==================== lsu_ahb_master
### Wiring by layer, lsu_ahb_master

Drawn at 2 px/µm.
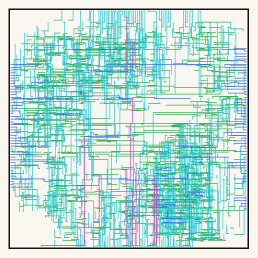

File: src/rtl/lsu_ahb_pkg.sv
// Shared types, rwtyp encodings and data-path helpers for the LSU-to-AHB bridge.
`ifndef AHB_ADDR_WIDTH
`define AHB_ADDR_WIDTH 32
`endif
`ifndef AHB_DATA_WIDTH
`define AHB_DATA_WIDTH 32
`endif

package lsu_ahb_pkg;

    typedef enum logic [1:0] {
        ST_IDLE = 2'd0,
        ST_ADDR = 2'd1,
        ST_DATA = 2'd2,
        ST_RESP = 2'd3
    } lsu_ahb_state_e;

    localparam logic [2:0] RW_B  = 3'b000;
    localparam logic [2:0] RW_H  = 3'b001;
    localparam logic [2:0] RW_W  = 3'b010;
    localparam logic [2:0] RW_BU = 3'b100;
    localparam logic [2:0] RW_HU = 3'b101;

    function automatic logic req_illegal(input logic we, input logic [2:0] rwtyp,
                                         input logic [1:0] a);
        case (rwtyp)
            RW_B:    return 1'b0;
            RW_H:    return a[0];
            RW_W:    return a != 2'b00;
            RW_BU:   return we;
            RW_HU:   return we | a[0];
            default: return 1'b1;
        endcase
    endfunction

    function automatic logic [31:0] store_lanes(input logic [2:0] rwtyp, input logic [31:0] w);
        case (rwtyp)
            RW_B:    return {4{w[7:0]}};
            RW_H:    return {2{w[15:0]}};
            default: return w;
        endcase
    endfunction

    function automatic logic [31:0] load_extract(input logic [2:0] rwtyp, input logic [1:0] a,
                                                 input logic [31:0] d);
        logic [7:0]  b;
        logic [15:0] h;
        b = d[{a, 3'b000} +: 8];
        h = a[1] ? d[31:16] : d[15:0];
        case (rwtyp)
            RW_B:    return {{24{b[7]}}, b};
            RW_BU:   return {24'b0, b};
            RW_H:    return {{16{h[15]}}, h};
            RW_HU:   return {16'b0, h};
            default: return d;
        endcase
    endfunction

endpackage

File: src/rtl/lsu_ahb_wdt.sv
// Data-phase watchdog for lsu_ahb_master; only built when LSU_AHB_TIMEOUT_EN is defined.
module lsu_ahb_wdt #(
    parameter int LIMIT = 256
) (
    input  logic clk,
    input  logic rstn,
    input  logic clr,
    input  logic inc,
    output logic expired
);
    localparam int CW = $clog2(LIMIT + 1);

    logic [CW-1:0] count;

    always_ff @(posedge clk or negedge rstn) begin
        if (!rstn)
            count <= '0;
        else if (clr)
            count <= '0;
        else if (inc)
            count <= count + CW'(1);
    end

    // Fires on the wait cycle that brings the count up to LIMIT.
    assign expired = inc && (count == CW'(LIMIT - 1));

endmodule

File: src/rtl/lsu_ahb_master.sv
// Single-outstanding AHB-lite master for the LSU; optional data-phase watchdog
// under LSU_AHB_TIMEOUT_EN.
//   state | meaning
//   IDLE  | waiting for a request, req_ready high
//   ADDR  | address phase, hsel high for one cycle
//   DATA  | data phase, waiting for hready (or watchdog)
//   RESP  | one-cycle response pulse to the LSU
`ifndef AHB_ADDR_WIDTH
`define AHB_ADDR_WIDTH 32
`endif
`ifndef AHB_DATA_WIDTH
`define AHB_DATA_WIDTH 32
`endif

module lsu_ahb_master
    import lsu_ahb_pkg::*;
#(
    parameter int AW             = `AHB_ADDR_WIDTH,
    parameter int DW             = `AHB_DATA_WIDTH,
    parameter int TIMEOUT_CYCLES = 256
) (
    input  logic          clk,
    input  logic          rstn,
    input  logic          req_valid,
    output logic          req_ready,
    input  logic [AW-1:0] req_addr,
    input  logic          req_we,
    input  logic [DW-1:0] req_wdata,
    input  logic [2:0]    req_rwtyp,
    output logic          resp_valid,
    output logic [DW-1:0] resp_rdata,
    output logic          resp_err,
    output logic          hsel,
    output logic [AW-1:0] haddr,
    output logic          hwrite,
    output logic [DW-1:0] hwdata,
    output logic [2:0]    hrwtyp,
    input  logic          hready,
    input  logic          hresp,
    input  logic [DW-1:0] hrdata
);
    lsu_ahb_state_e state;
    logic           timeout;

`ifdef LSU_AHB_TIMEOUT_EN
    lsu_ahb_wdt #(.LIMIT(TIMEOUT_CYCLES)) u_wdt (
        .clk     (clk),
        .rstn    (rstn),
        .clr     (state == ST_ADDR),
        .inc     ((state == ST_DATA) && !hready),
        .expired (timeout)
    );
`else
    logic unused_timeout_cfg;
    assign unused_timeout_cfg = (TIMEOUT_CYCLES != 0);
    assign timeout = 1'b0;
`endif

    assign req_ready = (state == ST_IDLE);

    always_ff @(posedge clk or negedge rstn) begin
        if (!rstn) begin
            state      <= ST_IDLE;
            hsel       <= 1'b0;
            haddr      <= '0;
            hwrite     <= 1'b0;
            hwdata     <= '0;
            hrwtyp     <= '0;
            resp_valid <= 1'b0;
            resp_rdata <= '0;
            resp_err   <= 1'b0;
        end else begin
            resp_valid <= 1'b0;
            resp_err   <= 1'b0;
            resp_rdata <= '0;
            case (state)
                ST_IDLE: begin
                    if (req_valid) begin
                        if (req_illegal(req_we, req_rwtyp, req_addr[1:0])) begin
                            // Rejected without any bus activity.
                            state      <= ST_RESP;
                            resp_valid <= 1'b1;
                            resp_err   <= 1'b1;
                        end else begin
                            state  <= ST_ADDR;
                            hsel   <= 1'b1;
                            haddr  <= req_addr;
                            hwrite <= req_we;
                            hrwtyp <= req_rwtyp;
                            hwdata <= req_we ? store_lanes(req_rwtyp, req_wdata) : '0;
                        end
                    end
                end
                ST_ADDR: begin
                    hsel  <= 1'b0;
                    state <= ST_DATA;
                end
                ST_DATA: begin
                    if (hready) begin
                        state      <= ST_RESP;
                        resp_valid <= 1'b1;
                        if (hresp)
                            resp_err <= 1'b1;
                        else if (!hwrite)
                            resp_rdata <= load_extract(hrwtyp, haddr[1:0], hrdata);
                    end else if (timeout) begin
                        state      <= ST_RESP;
                        resp_valid <= 1'b1;
                        resp_err   <= 1'b1;
                    end
                end
                ST_RESP: state <= ST_IDLE;
                default: state <= ST_IDLE;
            endcase
        end
    end

endmodule

File: config.mk
export PLATFORM = sky130hd
export DESIGN_NAME = lsu_ahb_master
export DESIGN_NICKNAME = d
export VERILOG_FILES = /design/src/rtl/lsu_ahb_pkg.sv /design/src/rtl/lsu_ahb_wdt.sv /design/src/rtl/lsu_ahb_master.sv
export SDC_FILE = /design/constraint.sdc
export NUM_CORES = 1
export LEC_CHECK = 0
export CAP_MARGIN = 20
export CORE_MARGIN = 2
export CORE_UTILIZATION = 39
export CTS_CLUSTER_SIZE = 25
export DETAILED_ROUTE_END_ITERATION = 10
export PLACE_DENSITY = 0.79
export SETUP_SLACK_MARGIN = 0.15
export SLEW_MARGIN = 20
export SYNTH_ARGS = -nofsm -noshare
export SYNTH_HDL_FRONTEND = slang
export SYNTH_SLANG_ARGS = --single-unit
File: constraint.sdc
create_clock -name clk -period 1.8 [get_ports clk]
set_clock_uncertainty 0.05 [all_clocks]
set_input_delay 0.45 -clock clk [delete_from_list [all_inputs] [get_ports clk]]
set_output_delay 0.45 -clock clk [all_outputs]
set_load 0.005 [all_outputs]
==================== decoder_2to4
`src/rtl/decoder_2to4_pkg.sv`:
```
// Shared constants and helpers for the registered 2-to-4 decoder.
// Optional per-lane event counters are enabled by defining DECODER_2TO4_CNT_EN.
package decoder_2to4_pkg;

  localparam int SEL_W = 2;
  localparam int OUT_W = 4;

  // Active-high one-hot image of a binary select.
  function automatic logic [OUT_W-1:0] onehot(input logic [SEL_W-1:0] sel);
    logic [OUT_W-1:0] vec;
    vec      = '0;
    vec[sel] = 1'b1;
    return vec;
  endfunction

  // Idle pattern of the strobe bus for a given output polarity.
  function automatic logic [OUT_W-1:0] idle_pattern(input logic active_low);
    return active_low ? {OUT_W{1'b1}} : {OUT_W{1'b0}};
  endfunction

endpackage

```
`src/rtl/decoder_2to4_sat_cnt.sv`:
```
// Saturating up-counter with synchronous active-low clear.
// Holds at all-ones instead of wrapping; only rst_n clears it.
module decoder_2to4_sat_cnt #(
  parameter int W = 8
) (
  input  logic         clk,
  input  logic         rst_n,
  input  logic         inc,
  output logic [W-1:0] cnt
);

  logic [W-1:0] cnt_q;
  logic [W-1:0] cnt_d;
  logic         at_max;

  assign at_max = &cnt_q;

  // Next count: advance on inc unless already saturated.
  always_comb begin
    cnt_d = cnt_q;
    if (inc && !at_max) begin
      cnt_d = cnt_q + 1'b1;
    end
  end

  // Count register; reset wins over any increment on the same edge.
  always_ff @(posedge clk) begin
    if (!rst_n) begin
      cnt_q <= '0;
    end else begin
      cnt_q <= cnt_d;
    end
  end

  assign cnt = cnt_q;

endmodule

```
`src/rtl/decoder_2to4.sv`:
```
// Registered 2-to-4 one-hot decoder with enable.
// s/s_vld are registered one cycle after a/en; no combinational input-to-output path.
// OUT_ACTIVE_LOW=1 turns the bus into a one-cold strobe (reset/idle value 4'b1111).
// Defining DECODER_2TO4_CNT_EN adds four CNT_W-bit saturating per-lane event
// counters exposed on sel_cnt (lane i at bits [i*CNT_W +: CNT_W]).
module decoder_2to4
  import decoder_2to4_pkg::*;
#(
  parameter bit OUT_ACTIVE_LOW = 1'b0,
  parameter int CNT_W          = 8
) (
  input  logic                 clk,
  input  logic                 rst_n,
  input  logic [SEL_W-1:0]     a,
  input  logic                 en,
  output logic [OUT_W-1:0]     s,
  output logic                 s_vld
`ifdef DECODER_2TO4_CNT_EN
  ,
  output logic [OUT_W*CNT_W-1:0] sel_cnt
`endif
);

  localparam logic [OUT_W-1:0] IDLE_S = idle_pattern(OUT_ACTIVE_LOW);

  logic [OUT_W-1:0] dec_raw;
  logic [OUT_W-1:0] s_d;
  logic [OUT_W-1:0] s_q;
  logic             s_vld_d;
  logic             s_vld_q;

  assign dec_raw = onehot(a);

  // Next strobe value: decoded lane when enabled, idle pattern otherwise.
  always_comb begin
    s_d     = IDLE_S;
    s_vld_d = 1'b0;
    if (en) begin
      s_d     = dec_raw ^ IDLE_S;
      s_vld_d = 1'b1;
    end
  end

  // Output registers; synchronous reset forces the idle pattern on that edge.
  always_ff @(posedge clk) begin
    if (!rst_n) begin
      s_q     <= IDLE_S;
      s_vld_q <= 1'b0;
    end else begin
      s_q     <= s_d;
      s_vld_q <= s_vld_d;
    end
  end

  assign s     = s_q;
  assign s_vld = s_vld_q;

`ifdef DECODER_2TO4_CNT_EN
  // One saturating counter per lane, bumped whenever that lane is strobed.
  for (genvar i = 0; i < OUT_W; i++) begin : g_lane_cnt
    logic             lane_inc;
    logic [CNT_W-1:0] lane_cnt;

    assign lane_inc = en & dec_raw[i];

    decoder_2to4_sat_cnt #(
      .W (CNT_W)
    ) u_cnt (
      .clk   (clk),
      .rst_n (rst_n),
      .inc   (lane_inc),
      .cnt   (lane_cnt)
    );

    assign sel_cnt[i*CNT_W +: CNT_W] = lane_cnt;
  end
`else
  // CNT_W only sizes the optional counters; a non-positive width is left as an
  // empty marker block so the default build still elaborates the parameter.
  if (CNT_W < 1) begin : g_cnt_w_unused
  end
`endif

endmodule

```
`config.mk`:
```
export PLATFORM = sky130hd
export DESIGN_NAME = decoder_2to4
export DESIGN_NICKNAME = d
export VERILOG_FILES = /design/src/rtl/decoder_2to4_pkg.sv /design/src/rtl/decoder_2to4_sat_cnt.sv /design/src/rtl/decoder_2to4.sv
export SDC_FILE = /design/constraint.sdc
export NUM_CORES = 1
export LEC_CHECK = 0
export CAP_MARGIN = 10
export CORE_AREA = 2 2 39 41
export CTS_CLUSTER_DIAMETER = 150
export DETAILED_ROUTE_END_ITERATION = 6
export DIE_AREA = 0 0 41 43
export SETUP_SLACK_MARGIN = 0.15
export SLEW_MARGIN = 0
export SYNTH_ARGS = -nofsm -noshare
export SYNTH_HDL_FRONTEND = slang
export SYNTH_SLANG_ARGS = --single-unit
export TNS_END_PERCENT = 20
```
`constraint.sdc`:
```
create_clock -name clk -period 0.8 [get_ports clk]
set_input_delay 0.24 -clock clk [delete_from_list [all_inputs] [get_ports clk]]
set_output_delay 0.24 -clock clk [all_outputs]
set_load 0.02 [all_outputs]
```
==================== unidade_decodificacao_pipe_flat
[config.mk]
export PLATFORM = sky130hd
export DESIGN_NAME = unidade_decodificacao_pipe_flat
export DESIGN_NICKNAME = d
export VERILOG_FILES = /design/src/rtl/unidade_decodificacao_pipe_if.sv /design/src/rtl/unidade_decodificacao_pipe.sv /design/src/flat_wrapper.sv
export SDC_FILE = /design/constraint.sdc
export NUM_CORES = 1
export LEC_CHECK = 0
export CAP_MARGIN = 20
export CORE_ASPECT_RATIO = 0.5
export CORE_UTILIZATION = 50
export CTS_BUF_LIST = sky130_fd_sc_hd__clkbuf_8
export DETAILED_ROUTE_END_ITERATION = 10
export PLACE_DENSITY = 0.87
export SLEW_MARGIN = 40
export SYNTH_ARGS = -nofsm -noshare
export SYNTH_HDL_FRONTEND = slang
export SYNTH_SLANG_ARGS = --single-unit
[constraint.sdc]
create_clock -name Clock -period 2.5 [get_ports Clock]
set_clock_uncertainty 0.15 [all_clocks]
set_input_delay 0.625 -clock Clock [delete_from_list [all_inputs] [get_ports Clock]]
set_output_delay 0.625 -clock Clock [all_outputs]
set_load 0.1 [all_outputs]
[src/rtl/unidade_decodificacao_pipe_if.sv]
// Handshake and decoded-field bundle for unidade_decodificacao_pipe.
// master drives instructions/flush and consumes fields; slave is the decoder.
interface unidade_decodificacao_pipe_if #(
  parameter int unsigned LARG_IMED = 32
);
  logic                 Flush;
  logic                 EntradaValida;
  logic                 EntradaPronta;
  logic [31:0]          Instrucao;
  logic                 SaidaValida;
  logic                 SaidaPronta;
  logic [3:0]           Cond;
  logic [7:0]           Opcode;
  logic [4:0]           RN;
  logic [4:0]           RD;
  logic [4:0]           RM;
  logic [LARG_IMED-1:0] Imediato;
  logic [1:0]           Tipo;

  modport master (
    output Flush, EntradaValida, Instrucao, SaidaPronta,
    input  EntradaPronta, SaidaValida, Cond, Opcode, RN, RD, RM, Imediato, Tipo
  );

  modport slave (
    input  Flush, EntradaValida, Instrucao, SaidaPronta,
    output EntradaPronta, SaidaValida, Cond, Opcode, RN, RD, RM, Imediato, Tipo
  );
endinterface

[src/rtl/unidade_decodificacao_pipe.sv]
// Instruction decoder with a 2-entry skid buffer (output + skid register), 1-cycle latency.
// Optional macro UNIDADE_DECOD_EXT_SINAL_EN: sign-extend the type-B immediate.
module unidade_decodificacao_pipe #(
  parameter int unsigned LARG_IMED = 32
) (
  input logic                          Clock,
  input logic                          Reset_n,
  unidade_decodificacao_pipe_if.slave  bus
);

  typedef struct packed {
    logic [3:0]           cond;
    logic [7:0]           opcode;
    logic [4:0]           rn;
    logic [4:0]           rd;
    logic [4:0]           rm;
    logic [LARG_IMED-1:0] imed;
    logic [1:0]           tipo;
  } campos_t;

  function automatic campos_t decodifica(input logic [31:0] ins);
    campos_t c;
    c      = '0;
    c.cond = ins[31:28];
    c.tipo = ins[27:26];
    case (ins[27:26])
      2'b00: begin
        c.opcode = ins[27:20];
        c.rn     = ins[19:15];
        c.rd     = ins[14:10];
        c.rm     = ins[9:5];
        c.imed   = LARG_IMED'(ins[9:0]);
      end
      2'b01: begin
        c.opcode = {ins[27:24], 4'b0000};
        c.rn     = ins[23:19];
        c.rd     = 5'd31;
`ifdef UNIDADE_DECOD_EXT_SINAL_EN
        c.imed   = LARG_IMED'($signed(ins[18:0]));
`else
        c.imed   = LARG_IMED'(ins[18:0]);
`endif
      end
      2'b10: begin
        c.opcode = {ins[27:23], 3'b000};
        c.rn     = ins[22:18];
        c.rd     = ins[17:13];
        c.rm     = ins[17:13];
        c.imed   = LARG_IMED'(ins[12:0]);
      end
      default: begin
        c.opcode = {ins[27:22], 2'b00};
        c.rn     = ins[21:17];
        c.rd     = ins[21:17];
      end
    endcase
    return c;
  endfunction

  campos_t r_saida_q, r_skid_q;
  logic    r_val_saida_q, r_val_skid_q, r_pronta_q;

  campos_t w_saida_d, w_skid_d, w_dec;
  logic    w_val_saida_d, w_val_skid_d, w_pronta_d;
  logic    w_push, w_pop;

  assign w_dec  = decodifica(bus.Instrucao);
  assign w_push = bus.EntradaValida & r_pronta_q;
  assign w_pop  = r_val_saida_q & bus.SaidaPronta;

  always_comb begin
    w_saida_d     = r_saida_q;
    w_skid_d      = r_skid_q;
    w_val_saida_d = r_val_saida_q;
    w_val_skid_d  = r_val_skid_q;
    if (bus.Flush) begin
      w_val_saida_d = 1'b0;
      w_val_skid_d  = 1'b0;
    end else if (r_val_skid_q) begin
      // Full: no push possible (EntradaPronta is low); a pop drains skid into output.
      if (w_pop) begin
        w_saida_d    = r_skid_q;
        w_val_skid_d = 1'b0;
      end
    end else if (r_val_saida_q) begin
      if (w_pop && w_push) begin
        w_saida_d = w_dec;
      end else if (w_pop) begin
        w_val_saida_d = 1'b0;
      end else if (w_push) begin
        w_skid_d     = w_dec;
        w_val_skid_d = 1'b1;
      end
    end else if (w_push) begin
      w_saida_d     = w_dec;
      w_val_saida_d = 1'b1;
    end
    w_pronta_d = ~w_val_skid_d;
  end

  always_ff @(posedge Clock) begin
    if (!Reset_n) begin
      r_saida_q     <= '0;
      r_skid_q      <= '0;
      r_val_saida_q <= 1'b0;
      r_val_skid_q  <= 1'b0;
      r_pronta_q    <= 1'b0;
    end else begin
      r_saida_q     <= w_saida_d;
      r_skid_q      <= w_skid_d;
      r_val_saida_q <= w_val_saida_d;
      r_val_skid_q  <= w_val_skid_d;
      r_pronta_q    <= w_pronta_d;
    end
  end

  assign bus.EntradaPronta = r_pronta_q;
  assign bus.SaidaValida   = r_val_saida_q;
  assign bus.Cond          = r_saida_q.cond;
  assign bus.Opcode        = r_saida_q.opcode;
  assign bus.RN            = r_saida_q.rn;
  assign bus.RD            = r_saida_q.rd;
  assign bus.RM            = r_saida_q.rm;
  assign bus.Imediato      = r_saida_q.imed;
  assign bus.Tipo          = r_saida_q.tipo;

endmodule

[src/flat_wrapper.sv]
// flat-port wrapper written by rule: the top's interface ports become plain ports
module unidade_decodificacao_pipe_flat 
#(
  parameter int unsigned LARG_IMED = 32
)
  (Clock, Reset_n, bus_Flush, bus_EntradaValida, bus_Instrucao, bus_SaidaPronta, bus_EntradaPronta, bus_SaidaValida, bus_Cond, bus_Opcode, bus_RN, bus_RD, bus_RM, bus_Imediato, bus_Tipo);
  unidade_decodificacao_pipe_if #(.LARG_IMED(LARG_IMED)) bus_i ();
  input logic Clock;
  input logic Reset_n;
  input wire logic [$bits(bus_i.Flush)-1:0] bus_Flush;
  input wire logic [$bits(bus_i.EntradaValida)-1:0] bus_EntradaValida;
  input wire logic [$bits(bus_i.Instrucao)-1:0] bus_Instrucao;
  input wire logic [$bits(bus_i.SaidaPronta)-1:0] bus_SaidaPronta;
  output wire logic [$bits(bus_i.EntradaPronta)-1:0] bus_EntradaPronta;
  output wire logic [$bits(bus_i.SaidaValida)-1:0] bus_SaidaValida;
  output wire logic [$bits(bus_i.Cond)-1:0] bus_Cond;
  output wire logic [$bits(bus_i.Opcode)-1:0] bus_Opcode;
  output wire logic [$bits(bus_i.RN)-1:0] bus_RN;
  output wire logic [$bits(bus_i.RD)-1:0] bus_RD;
  output wire logic [$bits(bus_i.RM)-1:0] bus_RM;
  output wire logic [$bits(bus_i.Imediato)-1:0] bus_Imediato;
  output wire logic [$bits(bus_i.Tipo)-1:0] bus_Tipo;
  assign bus_i.Flush = bus_Flush;
  assign bus_i.EntradaValida = bus_EntradaValida;
  assign bus_i.Instrucao = bus_Instrucao;
  assign bus_i.SaidaPronta = bus_SaidaPronta;
  assign bus_EntradaPronta = bus_i.EntradaPronta;
  assign bus_SaidaValida = bus_i.SaidaValida;
  assign bus_Cond = bus_i.Cond;
  assign bus_Opcode = bus_i.Opcode;
  assign bus_RN = bus_i.RN;
  assign bus_RD = bus_i.RD;
  assign bus_RM = bus_i.RM;
  assign bus_Imediato = bus_i.Imediato;
  assign bus_Tipo = bus_i.Tipo;
  unidade_decodificacao_pipe #(.LARG_IMED(LARG_IMED)) u_core (.Clock(Clock), .Reset_n(Reset_n), .bus(bus_i));
endmodule
### Cells coloured by class, lsu_ahb_master

Drawn at 2 px/µm.
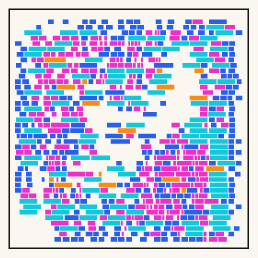
[registers] cyan | cells: 105 | share of their area: 31%
[remaining logic cells] magenta | cells: 284 | share of their area: 31%
[clock drivers and dummy loads] orange | cells: 16 | share of their area: 3.6%
[remaining buffers and delay cells] blue | cells: 289 | share of their area: 34%

## Picture notes: 'Wiring by layer' of lsu_ahb_master
[M2] cyan | wire length: 8,290 µm
[M3] blue | wire length: 1,180 µm
[M4] magenta | wire length: 441 µm
[M1] green | wire length: 6,520 µm

==> flow_metrics.tcl, lsu_ahb_master <==
# metrics dict for downstream scripts
set metrics [dict create \
    io_buffers 208 \
    seq_share_pct 30.3 \
    path_cells "inv_2, ha_4, nand2_4, o21bai_4, buf_12, clkbuf_16, mux2_4" \
    grt_max_degree 49 \
    drtIter0Drc 349 \
    ys.flop_type "dfrtp_1" \
    status "complete, no violations" \
    die_area_um2 14100 \
    hpwl_mm 11.0 \
    crit_buf_inv 3 \
    flop_area_um2 2630 \
    cp.arrival_ns 1.88 \
    synth_adder_area_share_pct 0.731 \
    synthCells 426 \
    setup_violations 0 \
]
==> lsu_ahb_master: through the flow <==
step / instance area, µm² / cells / power [µW] / setup WS [ns] / util [%]
floorplan: 5200 / 426 / 5890 / 0.0478 / -
global placement: 7750 / 818 / 8470 / -0.396 / 60.9
detailed placement: 7750 / 818 / 8670 / -0.469 / 60.9
CTS: 8320 / 856 / 10600 / 0.0691 / 65.4
global route: 8700 / 866 / 11700 / 0.0535 / 68.4
finish: 8700 / 866 / 11000 / 0.0990 / 68.4
==> lsu_ahb_master: synthesized netlist by cell type, drive strengths merged, types with 8 or more instances <==
| cell | instances | area share, % |
|---|---|---|
| o21ai | 9 | 0.88 |
| inv | 28 | 2.0 |
| or3b | 10 | 1.7 |
| o21bai | 17 | 2.6 |
| mux2i | 8 | 1.6 |
| mux2 | 77 | 18 |
| nand2 | 20 | 1.5 |
| a221oi | 10 | 1.9 |
| a211oi | 22 | 3.2 |
| dfrtp | 105 | 51 |
| buf | 15 | 1.8 |
| clkbuf | 22 | 1.6 |
| o311a | 16 | 3.1 |
| a21oi | 29 | 2.9 |
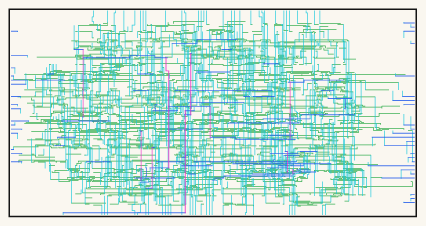
*Wiring by layer, unidade_decodificacao_pipe_flat*
Drawn at 3 px/µm.
[M1] green | wire length: 5,280 µm
[M4] magenta | wire length: 182 µm
[M3] blue | wire length: 762 µm
[M2] cyan | wire length: 5,210 µm

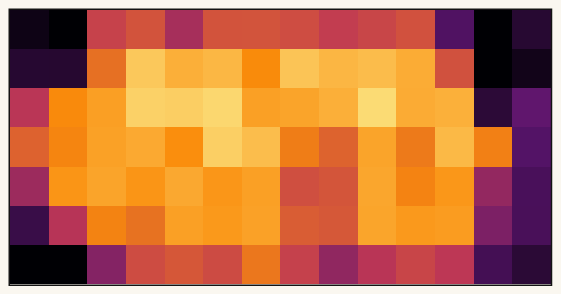
*Cell area per tile, unidade_decodificacao_pipe_flat*
Drawn at 4 px/µm. 14 x 7 tiles, from black (low) to pale yellow (high), 0 to 100% covered.
fullest tile: 92%
nearly empty tiles: 5.1%
tiles over 75% full: 39%
emptiest ninth of the die: upper right
mean over tiles: 58%

==> flow_metrics.tcl, unidade_decodificacao_pipe_flat <==
# metrics dict for downstream scripts
set metrics [dict create \
    status "complete, no violations" \
    synthTopCellsByCount "dfxtp_1 (95), nand2_1 (95), a21oi_1 (41), nand3_1 (31), o21ai_0 (30)" \
    p_per_area_nw_per_um2 642 \
    grt_use_total_pct 25.4 \
    worstSetupPathType "in -> reg" \
    critPathLaunchType "primary input" \
    ys_chip_area_um2 4440 \
    p_switching_uw 1190 \
    reg2regPathDepth 5 \
    grt_max_degree 53 \
    critical_path.slowest_cell "clkdlybuf4s50_1" \
    place_inst 704 \
    path_cells "clkdlybuf4s50_1, a21oi_1, a211oi_4, buf_12, o311ai_0, o211a_1" \
    die_area_um2 9270 \
    ys_cells 527 \
    flops 95 \
    clockBufferDepth 2 \
]
[unidade_decodificacao_pipe_flat: cell families after synthesis]
kind of cell           after synthesis  synth area share [%]
multiplexers                        23                  5.25
AND-OR/OR-AND                      173                  27.1
buffers and inverters               67                  7.70
flip-flops                          95                  42.9
AND/OR/NAND/NOR                    167                  16.8
other                                1                0.0845
XOR/XNOR                             1                 0.197
[unidade_decodificacao_pipe_flat: per-layer routing]
layer | GRT usage (%) | wire length, µm
met1 | 33.6 | 5280
met2 | 41.4 | 5210
met3 | 4.82 | 761
met4 | 10.4 | 181
met5 | 0 | 0
[unidade_decodificacao_pipe_flat: cells in the final DEF, fill, tap and decap left out, drive strengths merged, types with 17 or more instances in the layout]
| master | instances |
|---|---|
| clkdlybuf4s50 | 35 |
| nand3 | 31 |
| nand2 | 95 |
| o21ai | 30 |
| buf | 78 |
| a21boi | 31 |
| o211a | 26 |
| o211ai | 17 |
| a21oi | 41 |
| mux2i | 21 |
| dfxtp | 95 |
[unidade_decodificacao_pipe_flat: power groups by stage]
stage	clock network [µW]	logic, µW	registers [µW]
detailed placement	0	797	1620
global placement	0	792	1620
finish	1160	802	1580
floorplan	0	305	1910
global route	1220	838	1590
CTS	1170	800	1580
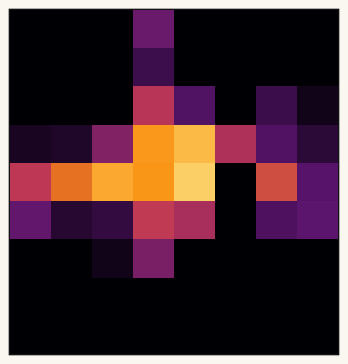
*Cell area per tile, decoder_2to4*
Drawn at 8 px/µm. 8 x 9 tiles, from black (low) to pale yellow (high), 0 to 100% covered.
tiles over 75% full: 6.9%
fullest tile: 90%
densest ninth of the die: centre
nearly empty tiles: 58%

==> flow_metrics.tcl, decoder_2to4 <==
# metrics dict for downstream scripts
set metrics [dict create \
    yosys.area.top_type "dfxtp_1" \
    grt_pass1_wl_um 441 \
    netlist_logic_family_top "simple AND/OR/NAND/NOR gates" \
    drt-pass1-iter-count 3 \
    vias 129 \
    cts_num_sinks 5 \
    wl_met2_um 104 \
    leakagePower_uw 0.000134 \
    post_cts_buffers 0 \
    final_layout_size_suffix_gt1_share_pct 56.5 \
    synth_adder_area_share_pct 0 \
    area_leaders "dfxtp_1 (68%), and4b_1 (14%), and4bb_1 (8.5%)" \
    numCtsBuffers 3 \
    setup_violations 5 \
    logic_area_um2 47.5 \
    rsz0062_at_grt "true" \
    grtUsageMet1_pct 3.57 \
    place_inst 35 \
    fin_crit_sh_pct 113 \
    fin_ws_ns -0.107 \
    top_usage_layer "met4" \
    max_slew_margin_pct 91.3 \
    tightest_slew_ns 0.130 \
    ys.flops 5 \
    stdcell_count 39 \
    top_area_share_pct 67.8 \
    met3_usage_pct 3.14 \
    xor_share_pct 0 \
    n_fill_cell 153 \
    fp-row-count 14 \
    synth-simple-area-share_pct 32.2 \
    critical_path.slowest_cell "dfxtp_2" \
    top_layer "met4" \
    grt_pass1_vias 123 \
    crit_required_ns 0.56 \
    final_net_count 29 \
    io_buffers 9 \
    cts-root-buf "clkbuf_4" \
    p_per_area_nw_per_um2 2060 \
    mux_area_share_pct 0 \
    clk_pin_slew_ns 0.04 \
    die_w_um 41 \
    peakVddDrop_uv 354 \
    die_y_um 43 \
    status "finished, violations left" \
    violations "negative setup slack" \
    clockBufferDepth 2 \
    ys_chip_area_um2 148 \
    wl_met1_um 122 \
]
## decoder_2to4: power by group
group          total (µW)  leakage (µW)  switching (µW)  internal, µW
registers             263     0.0000430            3.55           260
clock network         284     0.0000150            95.6           188
logic                53.6     0.0000764            22.9          30.7
total                 601      0.000134             122           479
## decoder_2to4: stage by stage
step,instance area [µm²],worst slack (ns)
6_report,292,-0.107
5_1_grt,292,-0.124
4_1_cts,292,-0.119
3_5_place_dp,258,-0.332
3_3_place_gp,258,-0.325
2_1_floorplan,148,0.165
## decoder_2to4: layout by cell type, fill, tap and decap left out
cell | netlist | final
clkbuf_4 | 0 | 3
and4bb_1 | 1 | 1
and4_1 | 1 | 1
and4b_1 | 2 | 2
dfxtp_2 | 0 | 5
and2_1 | 1 | 1
buf_6 | 0 | 5
clkbuf_1 | 0 | 1
dlygate4sd2_1 | 0 | 4
## decoder_2to4: area by class of cell
type / count / share of cell area (%)
Tap cell: 16 / 6.87
Sequential cell: 5 / 36.5
Clock buffer: 4 / 9.01
Multi-Input combinational cell: 5 / 16.3
Timing Repair Buffer: 9 / 31.3
## decoder_2to4: worst paths after layout
check / slack (ns) / endpoint / start
max: -0.11 / s_vld / s_vld
min: 0.42 / s_vld / en

==================== load_store_unit_flat
### Clock nets, load_store_unit_flat

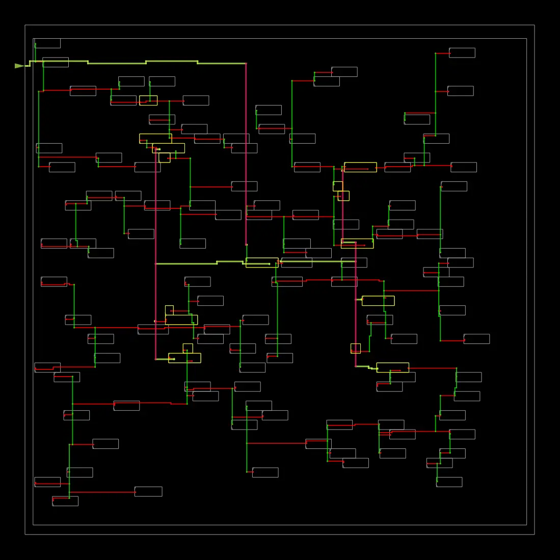

## src/rtl/lsu_pkg.sv

```systemverilog
// Shared definitions for the load/store unit: RV32I funct3 codes, FSM state
// encoding, and helpers that map an access to byte lanes.
//   f3_illegal  : funct3 not usable for the given direction
//   f3_misalign : address not naturally aligned for the access size
//   lane_be     : byte enables for an access at byte offset a
//   lane_wdata  : store data replicated into every lane of its size
package lsu_pkg;

  localparam logic [2:0] F3_B  = 3'b000;
  localparam logic [2:0] F3_H  = 3'b001;
  localparam logic [2:0] F3_W  = 3'b010;
  localparam logic [2:0] F3_BU = 3'b100;
  localparam logic [2:0] F3_HU = 3'b101;

  typedef enum logic [1:0] {
    IDLE = 2'd0,
    REQ  = 2'd1,
    WAIT = 2'd2,
    RESP = 2'd3
  } lsu_state_e;

  // Stores have no unsigned forms, so any funct3[2]=1 store is illegal.
  function automatic logic f3_illegal(input logic [2:0] f3, input logic we);
    logic bad;
    bad = 1'b0;
    case (f3)
      F3_B, F3_H, F3_W: bad = 1'b0;
      F3_BU, F3_HU:     bad = we;
      default:          bad = 1'b1;
    endcase
    return bad;
  endfunction

  // funct3[1:0] encodes the size for both signed and unsigned loads.
  function automatic logic f3_misalign(input logic [2:0] f3, input logic [1:0] a);
    logic mis;
    mis = 1'b0;
    case (f3[1:0])
      2'b01:   mis = a[0];
      2'b10:   mis = (a != 2'b00);
      default: mis = 1'b0;
    endcase
    return mis;
  endfunction

  function automatic logic [3:0] lane_be(input logic [2:0] f3, input logic [1:0] a);
    logic [3:0] be;
    be = '0;
    case (f3[1:0])
      2'b00:   be = 4'b0001 << a;
      2'b01:   be = 4'b0011 << a;
      default: be = 4'b1111;
    endcase
    return be;
  endfunction

  function automatic logic [31:0] lane_wdata(input logic [2:0] f3, input logic [31:0] wdata);
    logic [31:0] wd;
    wd = '0;
    case (f3[1:0])
      2'b00:   wd = {4{wdata[7:0]}};
      2'b01:   wd = {2{wdata[15:0]}};
      default: wd = wdata;
    endcase
    return wd;
  endfunction

endpackage

```

## src/rtl/load_store_unit_if.sv

```systemverilog
// Data-memory bus between the LSU (master) and a memory responder (slave).
//   dmem_req/we/be/addr/wdata : request, held by the master until dmem_gnt
//   dmem_gnt                  : responder accepts the request this cycle
//   dmem_rvalid/dmem_rdata    : read data return for loads
interface load_store_unit_if;
  logic        dmem_req;
  logic        dmem_we;
  logic [3:0]  dmem_be;
  logic [31:0] dmem_addr;
  logic [31:0] dmem_wdata;
  logic        dmem_gnt;
  logic        dmem_rvalid;
  logic [31:0] dmem_rdata;

  modport master (
    output dmem_req, dmem_we, dmem_be, dmem_addr, dmem_wdata,
    input  dmem_gnt, dmem_rvalid, dmem_rdata
  );

  modport slave (
    input  dmem_req, dmem_we, dmem_be, dmem_addr, dmem_wdata,
    output dmem_gnt, dmem_rvalid, dmem_rdata
  );
endinterface

```

## src/rtl/lsu_align.sv

```systemverilog
// Load data alignment: picks the addressed byte/half out of the read word
// and sign- or zero-extends it according to funct3.
//   i_funct3    : load funct3 (B/H/W/BU/HU)
//   i_addr_lo   : byte offset within the word
//   i_rdata     : raw read word from memory
//   o_rdata_ext : extended result
module lsu_align
  import lsu_pkg::*;
(
  input  logic [2:0]  i_funct3,
  input  logic [1:0]  i_addr_lo,
  input  logic [31:0] i_rdata,
  output logic [31:0] o_rdata_ext
);

  logic [7:0]  w_byte;
  logic [15:0] w_half;
  logic        w_sext;

  always_comb begin
    w_byte      = i_rdata[{i_addr_lo, 3'b000} +: 8];
    w_half      = i_rdata[{i_addr_lo[1], 4'b0000} +: 16];
    w_sext      = ~i_funct3[2];
    o_rdata_ext = i_rdata;
    case (i_funct3[1:0])
      2'b00:   o_rdata_ext = {{24{w_sext & w_byte[7]}}, w_byte};
      2'b01:   o_rdata_ext = {{16{w_sext & w_half[15]}}, w_half};
      default: o_rdata_ext = i_rdata;
    endcase
  end

endmodule

```

## src/rtl/load_store_unit.sv

```systemverilog
// Load/store unit: accepts one RV32I load/store from the MEM stage, issues a
// word-aligned request on the data-memory bus, returns aligned load data and
// reports misaligned/illegal accesses or responder timeouts.
//   clk, rst        : clock, synchronous active-high reset
//   req_*           : core request (valid/ready handshake)
//   resp_*          : one-cycle completion pulse with data and status
//   dmem            : data-memory bus (master side)
module load_store_unit
  import lsu_pkg::*;
#(
  parameter int unsigned TIMEOUT_CYCLES = 64
) (
  input  logic        clk,
  input  logic        rst,
  input  logic        req_valid,
  output logic        req_ready,
  input  logic        req_we,
  input  logic [2:0]  req_funct3,
  input  logic [31:0] req_addr,
  input  logic [31:0] req_wdata,
  output logic        resp_valid,
  output logic [31:0] resp_rdata,
  output logic        resp_misalign,
  output logic        resp_err,
  load_store_unit_if.master dmem
);

  localparam int unsigned TW = (TIMEOUT_CYCLES > 2) ? $clog2(TIMEOUT_CYCLES) : 1;
  localparam logic [TW-1:0] TMAX = TW'(TIMEOUT_CYCLES - 1);

  lsu_state_e  r_state;
  lsu_state_e  w_next;
  logic        r_we;
  logic [2:0]  r_funct3;
  logic [1:0]  r_addr_lo;
  logic [29:0] r_waddr;
  logic [31:0] r_wdata;
  logic [31:0] r_rdata;
  logic        r_misalign;
  logic        r_err;
  logic [TW-1:0] r_timer;

  logic        w_illegal;
  logic        w_misalign;
  logic        w_timeout;
  logic [31:0] w_rdata_ext;

  lsu_align u_align (
    .i_funct3    (r_funct3),
    .i_addr_lo   (r_addr_lo),
    .i_rdata     (dmem.dmem_rdata),
    .o_rdata_ext (w_rdata_ext)
  );

  always_comb begin
    w_illegal  = f3_illegal(req_funct3, req_we);
    w_misalign = f3_misalign(req_funct3, req_addr[1:0]);
    w_timeout  = (r_timer == TMAX);
    w_next     = r_state;
    case (r_state)
      IDLE: if (req_valid) w_next = (w_illegal || w_misalign) ? RESP : REQ;
      // gnt wins over a simultaneous rvalid; read data is only taken in WAIT
      REQ: begin
        if (dmem.dmem_gnt)  w_next = r_we ? RESP : WAIT;
        else if (w_timeout) w_next = RESP;
      end
      WAIT: begin
        if (dmem.dmem_rvalid) w_next = RESP;
        else if (w_timeout)   w_next = RESP;
      end
      default: w_next = IDLE;
    endcase
  end

  always_ff @(posedge clk) begin
    if (rst) begin
      r_state    <= IDLE;
      r_we       <= 1'b0;
      r_funct3   <= '0;
      r_addr_lo  <= '0;
      r_waddr    <= '0;
      r_wdata    <= '0;
      r_rdata    <= '0;
      r_misalign <= 1'b0;
      r_err      <= 1'b0;
      r_timer    <= '0;
    end else begin
      r_state <= w_next;
      // Every transition resets the timer, so it counts from 0 in REQ and WAIT.
      if (w_next != r_state)
        r_timer <= '0;
      else if (r_state == REQ || r_state == WAIT)
        r_timer <= r_timer + 1'b1;

      case (r_state)
        IDLE: begin
          if (req_valid) begin
            r_we       <= req_we;
            r_funct3   <= req_funct3;
            r_addr_lo  <= req_addr[1:0];
            r_waddr    <= req_addr[31:2];
            r_wdata    <= req_wdata;
            r_rdata    <= '0;
            r_err      <= w_illegal;
            r_misalign <= ~w_illegal & w_misalign;
          end
        end
        REQ: begin
          if (!dmem.dmem_gnt && w_timeout) r_err <= 1'b1;
        end
        WAIT: begin
          if (dmem.dmem_rvalid)  r_rdata <= w_rdata_ext;
          else if (w_timeout)    r_err   <= 1'b1;
        end
        default: ;
      endcase
    end
  end

  always_comb begin
    req_ready       = (r_state == IDLE);
    resp_valid      = (r_state == RESP);
    resp_rdata      = (r_state == RESP) ? r_rdata : '0;
    resp_misalign   = (r_state == RESP) & r_misalign;
    resp_err        = (r_state == RESP) & r_err;
    dmem.dmem_req   = (r_state == REQ);
    dmem.dmem_we    = (r_state == REQ) & r_we;
    dmem.dmem_be    = (r_state == REQ) ? lane_be(r_funct3, r_addr_lo) : '0;
    dmem.dmem_addr  = (r_state == REQ) ? {r_waddr, 2'b00} : '0;
    dmem.dmem_wdata = (r_state == REQ && r_we) ? lane_wdata(r_funct3, r_wdata) : '0;
  end

endmodule

```

## src/flat_wrapper.sv

```systemverilog
// flat-port wrapper written by rule: the top's interface ports become plain ports
module load_store_unit_flat import lsu_pkg::*;
#(
  parameter int unsigned TIMEOUT_CYCLES = 64
)
  (clk, rst, req_valid, req_ready, req_we, req_funct3, req_addr, req_wdata, resp_valid, resp_rdata, resp_misalign, resp_err, dmem_dmem_req, dmem_dmem_we, dmem_dmem_be, dmem_dmem_addr, dmem_dmem_wdata, dmem_dmem_gnt, dmem_dmem_rvalid, dmem_dmem_rdata);
  load_store_unit_if dmem_i ();
  input  logic clk;
  input  logic rst;
  input  logic req_valid;
  output logic req_ready;
  input  logic req_we;
  input  logic [2:0] req_funct3;
  input  logic [31:0] req_addr;
  input  logic [31:0] req_wdata;
  output logic resp_valid;
  output logic [31:0] resp_rdata;
  output logic resp_misalign;
  output logic resp_err;
  output wire logic [$bits(dmem_i.dmem_req)-1:0] dmem_dmem_req;
  output wire logic [$bits(dmem_i.dmem_we)-1:0] dmem_dmem_we;
  output wire logic [$bits(dmem_i.dmem_be)-1:0] dmem_dmem_be;
  output wire logic [$bits(dmem_i.dmem_addr)-1:0] dmem_dmem_addr;
  output wire logic [$bits(dmem_i.dmem_wdata)-1:0] dmem_dmem_wdata;
  input wire logic [$bits(dmem_i.dmem_gnt)-1:0] dmem_dmem_gnt;
  input wire logic [$bits(dmem_i.dmem_rvalid)-1:0] dmem_dmem_rvalid;
  input wire logic [$bits(dmem_i.dmem_rdata)-1:0] dmem_dmem_rdata;
  assign dmem_dmem_req = dmem_i.dmem_req;
  assign dmem_dmem_we = dmem_i.dmem_we;
  assign dmem_dmem_be = dmem_i.dmem_be;
  assign dmem_dmem_addr = dmem_i.dmem_addr;
  assign dmem_dmem_wdata = dmem_i.dmem_wdata;
  assign dmem_i.dmem_gnt = dmem_dmem_gnt;
  assign dmem_i.dmem_rvalid = dmem_dmem_rvalid;
  assign dmem_i.dmem_rdata = dmem_dmem_rdata;
  load_store_unit #(.TIMEOUT_CYCLES(TIMEOUT_CYCLES)) u_core (.clk(clk), .rst(rst), .req_valid(req_valid), .req_ready(req_ready), .req_we(req_we), .req_funct3(req_funct3), .req_addr(req_addr), .req_wdata(req_wdata), .resp_valid(resp_valid), .resp_rdata(resp_rdata), .resp_misalign(resp_misalign), .resp_err(resp_err), .dmem(dmem_i));
endmodule
```

## config.mk

```make
export PLATFORM = sky130hd
export DESIGN_NAME = load_store_unit_flat
export DESIGN_NICKNAME = d
export VERILOG_FILES = /design/src/rtl/lsu_pkg.sv /design/src/rtl/load_store_unit_if.sv /design/src/rtl/lsu_align.sv /design/src/rtl/load_store_unit.sv /design/src/flat_wrapper.sv
export SDC_FILE = /design/constraint.sdc
export NUM_CORES = 1
export LEC_CHECK = 0
export CELL_PAD_IN_SITES_DETAIL_PLACEMENT = 1
export CELL_PAD_IN_SITES_GLOBAL_PLACEMENT = 1
export CORE_MARGIN = 2
export CORE_UTILIZATION = 29
export DETAILED_ROUTE_END_ITERATION = 12
export PLACE_DENSITY_LB_ADDON = 0.1
export SLEW_MARGIN = 10
export SYNTH_ARGS = -nofsm -noshare
export SYNTH_HDL_FRONTEND = slang
export SYNTH_SLANG_ARGS = --single-unit
```

## constraint.sdc

```tcl
create_clock -name clk -period 2 [get_ports clk]
set_input_delay 0.4 -clock clk [delete_from_list [all_inputs] [get_ports clk]]
set_output_delay 0.4 -clock clk [all_outputs]
set_load 0.1 [all_outputs]
```

==================== branch_predictor
==> src/rtl/branch_predictor.sv <==
// Fetch-stage dynamic branch predictor: 2-bit counter BHT plus tagged BTB, trained
// from ID-stage resolution, with registered mispredict redirect and saturating stats.
module branch_predictor #(
    parameter int         IDX_W    = 4,
    parameter int         CNT_W    = 16,
    parameter logic [1:0] BHT_INIT = 2'b01
) (
    input  logic             clk,
    input  logic             rst,
    input  logic [31:0]      lookup_pc,
    output logic             pred_taken,
    output logic             pred_btb_hit,
    output logic [31:0]      pred_next_pc,
    input  logic             upd_valid,
    input  logic [31:0]      upd_pc,
    input  logic             upd_taken,
    input  logic [31:0]      upd_target,
    input  logic             upd_pred_taken,
    input  logic [31:0]      upd_pred_next_pc,
    output logic             mispredict,
    output logic [31:0]      correct_pc,
    output logic [CNT_W-1:0] branch_count,
    output logic [CNT_W-1:0] mispredict_count
);
    localparam int ENTRIES = 1 << IDX_W;
    localparam int TAG_W   = 30 - IDX_W;
    localparam logic [CNT_W-1:0] CNT_MAX = {CNT_W{1'b1}};
    localparam logic [CNT_W-1:0] CNT_ONE = {{(CNT_W-1){1'b0}}, 1'b1};

    typedef enum logic {COUNTING, SATURATED} stat_state_t;

    logic [1:0]       bht        [ENTRIES];
    logic [ENTRIES-1:0] btb_valid;
    logic [TAG_W-1:0] btb_tag    [ENTRIES];
    logic [31:0]      btb_target [ENTRIES];

    logic [IDX_W-1:0] lookup_idx;
    logic [TAG_W-1:0] lookup_tag;
    logic [IDX_W-1:0] upd_idx;
    logic [TAG_W-1:0] upd_tag;
    logic [31:0]      actual_next_pc;
    logic             upd_mispredict;
    stat_state_t      branch_state;
    stat_state_t      mispredict_state;

    // The carried prediction bit is implied by upd_pred_next_pc; pc[1:0] never matters.
    logic unused_bits;
    assign unused_bits = ^{upd_pred_taken, lookup_pc[1:0], upd_pc[1:0]};

    function automatic logic [1:0] bht_next(input logic [1:0] cnt, input logic taken);
        if (taken)
            return (cnt == 2'b11) ? cnt : cnt + 2'd1;
        else
            return (cnt == 2'b00) ? cnt : cnt - 2'd1;
    endfunction

    assign lookup_idx   = lookup_pc[IDX_W+1:2];
    assign lookup_tag   = lookup_pc[31:IDX_W+2];
    assign pred_btb_hit = btb_valid[lookup_idx] && (btb_tag[lookup_idx] == lookup_tag);
    assign pred_taken   = bht[lookup_idx][1] && pred_btb_hit;
    assign pred_next_pc = pred_taken ? btb_target[lookup_idx] : lookup_pc + 32'd4;

    assign upd_idx        = upd_pc[IDX_W+1:2];
    assign upd_tag        = upd_pc[31:IDX_W+2];
    assign actual_next_pc = upd_taken ? upd_target : upd_pc + 32'd4;
    assign upd_mispredict = upd_valid && (actual_next_pc != upd_pred_next_pc);

    // Table training; lookups in the same cycle still see the old contents.
    always_ff @(posedge clk or posedge rst) begin
        if (rst) begin
            btb_valid <= '0;
            for (int i = 0; i < ENTRIES; i++) begin
                bht[i]        <= BHT_INIT;
                btb_tag[i]    <= '0;
                btb_target[i] <= '0;
            end
        end else if (upd_valid) begin
            bht[upd_idx] <= bht_next(bht[upd_idx], upd_taken);
            if (upd_taken) begin
                btb_valid[upd_idx]  <= 1'b1;
                btb_tag[upd_idx]    <= upd_tag;
                btb_target[upd_idx] <= upd_target;
            end
        end
    end

    always_ff @(posedge clk or posedge rst) begin
        if (rst) begin
            mispredict <= 1'b0;
            correct_pc <= '0;
        end else begin
            mispredict <= upd_mispredict;
            if (upd_mispredict)
                correct_pc <= actual_next_pc;
        end
    end

    // Once a counter reaches all-ones it parks in SATURATED until reset.
    always_ff @(posedge clk or posedge rst) begin
        if (rst) begin
            branch_state     <= COUNTING;
            mispredict_state <= COUNTING;
            branch_count     <= '0;
            mispredict_count <= '0;
        end else begin
            case (branch_state)
                COUNTING: begin
                    if (branch_count == CNT_MAX)
                        branch_state <= SATURATED;
                    else if (upd_valid)
                        branch_count <= branch_count + CNT_ONE;
                end
                SATURATED: branch_state <= SATURATED;
            endcase
            case (mispredict_state)
                COUNTING: begin
                    if (mispredict_count == CNT_MAX)
                        mispredict_state <= SATURATED;
                    else if (upd_mispredict)
                        mispredict_count <= mispredict_count + CNT_ONE;
                end
                SATURATED: mispredict_state <= SATURATED;
            endcase
        end
    end
endmodule

==> config.mk <==
export PLATFORM = sky130hd
export DESIGN_NAME = branch_predictor
export DESIGN_NICKNAME = d
export VERILOG_FILES = /design/src/rtl/branch_predictor.sv
export SDC_FILE = /design/constraint.sdc
export NUM_CORES = 2
export LEC_CHECK = 0
export CAP_MARGIN = 20
export CORE_AREA = 2 2 359 361
export DETAILED_ROUTE_END_ITERATION = 6
export DIE_AREA = 0 0 361 363
export GPL_TIMING_DRIVEN = 0
export HOLD_SLACK_MARGIN = 0.1
export PLACE_DENSITY = 0.68
export SYNTH_ARGS = -nofsm -noshare
export SYNTH_HDL_FRONTEND = slang
export SYNTH_SLANG_ARGS = --single-unit
==> constraint.sdc <==
create_clock -name clk -period 40.4 [get_ports clk]
set_input_delay 8.08 -clock clk [delete_from_list [all_inputs] [get_ports clk]]
set_output_delay 8.08 -clock clk [all_outputs]
set_load 0.1 [all_outputs]

==> layout pictures side by side <==
Cells coloured by class.
image #1
Drawn at 1 px/µm.
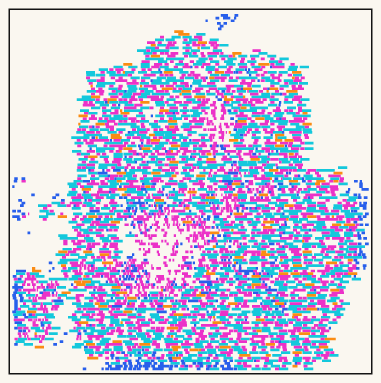
image #2
Drawn at 2 px/µm.
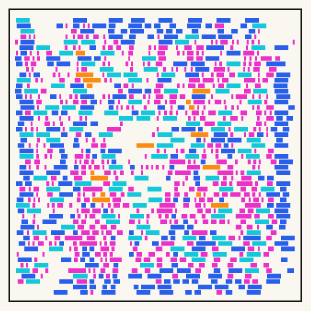
load_store_unit_flat is image #2.
branch_predictor is image #1.
- highest utilization: image #2

### Wiring by layer, branch_predictor

Drawn at 1 px/µm.
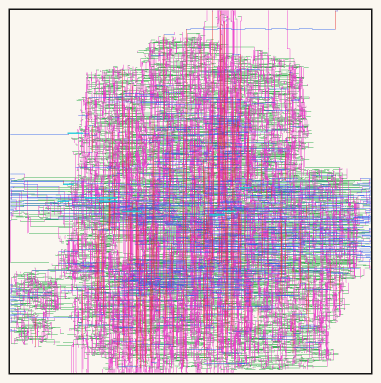
[M5] cyan | wire length: 131 µm
[M2] magenta | wire length: 74.2 mm
[M4] red | wire length: 8,080 µm
[M3] blue | wire length: 17,000 µm
[M1] green | wire length: 68.9 mm

==> flow_metrics.tcl, branch_predictor <==
# metrics dict for downstream scripts
set metrics [dict create \
    hpwl_mm 122 \
    status "complete, no violations" \
    yosys.area.top_type "dfrtp_1" \
    gp_congestion 0.965 \
    mostFrequentLayoutCell "dfrtp_1" \
    setup_violations 0 \
    max_cap_violations 0 \
    die_y_um 363 \
    critical_path.endpoint "pred_next_pc[2]" \
    async_flop_share_pct 100 \
    cts.htree.levels 3 \
    ant_nets 0 \
    p_switching_uw 887 \
    fin_ws_ns 17.06 \
    vias 33200 \
    clk_pin_slew_ns 0.06 \
    final_net_count 3947 \
    xor_share_pct 2.64 \
    fin_skew_ns 0.0194 \
    overflow 0 \
    hold_path.startpoint "branch_state" \
    fmax_mhz 42.8 \
    n_fill_cell 11100 \
    min_delay_path_depth 2 \
    synth-simple-area-share_pct 4.27 \
    synth_adder_area_share_pct 0.213 \
    ys_cells 3472 \
    lay_top_cells "dfrtp_1 (1,027), mux2_2 (992), mux4_2 (287)" \
    mux_area_share_pct 36.4 \
    cts-resized-gates 0 \
    core_um2 127000 \
    grt_max_degree 132 \
    power.internal_uw 2180 \
    fin_crit_sh_pct 57.8 \
    setup-tns-final_ns 0 \
    cp.arrival_ns 15.26 \
    aoi_share_pct 1.89 \
    io_buffers 190 \
    synthTopCellsByCount "dfrtp_1 (1,027), mux2_2 (992), mux4_2 (287), clkbuf_1 (221), xnor2_1 (94)" \
    hold_end "branch_state" \
    area_leaders "dfrtp_1 (51%), mux2_2 (22%), mux4_2 (13%)" \
    seq_area_frac_synth_pct 51.7 \
    final_util_pct 46.4 \
    synth_cell_types 70 \
    reg2regPathDepth 9 \
    max_slew_margin_pct 17.4 \
    flop_area_um2 26100 \
]
==> branch_predictor: power by group through the flow <==
stage | clock network, µW | logic (µW) | registers, µW
2_1_floorplan | 0 | 407 | 1430
3_3_place_gp | 0 | 627 | 1380
3_5_place_dp | 0 | 646 | 1380
4_1_cts | 1060 | 648 | 1360
5_1_grt | 1110 | 685 | 1390
6_report | 1050 | 650 | 1370
==> branch_predictor: sequential cells by signal, summed over array words and instances (netlist names), 16 cells and up <==
register	cells
bht	32
branch_count	16
btb_tag	416
btb_target	512
btb_valid	16
correct_pc	32
mispredict_count	16
==> branch_predictor: cell type report <==
type	instances	share of cell area, %
Inverter	35	0.236
Tap cell	1662	3.53
Clock inverter	46	0.936
Clock buffer	156	5.43
Multi-Input combinational cell	2065	39.0
Sequential cell	1043	44.3
Antenna cell	17	0.0722
Timing Repair Buffer	222	4.24
Buffer	329	2.28
==> branch_predictor: routing by layer <==
metal	routed length (µm)	global-route usage (%)	vias to the layer above	share of wire [%]
met2	74200	38.0	1530	44
li1	-	-	13500	-
met1	68900	34.6	17700	41
met3	17000	7.71	371	10
met5	130	0	-	0.077
met4	8080	11.5	20	4.8
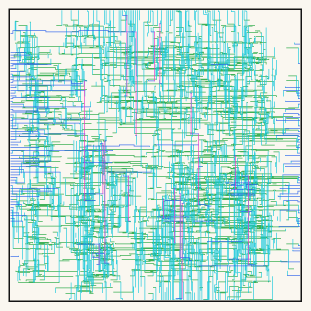
*Wiring by layer, load_store_unit_flat*
Drawn at 2 px/µm.
[M2] cyan | wire length: 11,900 µm
[M4] magenta | wire length: 558 µm
[M3] blue | wire length: 1,430 µm
[M1] green | wire length: 9,590 µm

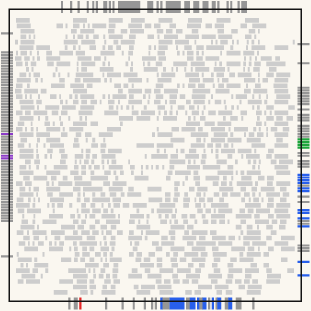
*Ports around the boundary, load_store_unit_flat*
Drawn at 2 px/µm. Pins as bars across the die edge, other pins in grey.
[`dmem_dmem_gnt`] red | pins: 1 | direction: input | edge: bottom
[`req_funct3`] purple | pins: 3 | direction: input | edge: left
[`dmem_dmem_be`] green | pins: 4 | direction: output | edge: right
[`dmem_dmem_rdata`] blue | pins: 32 | direction: input | edge: 20 bottom, 12 right

Notes on 'Clock nets' of load_store_unit_flat above:
Clk. pwr: 1780 µW
Clock Buffer Count: 10
cts bufs inserted: 9

==> flow_metrics.tcl, load_store_unit_flat <==
# metrics dict for downstream scripts
set metrics [dict create \
    flop_area_um2 2220 \
    hold_slack_ns 0.458 \
    warnings 35 \
    hpwl_mm 17.1 \
    drc 0 \
    wl_met3_mm 1.43 \
    lay_top_cells "nand2_1 (165), buf_12 (111), dfxtp_1 (105)" \
    final_layout_size_suffix_gt1_share_pct 36.0 \
    die_y_um 145 \
    overflow 0 \
    wl_mm 23.5 \
    ys_cells 735 \
    regToRegStartpoint "u_core.r_state[0]" \
    flops 110 \
    mux_area_share_pct 6.61 \
    gp_congestion 0.809 \
    grtUsageMet1_pct 25.6 \
    fin_ws_ns -0.0845 \
    status "finished, violations left" \
    grt_use_met2_pct 38.2 \
    setup_violations 100 \
    final_net_count 1071 \
    cts-root-buf "clkbuf_16" \
    violations "negative setup slack" \
    largest_class "logic gates" \
    synth_adder_area_share_pct 1.95 \
]
[load_store_unit_flat: state kept, by name (all words and copies together) (netlist names)]
name,count
u_core.r_timer,6
u_core.r_wdata,32
u_core.r_err,1
u_core.r_waddr,30
u_core.r_funct3,3
u_core.r_rdata,32
u_core.r_misalign,1
u_core.r_we,1
u_core.r_addr_lo,2
u_core.r_state,2
[load_store_unit_flat: worst min-delay path, stage by stage (launching register included)]
cell	delay (ns)
dfxtp_1	0.31
nand2_1	0.05
a21oi_1	0.05
[load_store_unit_flat: through the flow]
step / TNS (ns) / total power [µW] / instances / util [%]
after CTS: -3.20 / 8510 / 1218 / 52.9
after global placement: -7.45 / 6370 / 1188 / 50.1
after floorplan: -7.87 / 5170 / 736 / -
after global routing: -8.19 / 9090 / 1227 / 54.0
final: -3.14 / 8640 / 1227 / 54.0
after detailed placement: -11.85 / 6490 / 1188 / 50.1
[load_store_unit_flat: where the power goes]
group / total [µW] / internal [µW] / switching, µW
sequential: 2730 / 2480 / 252
clock: 1780 / 887 / 892
combinational: 4130 / 1700 / 2430

==================== key_emu_module
### Clock network drawn from the DEF, key_emu_module

Drawn at 3 px/µm.
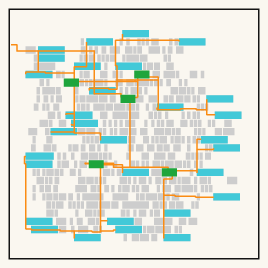

--- src/rtl/key_emu_module.sv ---
// rtl/key_emu_module.sv - Emulated active-low key press with bounce bursts on press and release.
module key_emu_module #(
  parameter int HOLD_T   = 500000,
  parameter int GAP_T    = 500000,
  parameter int BOUNCE_N = 4,
  parameter int BOUNCE_T = 1000,
  parameter int CNT_W    = 20
) (
  input  logic CLK,
  input  logic RST,
  input  logic Trig_Sig,
  output logic Pin_Out,
  output logic Busy_Sig,
  output logic Done_Sig
);

  localparam int PH_W = (BOUNCE_N > 0) ? $clog2(2 * BOUNCE_N + 1) : 1;
  localparam logic [PH_W-1:0]  PH_LAST = PH_W'(2 * BOUNCE_N - 1);
  localparam logic [CNT_W-1:0] BNC_LD  = CNT_W'(BOUNCE_T - 1);
  localparam logic [CNT_W-1:0] HOLD_LD = CNT_W'(HOLD_T - 1);
  localparam logic [CNT_W-1:0] GAP_LD  = CNT_W'(GAP_T - 1);

  typedef enum logic [2:0] {IDLE, FALL_BNC, HOLD, RISE_BNC, GAP} state_t;

  state_t            state;
  logic [CNT_W-1:0]  cnt;
  logic [PH_W-1:0]   ph;

  // Every phase loads length-1 on entry and only moves on when cnt reaches 0,
  // so Pin_Out only toggles on phase boundaries.
  always_ff @(posedge CLK or posedge RST) begin
    if (RST) begin
      state    <= IDLE;
      cnt      <= '0;
      ph       <= '0;
      Pin_Out  <= 1'b1;
      Busy_Sig <= 1'b0;
      Done_Sig <= 1'b0;
    end else begin
      Done_Sig <= 1'b0;
      case (state)
        IDLE: begin
          if (Trig_Sig) begin
            Pin_Out  <= 1'b0;
            Busy_Sig <= 1'b1;
            ph       <= '0;
            if (BOUNCE_N > 0) begin
              state <= FALL_BNC;
              cnt   <= BNC_LD;
            end else begin
              state <= HOLD;
              cnt   <= HOLD_LD;
            end
          end
        end
        FALL_BNC: begin
          if (cnt != '0) begin
            cnt <= cnt - 1'b1;
          end else if (ph == PH_LAST) begin
            state   <= HOLD;
            cnt     <= HOLD_LD;
            ph      <= '0;
            Pin_Out <= 1'b0;
          end else begin
            ph      <= ph + 1'b1;
            cnt     <= BNC_LD;
            Pin_Out <= ~Pin_Out;
          end
        end
        HOLD: begin
          if (cnt != '0) begin
            cnt <= cnt - 1'b1;
          end else begin
            Pin_Out <= 1'b1;
            ph      <= '0;
            if (BOUNCE_N > 0) begin
              state <= RISE_BNC;
              cnt   <= BNC_LD;
            end else begin
              state <= GAP;
              cnt   <= GAP_LD;
            end
          end
        end
        RISE_BNC: begin
          if (cnt != '0) begin
            cnt <= cnt - 1'b1;
          end else if (ph == PH_LAST) begin
            state   <= GAP;
            cnt     <= GAP_LD;
            ph      <= '0;
            Pin_Out <= 1'b1;
          end else begin
            ph      <= ph + 1'b1;
            cnt     <= BNC_LD;
            Pin_Out <= ~Pin_Out;
          end
        end
        GAP: begin
          if (cnt != '0) begin
            cnt <= cnt - 1'b1;
          end else begin
            state    <= IDLE;
            Busy_Sig <= 1'b0;
            Done_Sig <= 1'b1;
          end
        end
        default: state <= IDLE;
      endcase
    end
  end

endmodule

--- config.mk ---
export PLATFORM = sky130hd
export DESIGN_NAME = key_emu_module
export DESIGN_NICKNAME = d
export VERILOG_FILES = /design/src/rtl/key_emu_module.sv
export SDC_FILE = /design/constraint.sdc
export NUM_CORES = 1
export LEC_CHECK = 0
export ABC_AREA = 1
export CORE_MARGIN = 5
export CORE_UTILIZATION = 40
export CTS_CLUSTER_SIZE = 24
export DETAILED_ROUTE_END_ITERATION = 8
export GPL_ROUTABILITY_DRIVEN = 0
export SYNTH_ARGS = -nofsm -noshare
export SYNTH_HDL_FRONTEND = slang
export SYNTH_SLANG_ARGS = --single-unit
--- constraint.sdc ---
create_clock -name CLK -period 1.6 [get_ports CLK]
set_input_delay 0.32 -clock CLK [delete_from_list [all_inputs] [get_ports CLK]]
set_output_delay 0.32 -clock CLK [all_outputs]
set_load 0.01 [all_outputs]
==================== hex_display_ctrl
===== config.mk =====
export PLATFORM = sky130hd
export DESIGN_NAME = hex_display_ctrl
export DESIGN_NICKNAME = d
export VERILOG_FILES = /design/src/rtl/hex_display_ctrl.sv
export SDC_FILE = /design/constraint.sdc
export NUM_CORES = 1
export LEC_CHECK = 0
export CAP_MARGIN = 40
export CORE_MARGIN = 5
export CORE_UTILIZATION = 53
export DETAILED_ROUTE_END_ITERATION = 10
export GPL_TIMING_DRIVEN = 0
export PLACE_DENSITY_LB_ADDON = 0.12
export SYNTH_ARGS = -nofsm -noshare
export SYNTH_HDL_FRONTEND = slang
export SYNTH_SLANG_ARGS = --single-unit

===== constraint.sdc =====
create_clock -name clk -period 2.65 [get_ports clk]
set_input_delay 0.6625 -clock clk [delete_from_list [all_inputs] [get_ports clk]]
set_output_delay 0.6625 -clock clk [all_outputs]
set_load 0.02 [all_outputs]

===== src/rtl/hex_display_ctrl.sv =====
// Upstream stage for the six seven-segment decoders. It captures a 32-bit word on load,
// pages the eight nibbles onto six digits with a debounced button, and applies suppression and blink.
module hex_display_ctrl #(
    parameter int DEB_CYCLES = 50000,
    parameter int BLINK_HALF = 12500000,
    parameter bit LZS        = 1'b1
) (
    input  logic        clk,
    input  logic        rst_n,
    input  logic [31:0] value,
    input  logic        load,
    input  logic        npage_btn,
    input  logic        blink,
    output logic [23:0] din,
    output logic [5:0]  en,
    output logic [5:0]  dot,
    output logic        page
);

    localparam int DW = (DEB_CYCLES > 1) ? $clog2(DEB_CYCLES) : 1;
    localparam int BW = (BLINK_HALF > 1) ? $clog2(BLINK_HALF) : 1;
    localparam logic [DW-1:0] DEB_LAST = DW'(DEB_CYCLES - 1);
    localparam logic [BW-1:0] BLINK_LAST = BW'(BLINK_HALF - 1);
    localparam logic [5:0] EN_RST = LZS ? 6'b000001 : 6'b111111;

    logic [31:0]   val;
    logic          sync1;
    logic          sync2;
    logic          stb;
    logic [DW-1:0] deb_cnt;
    logic [BW-1:0] blink_cnt;
    logic          phase;

    logic [23:0]   map_din;
    logic [5:0]    map_en;
    logic [5:0]    map_dot;

    always_ff @(posedge clk or negedge rst_n) begin
        if (!rst_n) begin
            val <= '0;
        end else if (load) begin
            val <= value;
        end
    end

    // The button is asynchronous to clk; both stages idle high (released).
    always_ff @(posedge clk or negedge rst_n) begin
        if (!rst_n) begin
            sync1 <= 1'b1;
            sync2 <= 1'b1;
        end else begin
            sync1 <= npage_btn;
            sync2 <= sync1;
        end
    end

    // A level is accepted only after DEB_CYCLES consecutive differing samples.
    // Only the accepted 1->0 edge (a press) flips the page.
    always_ff @(posedge clk or negedge rst_n) begin
        if (!rst_n) begin
            stb     <= 1'b1;
            deb_cnt <= '0;
            page    <= 1'b0;
        end else if (sync2 == stb) begin
            deb_cnt <= '0;
        end else if (deb_cnt == DEB_LAST) begin
            stb     <= sync2;
            deb_cnt <= '0;
            if (stb && !sync2) begin
                page <= ~page;
            end
        end else begin
            deb_cnt <= deb_cnt + 1'b1;
        end
    end

    always_ff @(posedge clk or negedge rst_n) begin
        if (!rst_n) begin
            blink_cnt <= '0;
            phase     <= 1'b1;
        end else if (!blink) begin
            blink_cnt <= '0;
            phase     <= 1'b1;
        end else if (blink_cnt == BLINK_LAST) begin
            blink_cnt <= '0;
            phase     <= ~phase;
        end else begin
            blink_cnt <= blink_cnt + 1'b1;
        end
    end

    // Digit 0 always shows. Higher digits drop out when every nibble from them upward is zero.
    always_comb begin
        map_din = '0;
        map_en  = '0;
        map_dot = '0;
        if (!page) begin
            map_din   = val[23:0];
            map_en[0] = 1'b1;
            for (int k = 1; k < 6; k++) begin
                map_en[k] = !LZS || ((val >> (4 * k)) != 32'd0);
            end
        end else begin
            map_din[7:0] = val[31:24];
            map_en[0]    = 1'b1;
            map_en[1]    = !LZS || (val[31:28] != 4'd0);
            map_dot      = 6'b100000;
        end
    end

    always_ff @(posedge clk or negedge rst_n) begin
        if (!rst_n) begin
            din <= '0;
            en  <= EN_RST;
            dot <= '0;
        end else begin
            din <= map_din;
            en  <= map_en & {6{phase}};
            dot <= map_dot;
        end
    end

endmodule

==================== variable_node_serial
$ cat src/rtl/variable_node_serial.sv
// variable_node_serial: iterative LDPC variable node; define VN_EARLY_TERM_EN to stop early on syndrome_ok.
module variable_node_serial #(
  parameter int num_connections = 3,
  parameter int prec = 4,
  parameter int max_iter = 8
) (
  input  logic                              clk,
  input  logic                              rst,
  input  logic signed [prec-1:0]            llr_in,
  input  logic                              llr_valid,
  output logic                              llr_ready,
  input  logic [num_connections*prec-1:0]   Rwires,
  output logic [num_connections*prec-1:0]   Qwires,
  input  logic                              iter_en,
  input  logic                              syndrome_ok,
  output logic                              hard_bit,
  output logic                              done,
  input  logic                              out_ready,
  output logic [$clog2(max_iter+1)-1:0]     iter_count
);
  localparam int tw = prec + $clog2(num_connections + 1) + 1;
  localparam int cw = $clog2(max_iter + 1);
  localparam logic signed [tw-1:0] qmax = tw'((1 << (prec - 1)) - 1);
  typedef enum logic [1:0] {IDLE, ITER, DONE} state_t;
  state_t state, state_n;
  logic signed [prec-1:0] llr_q, llr_sat;
  logic signed [tw-1:0] total;
  logic [num_connections*prec-1:0] q_upd;
  logic term, upd, last, load;
  function automatic logic signed [prec-1:0] sat(input logic signed [tw-1:0] x);
    return x > qmax ? prec'(qmax) : x < -qmax ? prec'(-qmax) : prec'(x);
  endfunction
`ifdef VN_EARLY_TERM_EN
  assign term = syndrome_ok;
`else
  logic unused_syndrome;
  assign unused_syndrome = syndrome_ok;
  assign term = 1'b0;
`endif
  assign llr_sat = sat(tw'(llr_in));
  assign load = state == IDLE && llr_valid && llr_ready;
  assign upd = state == ITER && iter_en && !term;
  assign last = iter_count == cw'(max_iter - 1);
  assign done = state == DONE;
  always_comb begin
    total = tw'(llr_q);
    q_upd = '0;
    for (int i = 0; i < num_connections; i++)
      total = total + tw'($signed(Rwires[prec*i +: prec]));
    for (int i = 0; i < num_connections; i++)
      q_upd[prec*i +: prec] = sat(total - tw'($signed(Rwires[prec*i +: prec])));
  end
  always_comb begin
    state_n = state == IDLE ? (load ? ITER : IDLE)
            : state == ITER ? ((term || (iter_en && last)) ? DONE : ITER)
            : (out_ready ? IDLE : DONE);
  end
  always_ff @(posedge clk) begin
    if (!rst) state <= IDLE;
    else state <= state_n;
  end
  always_ff @(posedge clk) begin
    if (!rst) begin
      llr_ready <= 1'b0;
      llr_q <= '0;
      Qwires <= '0;
      hard_bit <= 1'b0;
      iter_count <= '0;
    end else begin
      llr_ready <= state_n == IDLE;
      if (load) begin
        llr_q <= llr_sat;
        Qwires <= {num_connections{llr_sat}};
        iter_count <= '0;
      end
      if (upd) begin
        Qwires <= q_upd;
        hard_bit <= total < 0;
        iter_count <= iter_count + 1'b1;
      end
    end
  end
endmodule
$ cat config.mk
export PLATFORM = sky130hd
export DESIGN_NAME = variable_node_serial
export DESIGN_NICKNAME = d
export VERILOG_FILES = /design/src/rtl/variable_node_serial.sv
export SDC_FILE = /design/constraint.sdc
export NUM_CORES = 1
export LEC_CHECK = 0
export CAP_MARGIN = 20
export CORE_MARGIN = 2
export CORE_UTILIZATION = 58
export DETAILED_ROUTE_END_ITERATION = 10
export PLACE_DENSITY = 0.87
export SLEW_MARGIN = 20
export SYNTH_ARGS = -nofsm -noshare
export SYNTH_HDL_FRONTEND = slang
export SYNTH_SLANG_ARGS = --single-unit
$ cat constraint.sdc
create_clock -name clk -period 12.15 [get_ports clk]
set_input_delay 1.8225 -clock clk [delete_from_list [all_inputs] [get_ports clk]]
set_output_delay 1.8225 -clock clk [all_outputs]
set_load 0.005 [all_outputs]
### Cells coloured by class, hex_display_ctrl

Drawn at 3 px/µm.
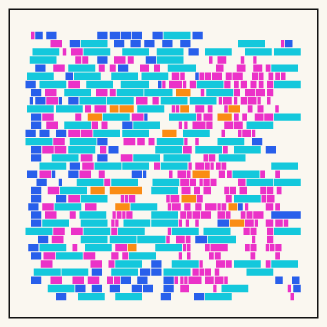
[registers] cyan | cells: 108 | share of their area: 50%
[clock drivers and dummy loads] orange | cells: 16 | share of their area: 4.0%
[remaining buffers and delay cells] blue | cells: 84 | share of their area: 15%
[remaining logic cells] magenta | cells: 255 | share of their area: 32%

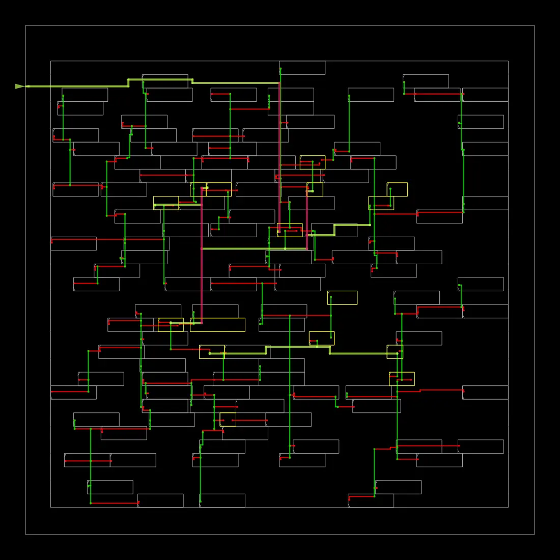
*Clock nets, hex_display_ctrl*
Clock Sink Count: 108
Clock Skew: 0.0162 ns

==> flow_metrics.tcl, hex_display_ctrl <==
# metrics dict for downstream scripts
set metrics [dict create \
    ys_cells 375 \
    fin_crit_ns 2.15 \
    comb_cells 247 \
    regToRegStartpoint "blink_cnt[0]" \
    rsz0062_at_grt "false" \
    status "complete, no violations" \
    grt_use_total_pct 18.3 \
    synthCells 375 \
    synthTopCellsByCount "dfrtp_1 (103), mux2_2 (40), nor2_1 (34), nor2b_1 (17)" \
    inverters 8 \
    tritoncts "built" \
    final_net_count 498 \
    cts-resized-gates 0 \
    hold_path_class "in -> async" \
    grt_use_met2_pct 29.3 \
    synth_cell_types 38 \
    slowest_delay_ns 0.59 \
    path_cells "clkdlybuf4s50_1" \
    clk_pin_slew_ns 0.11 \
    cts.htree.levels 3 \
    drt-pass1-iter-count 4 \
    post_cts_buffers 0 \
    die_w_um 102 \
    buffers 84 \
    final_layout_size_suffix_gt1_share_pct 16.0 \
    mostFrequentLayoutCell "dfrtp_1" \
    area_leaders "dfrtp_1 (57%), mux2_2 (10%), dfstp_2 (2.9%)" \
    hold_buffers 0 \
    leakagePower_uw 0.00225 \
    fp-row-count 33 \
    critical_path.slowest_cell "clkdlybuf4s50_1" \
    yosysWarnings 0 \
    flops 108 \
    avgViaCountPerCell 5.37 \
    cp_max_fo 1 \
    comb_area_share_pct 30.5 \
    async_flop_share_pct 100 \
]
[hex_display_ctrl: kinds of logic after synthesis]
logic type               Yosys count  synth area share (%)
AND-OR/OR-AND                     34                  4.49
XOR/XNOR                          23                  4.46
adder cells (fa/ha/maj)            3                 0.831
buffers and inverters             24                  2.77
flip-flops                       108                  59.9
multiplexers                      40                  9.97
other                              1                0.0830
AND/OR/NAND/NOR                  142                  17.5
[hex_display_ctrl: state kept, by name, summed over array words and instances, names as in the netlist]
signal     cells
blink_cnt     24
sync1          1
val           32
deb_cnt       16
sync2          1
dot            1
phase          1
din           24
page           1
en             6
stb            1
[hex_display_ctrl: stage by stage]
stage	cell area, µm²	hold slack (ns)	util, %	setup WS (ns)
after floorplan	4530	0.345	-	0.685
after global placement	5340	0.346	64.6	-3.10
after detailed placement	5360	0.347	64.9	0.479
after CTS	5580	0.319	67.5	0.471
after global routing	5580	0.342	67.5	0.305
final	5580	0.296	67.5	0.501
[hex_display_ctrl: where the power goes]
| part | internal [µW] | switching, µW | leakage [µW] |
|---|---|---|---|
| Sequential | 1740 | 55.0 | 0.00133 |
| Combinational | 193 | 162 | 0.000805 |
| Clock | 462 | 597 | 0.000109 |
| Total | 2400 | 814 | 0.00225 |
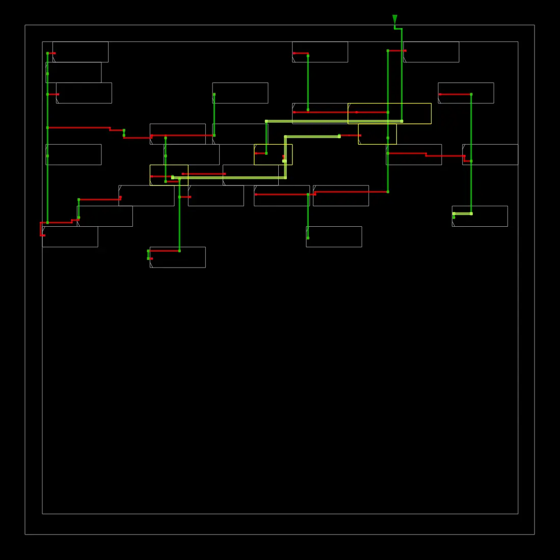
*Clock nets, variable_node_serial*
Clock Skew: 0.00298 ns
clock latency on the worst-skew pair: 0.27 ns
Clock Buffer Count: 3

==> flow_metrics.tcl, variable_node_serial <==
# metrics dict for downstream scripts
set metrics [dict create \
    grt_pass1_wl_mm 8.83 \
    fmax_mhz 160 \
    aoi_share_pct 23.2 \
    status "complete, no violations" \
    core_um2 3940 \
    cts_num_sinks 24 \
    area_leaders "dfxtp_1 (21%), ha_1 (14%), fa_1 (10%)" \
    rsz0062_at_grt "false" \
    synth_adder_area_share_pct 24.2 \
    reg2regPathDepth 16 \
    die_y_um 67.5 \
    r2r-end "Qwires[10]" \
    hold_slack_ns 0.450 \
    cts-resized-gates 0 \
    cts-root-buf "clkbuf_8" \
    hold_path_class "reg -> reg" \
    hold_viol 0 \
    max_cap_violations 0 \
    ios 41 \
    max_slew_margin_pct 57.2 \
    top_area_share_pct 20.5 \
    initial_core_util_pct 59.3 \
    drc 0 \
    p_total_uw 617 \
    antenna_found_initial 0 \
    tightest_slew_ns 0.639 \
    ys.flops 24 \
    clk_share_pct 2.51 \
    critical_path.slowest_cell "fa_1" \
    wire_per_inst_um 14.7 \
    post_cts_buffers 0 \
    crit_buf_inv 3 \
    crit_top_cell "fa_1" \
    place_inst 366 \
    io_buffers 39 \
    ff2ff_setup_slack_ns 8.18 \
    cp.arrival_ns 6.40 \
    synth_cell_types 46 \
    inverters 23 \
    worstSetupPathType "in -> reg" \
    antenna_cells 0 \
    stdcell_count 370 \
    logic_area_um2 1750 \
    tap_cells 50 \
    path_cells "clkdlybuf4s50_1, inv_1, fa_1, fa_1, inv_1, ha_1, fa_1, a21o_1, a21oi_1, xnor2_1, ha_1, nor3b_1, a31oi_1, o21ai_0, a311oi_1, a21o_1, o211ai_1, and3_1" \
    grt_pass1_vias 1983 \
    overflow 0 \
]
variable_node_serial: layer usage:
metal,wire length (µm),GRT usage (%)
met4,17,3.32
met2,2730,44.4
met3,241,4.33
met1,2460,34.0
met5,0,0
variable_node_serial: registers in the layout, indices dropped and copies added, names as in the netlist:
signal and cells:
Qwires 12, hard_bit 1, iter_count 4, llr_q 4
llr_ready 1, state 2
variable_node_serial: how the worst min path moves through the flow:
| stage | from | endpoint | slack, ns | cells after the start |
|---|---|---|---|---|
| global placement | Qwires[4] | Qwires[4] | 0.43 | 2 |
| CTS | Qwires[4] | Qwires[4] | 0.45 | 2 |
| detailed placement | Qwires[4] | Qwires[4] | 0.44 | 2 |
| finish | Qwires[4] | Qwires[4] | 0.45 | 2 |
| global route | Qwires[4] | Qwires[4] | 0.48 | 2 |
| floorplan | Qwires[4] | Qwires[4] | 0.44 | 2 |
variable_node_serial: power by group:
group          switching (µW)  total, µW  internal [µW]
clock                    25.9       69.9           44.0
combinational             255        454            199
sequential               5.82       93.2           87.4
total                     287        617            330
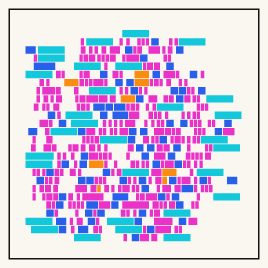
*Cells coloured by class, key_emu_module*
Drawn at 3 px/µm.
[registers] cyan | cells: 30 | share of their area: 26%
[clock drivers and dummy loads] orange | cells: 8 | share of their area: 3.1%
[remaining logic cells] magenta | cells: 288 | share of their area: 50%
[remaining buffers and delay cells] blue | cells: 77 | share of their area: 22%

Notes on 'Clock network drawn from the DEF' of key_emu_module above:
[clock-net drivers] green | count: 5
[clock wires] orange | length: 498 µm
[flip-flops] cyan | count: 30
routed clock nets: 6
flops lie: all over the die

==> flow_metrics.tcl, key_emu_module <==
# metrics dict for downstream scripts
set metrics [dict create \
    status "finished, violations left" \
    regToRegStartpoint "cnt[0]" \
    die_area_um2 6840 \
    antenna_cells 0 \
    max_slew_margin_pct 76.0 \
    fin_ws_ns -0.145 \
    ys_cells 323 \
    peakVddDrop_uv 982 \
    reg2regPathDepth 13 \
    p_total_uw 4570 \
    violations "negative setup slack" \
    netlist_logic_family_top "simple AND/OR/NAND/NOR gates" \
    final_net_count 408 \
    setup_violations 28 \
    cts-root-buf "clkbuf_8" \
    path_cells "inv_2, ha_4, inv_2, nor2_2, nand2_1, nor2_2, nand3_4, nand2_4, nand2_8, buf_8, buf_6, nand2_1, nand2_1" \
    seq_area_frac_synth_pct 35.6 \
    critical_path.endpoint "cnt[3]" \
    fp-row-count 26 \
    lay_top_cells "nand2_1 (117), buf_4 (65), nor2_1 (36)" \
    seq_share_pct 24.9 \
    grt_pass1_wl_mm 9.96 \
    wire_per_inst_um 11.8 \
    buffers 77 \
    drt-pass1-iter-count 4 \
    tap_cells 70 \
    ys.flop_type "dfrtp_1" \
    worst-path-stages 13 \
    cp_max_fo 6 \
    logic_area_um2 1340 \
]
==> key_emu_module: power groups by stage <==
| stage | clock, µW | sequential [µW] | combinational, µW |
|---|---|---|---|
| after CTS | 674 | 1080 | 2580 |
| after detailed placement | 0 | 1100 | 2380 |
| after global routing | 713 | 1120 | 3160 |
| after floorplan | 0 | 1120 | 1480 |
| final | 655 | 1080 | 2830 |
| after global placement | 0 | 1090 | 2370 |
==> key_emu_module: per-stage QoR <==
stage / hold slack [ns] / instances / setup TNS, ns
global route: 0.308 / 473 / -5.94
finish: 0.297 / 473 / -2.79
CTS: 0.297 / 470 / -2.36
floorplan: 0.410 / 323 / -1.20
global placement: 0.470 / 460 / -2.88
detailed placement: 0.478 / 460 / -3.96
==> key_emu_module: layer usage <==
| metal | vias to the layer above | track usage [%] |
|---|---|---|
| li1 | 1179 | - |
| met1 | 982 | 24.2 |
| met2 | 24 | 33.2 |
| met3 | 4 | 4.56 |
| met4 | 0 | 3.59 |
| met5 | - | 0 |
==> key_emu_module: registers in the layout (all words and copies together) (netlist names) <==
name      cells
cnt          20
ph            4
state         3
Busy_Sig      1
Done_Sig      1
Pin_Out       1

==> layout pictures side by side <==
Cell area per tile.
panel A
Drawn at 6 px/µm. 7 x 7 tiles, from black (low) to pale yellow (high), 0 to 100% covered.
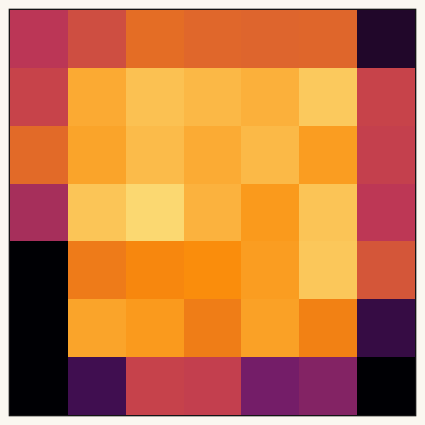
panel B
Drawn at 4 px/µm. 8 x 8 tiles, from black (low) to pale yellow (high), 0 to 100% covered.
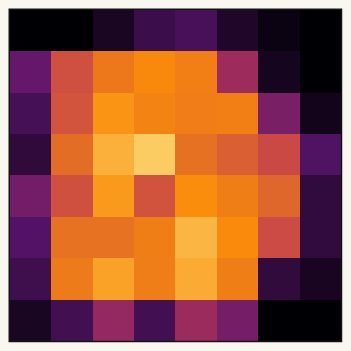
panel C
Drawn at 4 px/µm. 10 x 10 tiles, from black (low) to pale yellow (high), 0 to 100% covered.
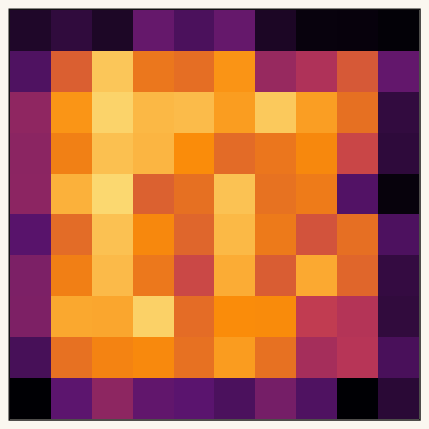
panel B -> key_emu_module
panel C -> hex_display_ctrl
panel A -> variable_node_serial
The one with the smallest die is panel A.
The one with the largest die is panel C.

Key to panel A:
tiles over 75% full: 43%
mean over tiles: 61%
nearly empty tiles: 8.2%


==================== wallace_mult_pipe
File: src/rtl/wallace_mult_pipe.sv
// wallace_mult_pipe: pipelined WIDTH x WIDTH multiplier, signed or unsigned per operation.
// The Baugh-Wooley partial-product matrix is reduced by a carry-save (3:2) tree.
// Register stages are: operand capture, reduced sum/carry rows, CPA result, and the output hold register.
// A single stall (out_valid && !out_ready) freezes every stage at once.
module wallace_mult_pipe #(
  parameter int WIDTH = 8
) (
  input  logic               clk,
  input  logic               rst_n,
  input  logic               in_valid,
  output logic               in_ready,
  input  logic [WIDTH-1:0]   a,
  input  logic [WIDTH-1:0]   b,
  input  logic               is_signed,
  output logic               out_valid,
  input  logic               out_ready,
  output logic [2*WIDTH-1:0] product
);

  localparam int P  = 2 * WIDTH;
  localparam int NR = WIDTH + 1;   // WIDTH partial-product rows plus one row of signed-mode constants
  localparam int NA = NR + 2;      // slack so unrolled index arithmetic stays in range

  logic             stall;
  logic [3:1]       vld_pipe;
  logic [WIDTH-1:0] a1, b1;
  logic             s1;
  logic [P-1:0]     sum2, car2, sum_d, car_d, p3;

  assign stall    = out_valid && !out_ready;
  assign in_ready = !stall;

  // Partial products with Baugh-Wooley correction, then carry-save reduction down to two rows
  always_comb begin : wallace
    logic [P-1:0] r [NA];
    logic [P-1:0] t [NA];
    logic         pb;
    int           n, k;
    for (int i = 0; i < NA; i++) begin
      r[i] = '0;
      t[i] = '0;
    end
    pb = 1'b0;
    for (int i = 0; i < WIDTH; i++) begin
      for (int j = 0; j < WIDTH; j++) begin
        pb = a1[j] & b1[i];
        // In signed mode, invert the bits that pair exactly one sign bit with a magnitude bit
        if (s1 && ((i == WIDTH-1) != (j == WIDTH-1)))
          pb = ~pb;
        r[i] = r[i] | ({{(P-1){1'b0}}, pb} << (i + j));
      end
    end
    // Baugh-Wooley constants: +2^WIDTH and +2^(2*WIDTH-1), taken modulo 2^(2*WIDTH)
    r[WIDTH] = s1 ? ((P'(1) << WIDTH) | (P'(1) << (P-1))) : '0;
    n = NR;
    for (int lv = 0; lv < NR; lv++) begin
      if (n > 2) begin
        k = 0;
        for (int g = 0; g < NR; g += 3) begin
          if (g + 2 < n) begin
            t[k]   = r[g] ^ r[g+1] ^ r[g+2];
            t[k+1] = ((r[g] & r[g+1]) | (r[g] & r[g+2]) | (r[g+1] & r[g+2])) << 1;
            k      = k + 2;
          end else if (g < n) begin
            t[k] = r[g];
            k    = k + 1;
            if (g + 1 < n) begin
              t[k] = r[g+1];
              k    = k + 1;
            end
          end
        end
        for (int i = 0; i < NA; i++)
          r[i] = (i < k) ? t[i] : '0;
        n = k;
      end
    end
    sum_d = r[0];
    car_d = r[1];
  end

  // Pipeline registers: all stages advance together unless the output is stalled
  always_ff @(posedge clk or negedge rst_n) begin
    if (!rst_n) begin
      vld_pipe  <= '0;
      a1        <= '0;
      b1        <= '0;
      s1        <= 1'b0;
      sum2      <= '0;
      car2      <= '0;
      p3        <= '0;
      out_valid <= 1'b0;
      product   <= '0;
    end else if (!stall) begin
      vld_pipe  <= {vld_pipe[2:1], in_valid};
      a1        <= a;
      b1        <= b;
      s1        <= is_signed;
      sum2      <= sum_d;
      car2      <= car_d;
      p3        <= sum2 + car2;
      out_valid <= vld_pipe[3];
      product   <= p3;
    end
  end

endmodule

File: config.mk
export PLATFORM = sky130hd
export DESIGN_NAME = wallace_mult_pipe
export DESIGN_NICKNAME = d
export VERILOG_FILES = /design/src/rtl/wallace_mult_pipe.sv
export SDC_FILE = /design/constraint.sdc
export NUM_CORES = 1
export LEC_CHECK = 0
export ABC_AREA = 1
export CAP_MARGIN = 40
export CORE_MARGIN = 10
export CORE_UTILIZATION = 36
export CTS_CLUSTER_DIAMETER = 80
export DETAILED_ROUTE_END_ITERATION = 6
export PLACE_DENSITY = 0.51
export SYNTH_ARGS = -nofsm -noshare
export SYNTH_HDL_FRONTEND = slang
export SYNTH_SLANG_ARGS = --single-unit
File: constraint.sdc
create_clock -name clk -period 3.64 [get_ports clk]
set_clock_uncertainty 0.15 [all_clocks]
set_input_delay 0.728 -clock clk [delete_from_list [all_inputs] [get_ports clk]]
set_output_delay 0.728 -clock clk [all_outputs]
set_load 0.05 [all_outputs]
==================== pc_sequencer
**src/rtl/pc_seq_pkg.sv**
```systemverilog
// Shared definitions for the PC sequencer: state encoding, next-PC source
// codes and the sequential PC step.
package pc_seq_pkg;

   // Sequencer states.
   typedef enum logic [2:0] {
      ST_IDLE   = 3'd0,
      ST_FETCH  = 3'd1,
      ST_EXEC   = 3'd2,
      ST_UPDATE = 3'd3,
      ST_HALT   = 3'd4
   } state_t;

   // Next-PC source codes carried on NextSel.
   typedef enum logic [1:0] {
      NS_SEQ    = 2'b00,
      NS_BRANCH = 2'b01,
      NS_JUMP   = 2'b10,
      NS_HALT   = 2'b11
   } nextsel_t;

   localparam int          PC_W    = 16;
   localparam logic [15:0] PC_STEP = 16'd2;

   // Sequential successor of a PC; 16-bit modulo so 0xFFFE wraps to 0x0000.
   function automatic logic [15:0] pc_add_step(input logic [15:0] pc);
      return pc + PC_STEP;
   endfunction

   // Instruction addresses are halfword aligned: clear bit 0 of a target.
   function automatic logic [15:0] align_target(input logic [15:0] tgt);
      return {tgt[15:1], 1'b0};
   endfunction

endpackage

```
**src/rtl/pc_next_calc.sv**
```systemverilog
// Combinational next-PC selection: sequential step, conditional branch or
// jump. Also reports whether the target was the chosen source so the
// sequencer can flag odd targets.
module pc_next_calc
   import pc_seq_pkg::*;
(
   input  logic [15:0] pcout,
   input  logic [1:0]  nextsel,
   input  logic        brtaken,
   input  logic [15:0] target,
   output logic [15:0] pcnext,
   output logic        target_used
);

   logic [15:0] seq_pc;
   logic [15:0] tgt_pc;

   assign seq_pc = pc_add_step(pcout);
   assign tgt_pc = align_target(target);

   // Pick the source; halt falls back to the sequential value, which the
   // sequencer never writes anyway.
   always_comb begin
      pcnext      = seq_pc;
      target_used = 1'b0;
      case (nextsel)
         NS_SEQ: begin
            pcnext      = seq_pc;
            target_used = 1'b0;
         end
         NS_BRANCH: begin
            if (brtaken) begin
               pcnext      = tgt_pc;
               target_used = 1'b1;
            end else begin
               pcnext      = seq_pc;
               target_used = 1'b0;
            end
         end
         NS_JUMP: begin
            pcnext      = tgt_pc;
            target_used = 1'b1;
         end
         default: begin
            pcnext      = seq_pc;
            target_used = 1'b0;
         end
      endcase
   end

endmodule

```
**src/rtl/pc_sequencer.sv**
```systemverilog
// Instruction sequencer: fetch handshake, execute wait, PC update and halt.
// Strobes are decoded from the state so the asynchronous reset clears them
// immediately; PCIn, RetireCnt and Misalign are registered.
module pc_sequencer
   import pc_seq_pkg::*;
(
   input  logic        CLK,
   input  logic        Reset,
   input  logic        Start,
   input  logic [15:0] PCout,
   input  logic        InstrAck,
   input  logic        Done,
   input  logic        Stall,
   input  logic [1:0]  NextSel,
   input  logic        BrTaken,
   input  logic [15:0] Target,
   output logic        InstrReq,
   output logic        IRWrite,
   output logic        PCWrite,
   output logic [15:0] PCIn,
   output logic        Halted,
   output logic        Misalign,
   output logic [15:0] RetireCnt
);

   state_t      state_reg;
   state_t      state_next;

   logic [15:0] pcin_reg;
   logic [15:0] retire_reg;
   logic        misalign_reg;

   logic [15:0] pc_calc;
   logic        target_used;
   logic        done_sampled;
   logic        halt_sel;

   pc_next_calc u_next (
      .pcout       (PCout),
      .nextsel     (NextSel),
      .brtaken     (BrTaken),
      .target      (Target),
      .pcnext      (pc_calc),
      .target_used (target_used)
   );

   // Done counts only while executing and not held by Stall.
   assign done_sampled = (state_reg == ST_EXEC) && Done && !Stall;
   assign halt_sel     = (NextSel == NS_HALT);

   // State register.
   always_ff @(posedge CLK or negedge Reset) begin
      if (!Reset) begin
         state_reg <= ST_IDLE;
      end else begin
         state_reg <= state_next;
      end
   end

   // Next-state and strobe decode.
   always_comb begin
      state_next = state_reg;
      InstrReq   = 1'b0;
      IRWrite    = 1'b0;
      PCWrite    = 1'b0;
      Halted     = 1'b0;
      case (state_reg)
         ST_IDLE: begin
            if (Start) begin
               state_next = ST_FETCH;
            end
         end
         ST_FETCH: begin
            InstrReq = 1'b1;
            if (InstrAck) begin
               IRWrite    = 1'b1;
               state_next = ST_EXEC;
            end
         end
         ST_EXEC: begin
            if (done_sampled) begin
               state_next = halt_sel ? ST_HALT : ST_UPDATE;
            end
         end
         ST_UPDATE: begin
            PCWrite    = 1'b1;
            state_next = ST_FETCH;
         end
         ST_HALT: begin
            Halted = 1'b1;
            if (Start) begin
               state_next = ST_FETCH;
            end
         end
         default: begin
            state_next = ST_IDLE;
         end
      endcase
   end

   // Capture the next PC on a non-halting Done; it is held for UPDATE and
   // beyond until the next instruction retires.
   always_ff @(posedge CLK or negedge Reset) begin
      if (!Reset) begin
         pcin_reg <= 16'h0000;
      end else if (done_sampled && !halt_sel) begin
         pcin_reg <= pc_calc;
      end
   end

   // Retired-instruction counter; halts retire too. Wraps naturally.
   always_ff @(posedge CLK or negedge Reset) begin
      if (!Reset) begin
         retire_reg <= 16'h0000;
      end else if (done_sampled) begin
         retire_reg <= retire_reg + 16'd1;
      end
   end

   // Sticky flag for any odd target that actually steered the PC.
   always_ff @(posedge CLK or negedge Reset) begin
      if (!Reset) begin
         misalign_reg <= 1'b0;
      end else if (done_sampled && !halt_sel && target_used && Target[0]) begin
         misalign_reg <= 1'b1;
      end
   end

   assign PCIn      = pcin_reg;
   assign RetireCnt = retire_reg;
   assign Misalign  = misalign_reg;

endmodule

```
**config.mk**
```make
export PLATFORM = sky130hd
export DESIGN_NAME = pc_sequencer
export DESIGN_NICKNAME = d
export VERILOG_FILES = /design/src/rtl/pc_seq_pkg.sv /design/src/rtl/pc_next_calc.sv /design/src/rtl/pc_sequencer.sv
export SDC_FILE = /design/constraint.sdc
export NUM_CORES = 1
export LEC_CHECK = 0
export ABC_AREA = 1
export CORE_MARGIN = 3
export CORE_UTILIZATION = 46
export CTS_CLUSTER_DIAMETER = 100
export DETAILED_ROUTE_END_ITERATION = 10
export PLACE_DENSITY_LB_ADDON = 0.15
export SLEW_MARGIN = 30
export SYNTH_ARGS = -nofsm -noshare
export SYNTH_HDL_FRONTEND = slang
export SYNTH_SLANG_ARGS = --single-unit
```
**constraint.sdc**
```tcl
create_clock -name CLK -period 2.1 [get_ports CLK]
set_clock_uncertainty 0.2 [all_clocks]
set_input_delay 0.315 -clock CLK [delete_from_list [all_inputs] [get_ports CLK]]
set_output_delay 0.315 -clock CLK [all_outputs]
set_load 0.02 [all_outputs]
```
==================== usb_rx_ctrl
File: src/rtl/usb_pkg.sv
// Shared USB link definitions: receive FSM states, PID codes, SYNC pattern.
package usb_pkg;

   typedef enum logic [3:0] {
      IDLE,
      RCV_SYNC,
      CHK_SYNC,
      RCV_PID,
      CHK_PID,
      RCV_DATA,
      STORE_BYTE,
      CHK_EOP,
      WAIT_EOP,
      DONE,
      ERR_WAIT
   } rx_state_t;

   localparam logic [3:0] PID_ACK   = 4'b0010;
   localparam logic [3:0] PID_NAK   = 4'b1010;
   localparam logic [3:0] PID_STALL = 4'b1110;
   localparam logic [3:0] PID_DATA0 = 4'b0011;
   localparam logic [3:0] PID_DATA1 = 4'b1011;

   // SYNC as it appears in an LSB-first shift register (seven 0s then a 1)
   localparam logic [7:0] USB_SYNC     = 8'h80;
   localparam int         USB_MAX_DATA = 64;

   // A PID byte is valid when its upper nibble is the complement of the lower one
   function automatic logic pid_check_ok(input logic [7:0] pid_byte);
      return pid_byte[7:4] == ~pid_byte[3:0];
   endfunction

endpackage

File: src/rtl/usb_rx_bit_counter.sv
// Counts decoded bits within a byte and flags the eighth bit.
module usb_rx_bit_counter (
   input  logic       clk,
   input  logic       n_rst,
   input  logic       clear,
   input  logic       enable,
   output logic [2:0] cnt,
   output logic       byte_done
);

   // Bit position 0..7; a clear (packet start) takes priority over counting
   always_ff @(posedge clk or negedge n_rst) begin
      if (!n_rst)
         cnt <= '0;
      else if (clear)
         cnt <= '0;
      else if (enable)
         cnt <= cnt + 3'd1;
   end

   assign byte_done = enable && (cnt == 3'd7);

endmodule

File: src/rtl/usb_rx_ctrl.sv
// USB receive packet control: SYNC/PID checking, payload streaming with the
// trailing CRC16 stripped by a 2-byte holding pipe, handshake reporting.
module usb_rx_ctrl
   import usb_pkg::*;
#(
   parameter logic [7:0] SYNC_BYTE      = USB_SYNC,
   parameter int         MAX_DATA_BYTES = USB_MAX_DATA
) (
   input  logic       clk,
   input  logic       n_rst,
   input  logic       d_edge,
   input  logic       eop,
   input  logic       shift_enable,
   input  logic [7:0] rcv_byte,
   input  logic       crc_ok,
   output logic       rcving,
   output logic       w_enable,
   output logic [7:0] rx_data,
   output logic [3:0] rx_pid,
   output logic       rx_ack,
   output logic       rx_nack,
   output logic       rx_stall,
   output logic       rx_packet_done,
   output logic       r_error,
   output logic [6:0] byte_count
);

   rx_state_t  state;
   logic [2:0] cnt;
   logic       byte_done;
   logic       start;
   logic [7:0] hold0;
   logic [7:0] hold1;
   logic [1:0] hcnt;
   logic       crc_reg;

   // Only a d_edge accepted in IDLE starts a packet and realigns the bit counter
   assign start = d_edge && (state == IDLE);

   usb_rx_bit_counter u_bit_counter (
      .clk       (clk),
      .n_rst     (n_rst),
      .clear     (start),
      .enable    (shift_enable),
      .cnt       (cnt),
      .byte_done (byte_done)
   );

   // Packet FSM with hold pipe, byte counter and all registered outputs
   always_ff @(posedge clk or negedge n_rst) begin
      if (!n_rst) begin
         state          <= IDLE;
         rcving         <= 1'b0;
         w_enable       <= 1'b0;
         rx_data        <= '0;
         rx_pid         <= '0;
         rx_ack         <= 1'b0;
         rx_nack        <= 1'b0;
         rx_stall       <= 1'b0;
         rx_packet_done <= 1'b0;
         r_error        <= 1'b0;
         byte_count     <= '0;
         hold0          <= '0;
         hold1          <= '0;
         hcnt           <= '0;
         crc_reg        <= 1'b0;
      end else begin
         w_enable       <= 1'b0;
         rx_ack         <= 1'b0;
         rx_nack        <= 1'b0;
         rx_stall       <= 1'b0;
         rx_packet_done <= 1'b0;
         case (state)
            IDLE: begin
               if (d_edge) begin
                  state      <= RCV_SYNC;
                  rcving     <= 1'b1;
                  r_error    <= 1'b0;
                  byte_count <= '0;
                  hcnt       <= '0;
               end
            end
            RCV_SYNC: begin
               if (eop) begin
                  state   <= IDLE;
                  rcving  <= 1'b0;
                  r_error <= 1'b1;
               end else if (byte_done) begin
                  state <= CHK_SYNC;
               end
            end
            CHK_SYNC: begin
               if (rcv_byte == SYNC_BYTE) begin
                  state <= RCV_PID;
               end else begin
                  state   <= ERR_WAIT;
                  r_error <= 1'b1;
               end
            end
            RCV_PID: begin
               if (eop) begin
                  state   <= IDLE;
                  rcving  <= 1'b0;
                  r_error <= 1'b1;
               end else if (byte_done) begin
                  state <= CHK_PID;
               end
            end
            CHK_PID: begin
               if (!pid_check_ok(rcv_byte)) begin
                  state   <= ERR_WAIT;
                  r_error <= 1'b1;
               end else begin
                  rx_pid <= rcv_byte[3:0];
                  case (rcv_byte[3:0])
                     PID_ACK, PID_NAK, PID_STALL: state <= WAIT_EOP;
                     PID_DATA0, PID_DATA1:        state <= RCV_DATA;
                     default: begin
                        state   <= ERR_WAIT;
                        r_error <= 1'b1;
                     end
                  endcase
               end
            end
            RCV_DATA: begin
               // eop outranks a simultaneous byte_done; only a byte-aligned eop is clean
               if (eop) begin
                  if (cnt == 3'd0) begin
                     state   <= CHK_EOP;
                     crc_reg <= crc_ok;
                  end else begin
                     state   <= IDLE;
                     rcving  <= 1'b0;
                     r_error <= 1'b1;
                  end
               end else if (byte_done) begin
                  state <= STORE_BYTE;
               end
            end
            STORE_BYTE: begin
               // The two newest bytes stay held so the CRC16 never reaches the FIFO
               if (hcnt == 2'd2) begin
                  if (byte_count == 7'(MAX_DATA_BYTES)) begin
                     state   <= ERR_WAIT;
                     r_error <= 1'b1;
                  end else begin
                     state      <= RCV_DATA;
                     w_enable   <= 1'b1;
                     rx_data    <= hold1;
                     byte_count <= byte_count + 7'd1;
                     hold1      <= hold0;
                     hold0      <= rcv_byte;
                  end
               end else begin
                  state <= RCV_DATA;
                  hcnt  <= hcnt + 2'd1;
                  hold1 <= hold0;
                  hold0 <= rcv_byte;
               end
            end
            CHK_EOP: begin
               if (hcnt == 2'd2 && crc_reg) begin
                  state <= DONE;
               end else begin
                  state   <= IDLE;
                  rcving  <= 1'b0;
                  r_error <= 1'b1;
               end
            end
            WAIT_EOP: begin
               if (eop) begin
                  state <= DONE;
               end else if (byte_done) begin
                  state   <= ERR_WAIT;
                  r_error <= 1'b1;
               end
            end
            DONE: begin
               state          <= IDLE;
               rcving         <= 1'b0;
               rx_packet_done <= 1'b1;
               rx_ack         <= (rx_pid == PID_ACK);
               rx_nack        <= (rx_pid == PID_NAK);
               rx_stall       <= (rx_pid == PID_STALL);
            end
            ERR_WAIT: begin
               r_error <= 1'b1;
               if (eop) begin
                  state  <= IDLE;
                  rcving <= 1'b0;
               end
            end
            default: begin
               state  <= IDLE;
               rcving <= 1'b0;
            end
         endcase
      end
   end

endmodule

File: config.mk
export PLATFORM = sky130hd
export DESIGN_NAME = usb_rx_ctrl
export DESIGN_NICKNAME = d
export VERILOG_FILES = /design/src/rtl/usb_pkg.sv /design/src/rtl/usb_rx_bit_counter.sv /design/src/rtl/usb_rx_ctrl.sv
export SDC_FILE = /design/constraint.sdc
export NUM_CORES = 1
export LEC_CHECK = 0
export CELL_PAD_IN_SITES_DETAIL_PLACEMENT = 1
export CELL_PAD_IN_SITES_GLOBAL_PLACEMENT = 1
export CORE_UTILIZATION = 39
export CTS_CLUSTER_DIAMETER = 30
export CTS_CLUSTER_SIZE = 30
export DETAILED_ROUTE_END_ITERATION = 6
export GPL_TIMING_DRIVEN = 1
export PLACE_DENSITY = 0.84
export SLEW_MARGIN = 30
export SYNTH_ARGS = -nofsm -noshare
export SYNTH_HDL_FRONTEND = slang
export SYNTH_SLANG_ARGS = --single-unit
File: constraint.sdc
create_clock -name clk -period 1.9 [get_ports clk]
set_input_delay 0.38 -clock clk [delete_from_list [all_inputs] [get_ports clk]]
set_output_delay 0.38 -clock clk [all_outputs]
set_load 0.005 [all_outputs]
==================== prio_arb_rr_flat
`config.mk`:
```
export PLATFORM = sky130hd
export DESIGN_NAME = prio_arb_rr_flat
export DESIGN_NICKNAME = d
export VERILOG_FILES = /design/src/rtl/prio_arb_rr_if.sv /design/src/rtl/prio_arb_rr.sv /design/src/flat_wrapper.sv
export SDC_FILE = /design/constraint.sdc
export NUM_CORES = 1
export LEC_CHECK = 0
export ABC_AREA = 0
export CORE_MARGIN = 5
export CORE_UTILIZATION = 45
export CTS_BUF_LIST = sky130_fd_sc_hd__clkbuf_2
export CTS_CLUSTER_DIAMETER = 200
export DETAILED_ROUTE_END_ITERATION = 10
export PLACE_DENSITY = 0.74
export SLEW_MARGIN = 20
export SYNTH_ARGS = -nofsm -noshare
export SYNTH_HDL_FRONTEND = slang
export SYNTH_SLANG_ARGS = --single-unit
```
`constraint.sdc`:
```
create_clock -name clk -period 1.6 [get_ports clk]
set_input_delay 0.24 -clock clk [delete_from_list [all_inputs] [get_ports clk]]
set_output_delay 0.24 -clock clk [all_outputs]
set_load 0.05 [all_outputs]
```
`src/rtl/prio_arb_rr_if.sv`:
```
// prio_arb_rr_if: request/grant bundle between requesters (master) and the arbiter (slave).
interface prio_arb_rr_if #(
  parameter int N = 4
) ();
  localparam int IDX_W = $clog2(N);
  logic [N-1:0]     req;
  logic             mode_rr;
  logic [N-1:0]     gnt;
  logic [IDX_W-1:0] gnt_idx;
  logic             gnt_valid;
  logic             timeout;
  modport master (output req, mode_rr, input gnt, gnt_idx, gnt_valid, timeout);
  modport slave (input req, mode_rr, output gnt, gnt_idx, gnt_valid, timeout);
endinterface

```
`src/rtl/prio_arb_rr.sv`:
```
// prio_arb_rr: N-way hold-until-release arbiter, fixed priority or round-robin; PRIO_ARB_TIMEOUT_EN adds a HOLD_MAX forced revoke.
module prio_arb_rr #(
  parameter int N        = 4,
  parameter int HOLD_MAX = 8
) (
  input logic          clk,
  input logic          reset,
  prio_arb_rr_if.slave bus
);
  localparam int IDX_W = $clog2(N);
  typedef enum logic {IDLE, OWNED} state_t;
  state_t           state_q, state_d;
  logic [N-1:0]     gnt_q, gnt_d;
  logic [IDX_W-1:0] gnt_idx_q, gnt_idx_d;
  logic             gnt_valid_q, gnt_valid_d;
  logic [IDX_W-1:0] ptr_q, ptr_d;
  logic [N-1:0]     cand, rot;
  logic [IDX_W-1:0] fix_idx, rr_idx, win_idx;
  logic             win_hit, own_req, force_rel, hold;
`ifdef PRIO_ARB_TIMEOUT_EN
  logic [7:0] cnt_q, cnt_d;
  logic       timeout_q, timeout_d;
  assign force_rel   = cnt_q == 8'(HOLD_MAX - 1);
  assign cnt_d       = hold ? cnt_q + 8'd1 : 8'd0;
  assign timeout_d   = own_req && force_rel;
  assign bus.timeout = timeout_q;
  always_ff @(posedge clk) begin
    cnt_q     <= reset ? 8'd0 : cnt_d;
    timeout_q <= reset ? 1'b0 : timeout_d;
  end
`else
  logic unused_hold_max;
  assign unused_hold_max = ^8'(HOLD_MAX);
  assign force_rel       = 1'b0;
  assign bus.timeout     = 1'b0;
`endif
  assign own_req = state_q == OWNED && |(bus.req & gnt_q);
  assign hold    = own_req && !force_rel;
  // The current owner never competes in its own re-arbitration.
  assign cand    = bus.req & ~gnt_q;
  assign rot     = N'({cand, cand} >> ptr_q);
  assign win_hit = |cand;
  assign win_idx = bus.mode_rr ? rr_idx : fix_idx;
  always_comb begin
    fix_idx = '0;
    rr_idx  = '0;
    for (int i = 0; i < N; i++)
      if (cand[i]) fix_idx = IDX_W'(i);
    for (int i = N - 1; i >= 0; i--)
      if (rot[i]) rr_idx = IDX_W'((int'(ptr_q) + i) % N);
  end
  always_comb begin
    state_d     = state_q;
    gnt_d       = gnt_q;
    gnt_idx_d   = gnt_idx_q;
    gnt_valid_d = gnt_valid_q;
    ptr_d       = ptr_q;
    if (!hold) begin
      state_d     = win_hit ? OWNED : IDLE;
      gnt_d       = win_hit ? N'(1) << win_idx : '0;
      gnt_idx_d   = win_hit ? win_idx : '0;
      gnt_valid_d = win_hit;
      ptr_d       = !win_hit ? ptr_q : win_idx == IDX_W'(N - 1) ? '0 : win_idx + IDX_W'(1);
    end
  end
  always_ff @(posedge clk) begin
    if (reset) begin
      state_q     <= IDLE;
      gnt_q       <= '0;
      gnt_idx_q   <= '0;
      gnt_valid_q <= 1'b0;
      ptr_q       <= '0;
    end else begin
      state_q     <= state_d;
      gnt_q       <= gnt_d;
      gnt_idx_q   <= gnt_idx_d;
      gnt_valid_q <= gnt_valid_d;
      ptr_q       <= ptr_d;
    end
  end
  assign bus.gnt       = gnt_q;
  assign bus.gnt_idx   = gnt_idx_q;
  assign bus.gnt_valid = gnt_valid_q;
endmodule
```
`src/flat_wrapper.sv`:
```
// flat-port wrapper written by rule: the top's interface ports become plain ports
module prio_arb_rr_flat 
#(
  parameter int N        = 4,
  parameter int HOLD_MAX = 8
)
  (clk, reset, bus_req, bus_mode_rr, bus_gnt, bus_gnt_idx, bus_gnt_valid, bus_timeout);
  prio_arb_rr_if #(.N(N)) bus_i ();
  input logic clk;
  input logic reset;
  input wire logic [$bits(bus_i.req)-1:0] bus_req;
  input wire logic [$bits(bus_i.mode_rr)-1:0] bus_mode_rr;
  output wire logic [$bits(bus_i.gnt)-1:0] bus_gnt;
  output wire logic [$bits(bus_i.gnt_idx)-1:0] bus_gnt_idx;
  output wire logic [$bits(bus_i.gnt_valid)-1:0] bus_gnt_valid;
  output wire logic [$bits(bus_i.timeout)-1:0] bus_timeout;
  assign bus_i.req = bus_req;
  assign bus_i.mode_rr = bus_mode_rr;
  assign bus_gnt = bus_i.gnt;
  assign bus_gnt_idx = bus_i.gnt_idx;
  assign bus_gnt_valid = bus_i.gnt_valid;
  assign bus_timeout = bus_i.timeout;
  prio_arb_rr #(.N(N), .HOLD_MAX(HOLD_MAX)) u_core (.clk(clk), .reset(reset), .bus(bus_i));
endmodule
```

==> screenshots <==
Cells coloured by class.
picture 1
Drawn at 4 px/µm.
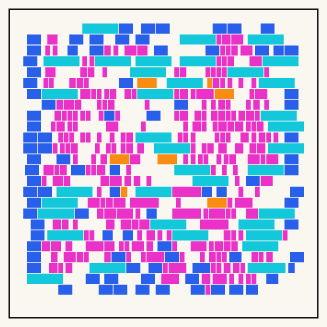
picture 2
Drawn at 2 px/µm.
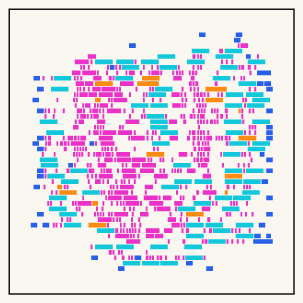
picture 3
Drawn at 6 px/µm.
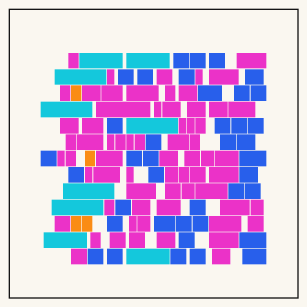
picture 4
Drawn at 3 px/µm.
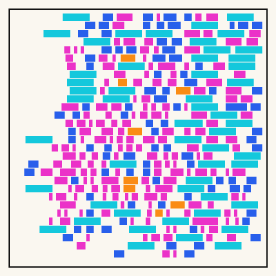
The one with the most cells is picture 2.
The one with the highest utilization is picture 3.
| picture | from |
|---|---|
| picture 1 | pc_sequencer |
| picture 2 | wallace_mult_pipe |
| picture 3 | prio_arb_rr_flat |
| picture 4 | usb_rx_ctrl |

Key to picture 2:
[registers] cyan | cells: 80 | share of their area: 34%
[clock drivers and dummy loads] orange | cells: 16 | share of their area: 5.4%
[remaining logic cells] magenta | cells: 552 | share of their area: 53%
[remaining buffers and delay cells] blue | cells: 44 | share of their area: 7.6%

### Ports around the boundary, pc_sequencer

Drawn at 4 px/µm. Pins as bars across the die edge, other pins in grey.
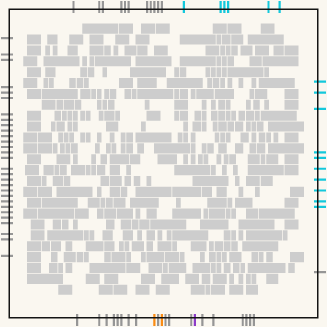
[`RetireCnt`] cyan | pins: 16 | direction: output | edge: 10 right, 6 top
[`Stall`] purple | pins: 1 | direction: input | edge: bottom
[`NextSel`] orange | pins: 2 | direction: input | edge: bottom

==> flow_metrics.tcl, pc_sequencer <==
# metrics dict for downstream scripts
set metrics [dict create \
    status "complete, no violations" \
    reg2regPathDepth 7 \
    switching_share_pct 38.3 \
    fin_crit_ns 1.89 \
    mux_area_share_pct 0 \
    max_cap_violations 0 \
    yosysWarnings 0 \
    warnings 28 \
    synthTopCellsByCount "nand2_1 (87), inv_1 (37), dfrtp_1 (36), nand3_1 (30), nor2_1 (19)" \
    worst_setup_path_end_kind "output port" \
    comb-power_uw 1360 \
    wl_met1_mm 2.35 \
    cts.htree.levels 2 \
    top_usage_layer "met2" \
    p_clk_uw 452 \
    ys_chip_area_um2 2300 \
    seq_area_frac_synth_pct 39.1 \
]
[pc_sequencer: cell type report]
class	instances	share of cell area (%)
Multi-Input combinational cell	223	37.3
Sequential cell	36	27.4
Timing Repair Buffer	88	25.8
Inverter	40	4.56
Tap cell	67	2.55
Clock buffer	6	2.20
Clock inverter	1	0.152
[pc_sequencer: worst max-delay path: stages, from the launching register on]
cell and delay, ns:
dfrtp_1 0.44, inv_1 0.07, nand3_1 0.12, nor2_1 0.11, dlygate4sd2_1 0.35
[pc_sequencer: timing repair]
action,CTS,global route
hold buffers,1,0
pin swaps,0,0
hold endpoints to repair,22,0
gates resized,4,1
setup endpoints to repair,3,1
[pc_sequencer: how the worst max path moves through the flow]
stage / cells past startpoint / endpoint
after global placement: 8 / PCIn[11]
after detailed placement: 9 / PCIn[11]
after floorplan: 8 / RetireCnt[14]
after global routing: 4 / IRWrite
after CTS: 4 / PCWrite
final: 4 / IRWrite
[pc_sequencer: per-stage QoR]
step	hold WS (ns)	area [µm²]	setup WS, ns
finish	0.266	3290	0.210
global route	0.281	3290	0.0847
CTS	0.270	3290	0.0150
detailed placement	0.145	3200	-0.0103
global placement	0.145	3200	0.0408
floorplan	-0.181	2300	0.499
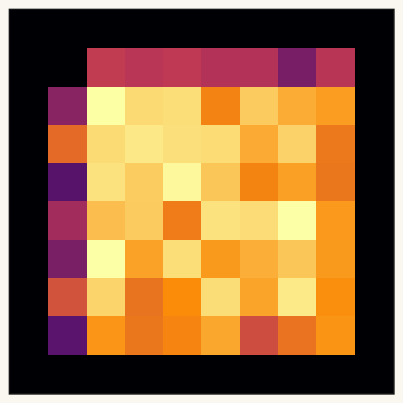
*Cell area per tile, prio_arb_rr_flat*
Drawn at 8 px/µm. 10 x 10 tiles, from black (low) to pale yellow (high), 0 to 100% covered.
mean over tiles: 47%
fullest tile: 100%
densest ninth of the die: centre
tiles over 75% full: 38%

==> flow_metrics.tcl, prio_arb_rr_flat <==
# metrics dict for downstream scripts
set metrics [dict create \
    reg2regPathDepth 7 \
    setup_violations 4 \
    violations "negative setup slack" \
    leakagePower_uw 0.000505 \
    setup-tns-final_ns -0.291 \
    path_delay_family "simple AND/OR/NAND/NOR gates" \
    status "finished, violations left" \
    fin_ws_ns -0.141 \
    regToRegStartpoint "u_core.ptr_q[1]" \
    syn-num-nets 89 \
    final_net_count 130 \
    tritoncts "built" \
    final_area_um2 1100 \
    ys_chip_area_um2 646 \
    drv_slew 0 \
    clockBufferDepth 2 \
    io_buffers 13 \
    crit_buf_inv 0 \
    cts-root-buf "clkbuf_2" \
    wl_met3_um 77 \
    p_clk_uw 146 \
    final_layout_size_suffix_gt1_share_pct 52.5 \
    hold_viol 0 \
    switching_share_pct 42.2 \
    slowest_delay_ns 0.39 \
    overflow 0 \
    final_util_pct 82.3 \
    power.internal_uw 679 \
    place_area_um2 962 \
    critical_path.slowest_cell "or3b_1" \
]
[prio_arb_rr_flat: layout make-up]
cell class | count | area, µm²
tap | 15 | 18.8
clock buffer | 4 | 20.0
multi-input combinational | 64 | 536
timing repair buffer | 39 | 317
inverter | 2 | 7.51
sequential | 9 | 199
fill | 83 | 236
[prio_arb_rr_flat: cells by family (layout without fill, tap and decap cells)]
kind of cell               after synthesis  count (layout)  share of synthesized area [%]
DFF                                      9               9                           27.9
other                                    1               1                          0.581
buffers and inverters                    5              45                           3.68
and+or+nand+nor                         34              34                           31.8
adders and majority gates                4               4                           7.75
AOI/OAI and AO/OA                       25              25                           28.3
[prio_arb_rr_flat: layer usage]
layer | vias to the layer above | GRT usage (%)
met5 | - | 0
met4 | 0 | 9.14
met3 | 4 | 1.50
met2 | 20 | 33.2
met1 | 376 | 21.1
li1 | 371 | -
[prio_arb_rr_flat: what timing repair did]
item                       4_1_cts  5_1_grt
pin swaps                        4       12
resized                          9       18
setup endpoints to repair        6        7
buffers inserted                 2        2
[prio_arb_rr_flat: flip-flops by register name (all words and copies together), names as in the netlist]
register	flops
u_core.bus.gnt	4
u_core.bus.gnt_idx	2
u_core.ptr_q	2
u_core.bus.gnt_valid	1
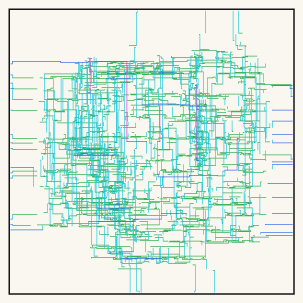
*Wiring by layer, wallace_mult_pipe*
Drawn at 2 px/µm.
[M2] cyan | wire length: 5,010 µm
[M4] magenta | wire length: 148 µm
[M3] blue | wire length: 527 µm
[M1] green | wire length: 5,140 µm

==> flow_metrics.tcl, wallace_mult_pipe <==
# metrics dict for downstream scripts
set metrics [dict create \
    status "complete, no violations" \
    comb_cells 443 \
    final_area_um2 6160 \
    mostFrequentLayoutCell "nand2_1" \
    synthTopCellsByCount "nand2_1 (287), inv_1 (108), dfrtp_1 (80), fa_1 (38), ha_1 (33)" \
    yosysWarnings 0 \
    fmax_mhz 307 \
    worstSetupPathType "reg -> reg" \
    grt_pass1_vias 3914 \
    grt_pass1_wl_mm 18.8 \
    largest_class "logic gates" \
    top_layer "met4" \
    xor_share_pct 2.80 \
    aoi_share_pct 3.27 \
    place_area_um2 5840 \
    inverters 109 \
    antenna_found_initial 0 \
    power_frac_clock_pct 15.6 \
    p_comb_share_pct 58.5 \
    ios 39 \
    syn2layout_area_growth_pct 15.8 \
    synthCells 666 \
    hold_viol 0 \
    clockBufferDepth 2 \
    worst_setup_path_end_kind "register" \
    async_flop_share_pct 100 \
    ys.flops 80 \
    wl_mm 10.8 \
    slowest_delay_ns 0.54 \
    dp_slack_ns 0.376 \
    final_net_count 779 \
    avgSynthCellArea_um2 7.99 \
    wire_per_inst_um 12.4 \
    fp-row-count 44 \
    buffers 44 \
    grt_use_total_pct 11.5 \
    regToRegStartpoint "a1[7]" \
    comb_area_share_pct 44.6 \
]
## wallace_mult_pipe: power by group through the flow
stage,Clock (µW),Sequential [µW],Combinational (µW)
2_1_floorplan,0,1780,2650
3_3_place_gp,0,1610,3660
3_5_place_dp,0,1630,3700
4_1_cts,1010,1610,3730
5_1_grt,1040,1670,4320
6_report,971,1610,3640
## wallace_mult_pipe: through the flow
step / std cells / util [%] / hold slack, ns
2_1_floorplan: 666 / - / 0.282
3_3_place_gp: 859 / 40.0 / 0.300
3_5_place_dp: 860 / 40.2 / 0.301
4_1_cts: 876 / 42.4 / 0.172
5_1_grt: 876 / 42.4 / 0.182
6_report: 876 / 42.4 / 0.167
## wallace_mult_pipe: how the worst max path moves through the flow
| stage | endpoint | slack [ns] | cells past startpoint |
|---|---|---|---|
| 2_1_floorplan | sum2[7] | 0.37 | 10 |
| 3_3_place_gp | sum2[7] | 0.42 | 9 |
| 3_5_place_dp | sum2[7] | 0.38 | 9 |
| 4_1_cts | sum2[7] | 0.38 | 9 |
| 5_1_grt | sum2[7] | 0.25 | 9 |
| 6_report | sum2[7] | 0.39 | 9 |
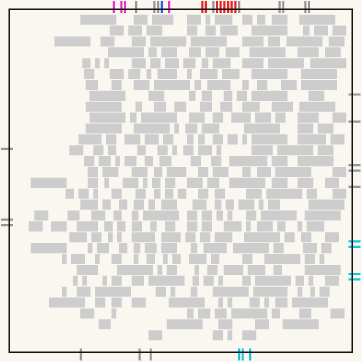
*Ports around the boundary, usb_rx_ctrl*
Drawn at 4 px/µm. Pins as bars across the die edge, other pins in grey.
[`byte_count`] cyan | pins: 7 | direction: output | edge: 4 right, 3 bottom
[`rx_pid`] magenta | pins: 4 | direction: output | edge: top
[`rx_stall`] blue | pins: 1 | direction: output | edge: top
[`rcv_byte`] red | pins: 8 | direction: input | edge: top
all pins by edge: 22 top, 9 right, 6 bottom, 3 left

==> flow_metrics.tcl, usb_rx_ctrl <==
# metrics dict for downstream scripts
set metrics [dict create \
    hold_slack_ns 0.0429 \
    die_w_um 85.4 \
    final_net_count 344 \
    worst_setup_path_end_kind "register" \
    hold_path_class "in -> async" \
    clk_share_pct 2.62 \
    gp_congestion 0.879 \
    drv_slew 0 \
    grt_use_met2_pct 40.0 \
    nonClkBufAreaFrac_pct 21.8 \
    violations "design-rule violations, negative setup slack" \
    drc 1 \
    largest_class "logic gates" \
    max_slew_margin_pct 60.9 \
    fin_ws_ns -0.102 \
    io_buffers 39 \
    drtIter0Drc 167 \
    cts.htree.levels 2 \
    overflow 0 \
    setup_violations 5 \
    status "finished, violations left" \
]
==> usb_rx_ctrl: path summary, 6_finish.rpt <==
kind,startpoint,end,slack [ns],cells past startpoint
setup / recovery,state[0],r_error,-0.10,6
hold / removal,n_rst,rx_data[4],0.04,1
setup reg to reg,state[0],r_error,-0.10,6
hold reg to reg,hcnt[0],hcnt[0],0.51,1
max in group asynchronous,n_rst,state[0],1.27,2
min in group clk,rcv_byte[6],hold0[6],0.40,2
==> usb_rx_ctrl: critical path, cell delays in order, from the launching register on <==
cell and delay (ns):
dfrtp_2 0.48, buf_4 0.17, nor2_1 0.24, nand2b_1 0.19, o311ai_2 0.38, nor3_2 0.07
mux2_1 0.35
==> usb_rx_ctrl: power breakdown <==
group          total, µW  internal (µW)  switching, µW  leakage [µW]
clock network        695            272            424     0.0000463
logic               1430            724            702      0.000991
registers           1530           1340            192      0.000692
==> usb_rx_ctrl: repair_timing <==
action                     4_1_cts  5_1_grt
setup buffers                    0        8
gates resized                    7       21
pin swaps                        2        7
setup endpoints to repair        8       15


==> layout pictures side by side <==
Wiring by layer.
(a)
Drawn at 3 px/µm.
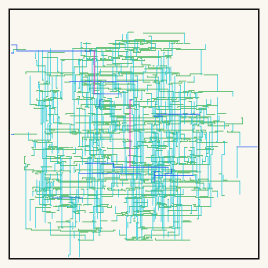
(b)
Drawn at 4 px/µm.
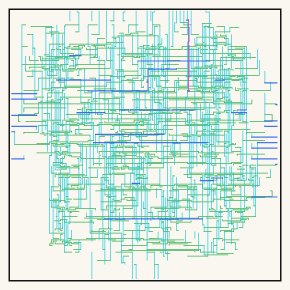
(c)
Drawn at 6 px/µm.
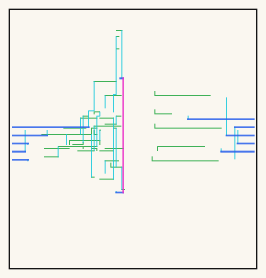
(d)
Drawn at 3 px/µm.
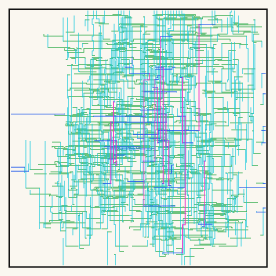
(e)
Drawn at 4 px/µm.
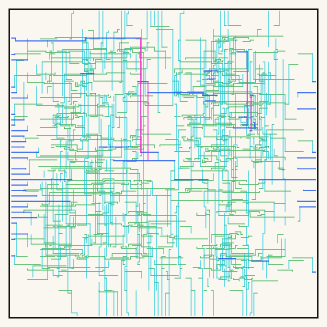
(f)
Drawn at 6 px/µm.
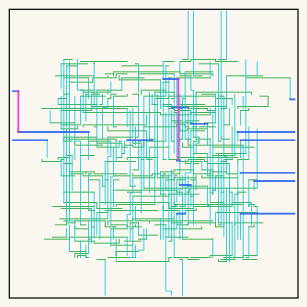
For decoder_2to4, see (c).
For pc_sequencer, see (e).
For usb_rx_ctrl, see (d).
For prio_arb_rr_flat, see (f).
For variable_node_serial, see (b).
For key_emu_module, see (a).
Of these, most wire: (d)
Of these, least wire: (c)

Key to (e):
[M1] green | wire length: 2,350 µm
[M4] magenta | wire length: 75.5 µm
[M2] cyan | wire length: 2,740 µm
[M3] blue | wire length: 277 µm


==> screenshots <==
Ports around the boundary.
shot_01.png
Drawn at 6 px/µm. Pins as bars across the die edge, other pins in grey.
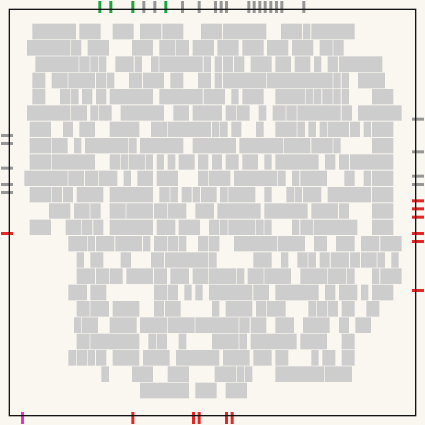
shot_02.png
Drawn at 1 px/µm. Pins as bars across the die edge, other pins in grey.
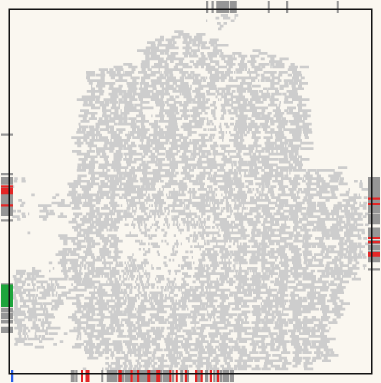
shot_03.png
Drawn at 8 px/µm. Pins as bars across the die edge, other pins in grey.
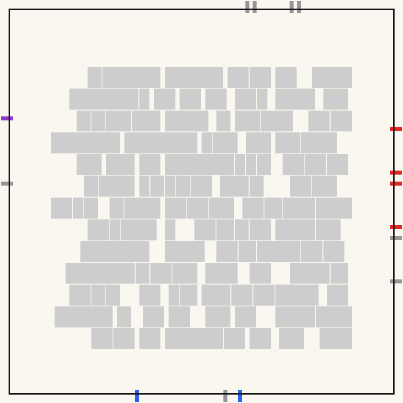
shot_04.png
Drawn at 3 px/µm. Pins as bars across the die edge, other pins in grey.
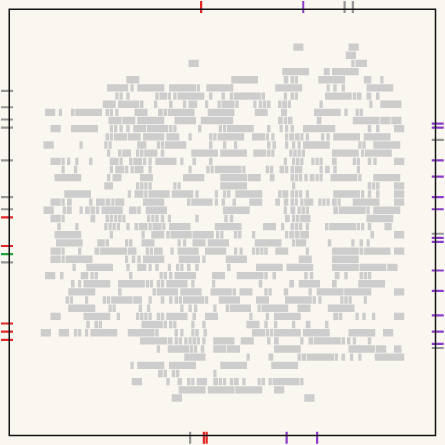
shot_05.png
Drawn at 8 px/µm. Pins as bars across the die edge, other pins in grey.
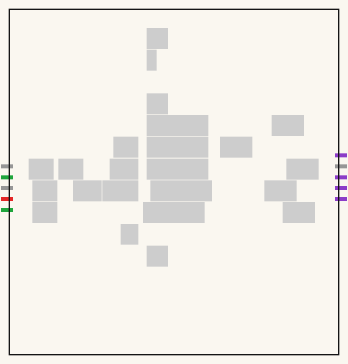
shot_06.png
Drawn at 4 px/µm. Pins as bars across the die edge, other pins in grey.
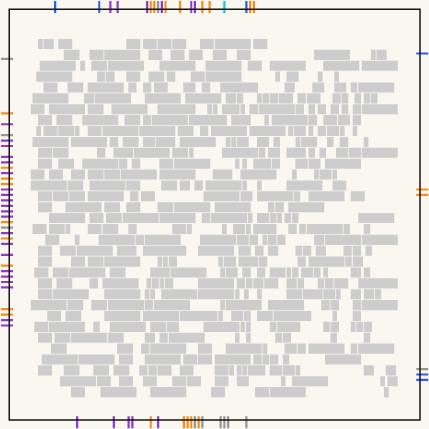
- most pins: shot_02.png
- fewest pins: shot_05.png
- variable_node_serial = shot_01.png
- hex_display_ctrl = shot_06.png
- wallace_mult_pipe = shot_04.png
- branch_predictor = shot_02.png
- prio_arb_rr_flat = shot_03.png
- decoder_2to4 = shot_05.png

Key to shot_05.png:
[`a`] green | pins: 2 | direction: input | edge: left
[`s`] purple | pins: 4 | direction: output | edge: right
[`en`] red | pins: 1 | direction: input | edge: left
all pins by edge: 5 left, 5 right

Power and IR drop assume default switching activity.
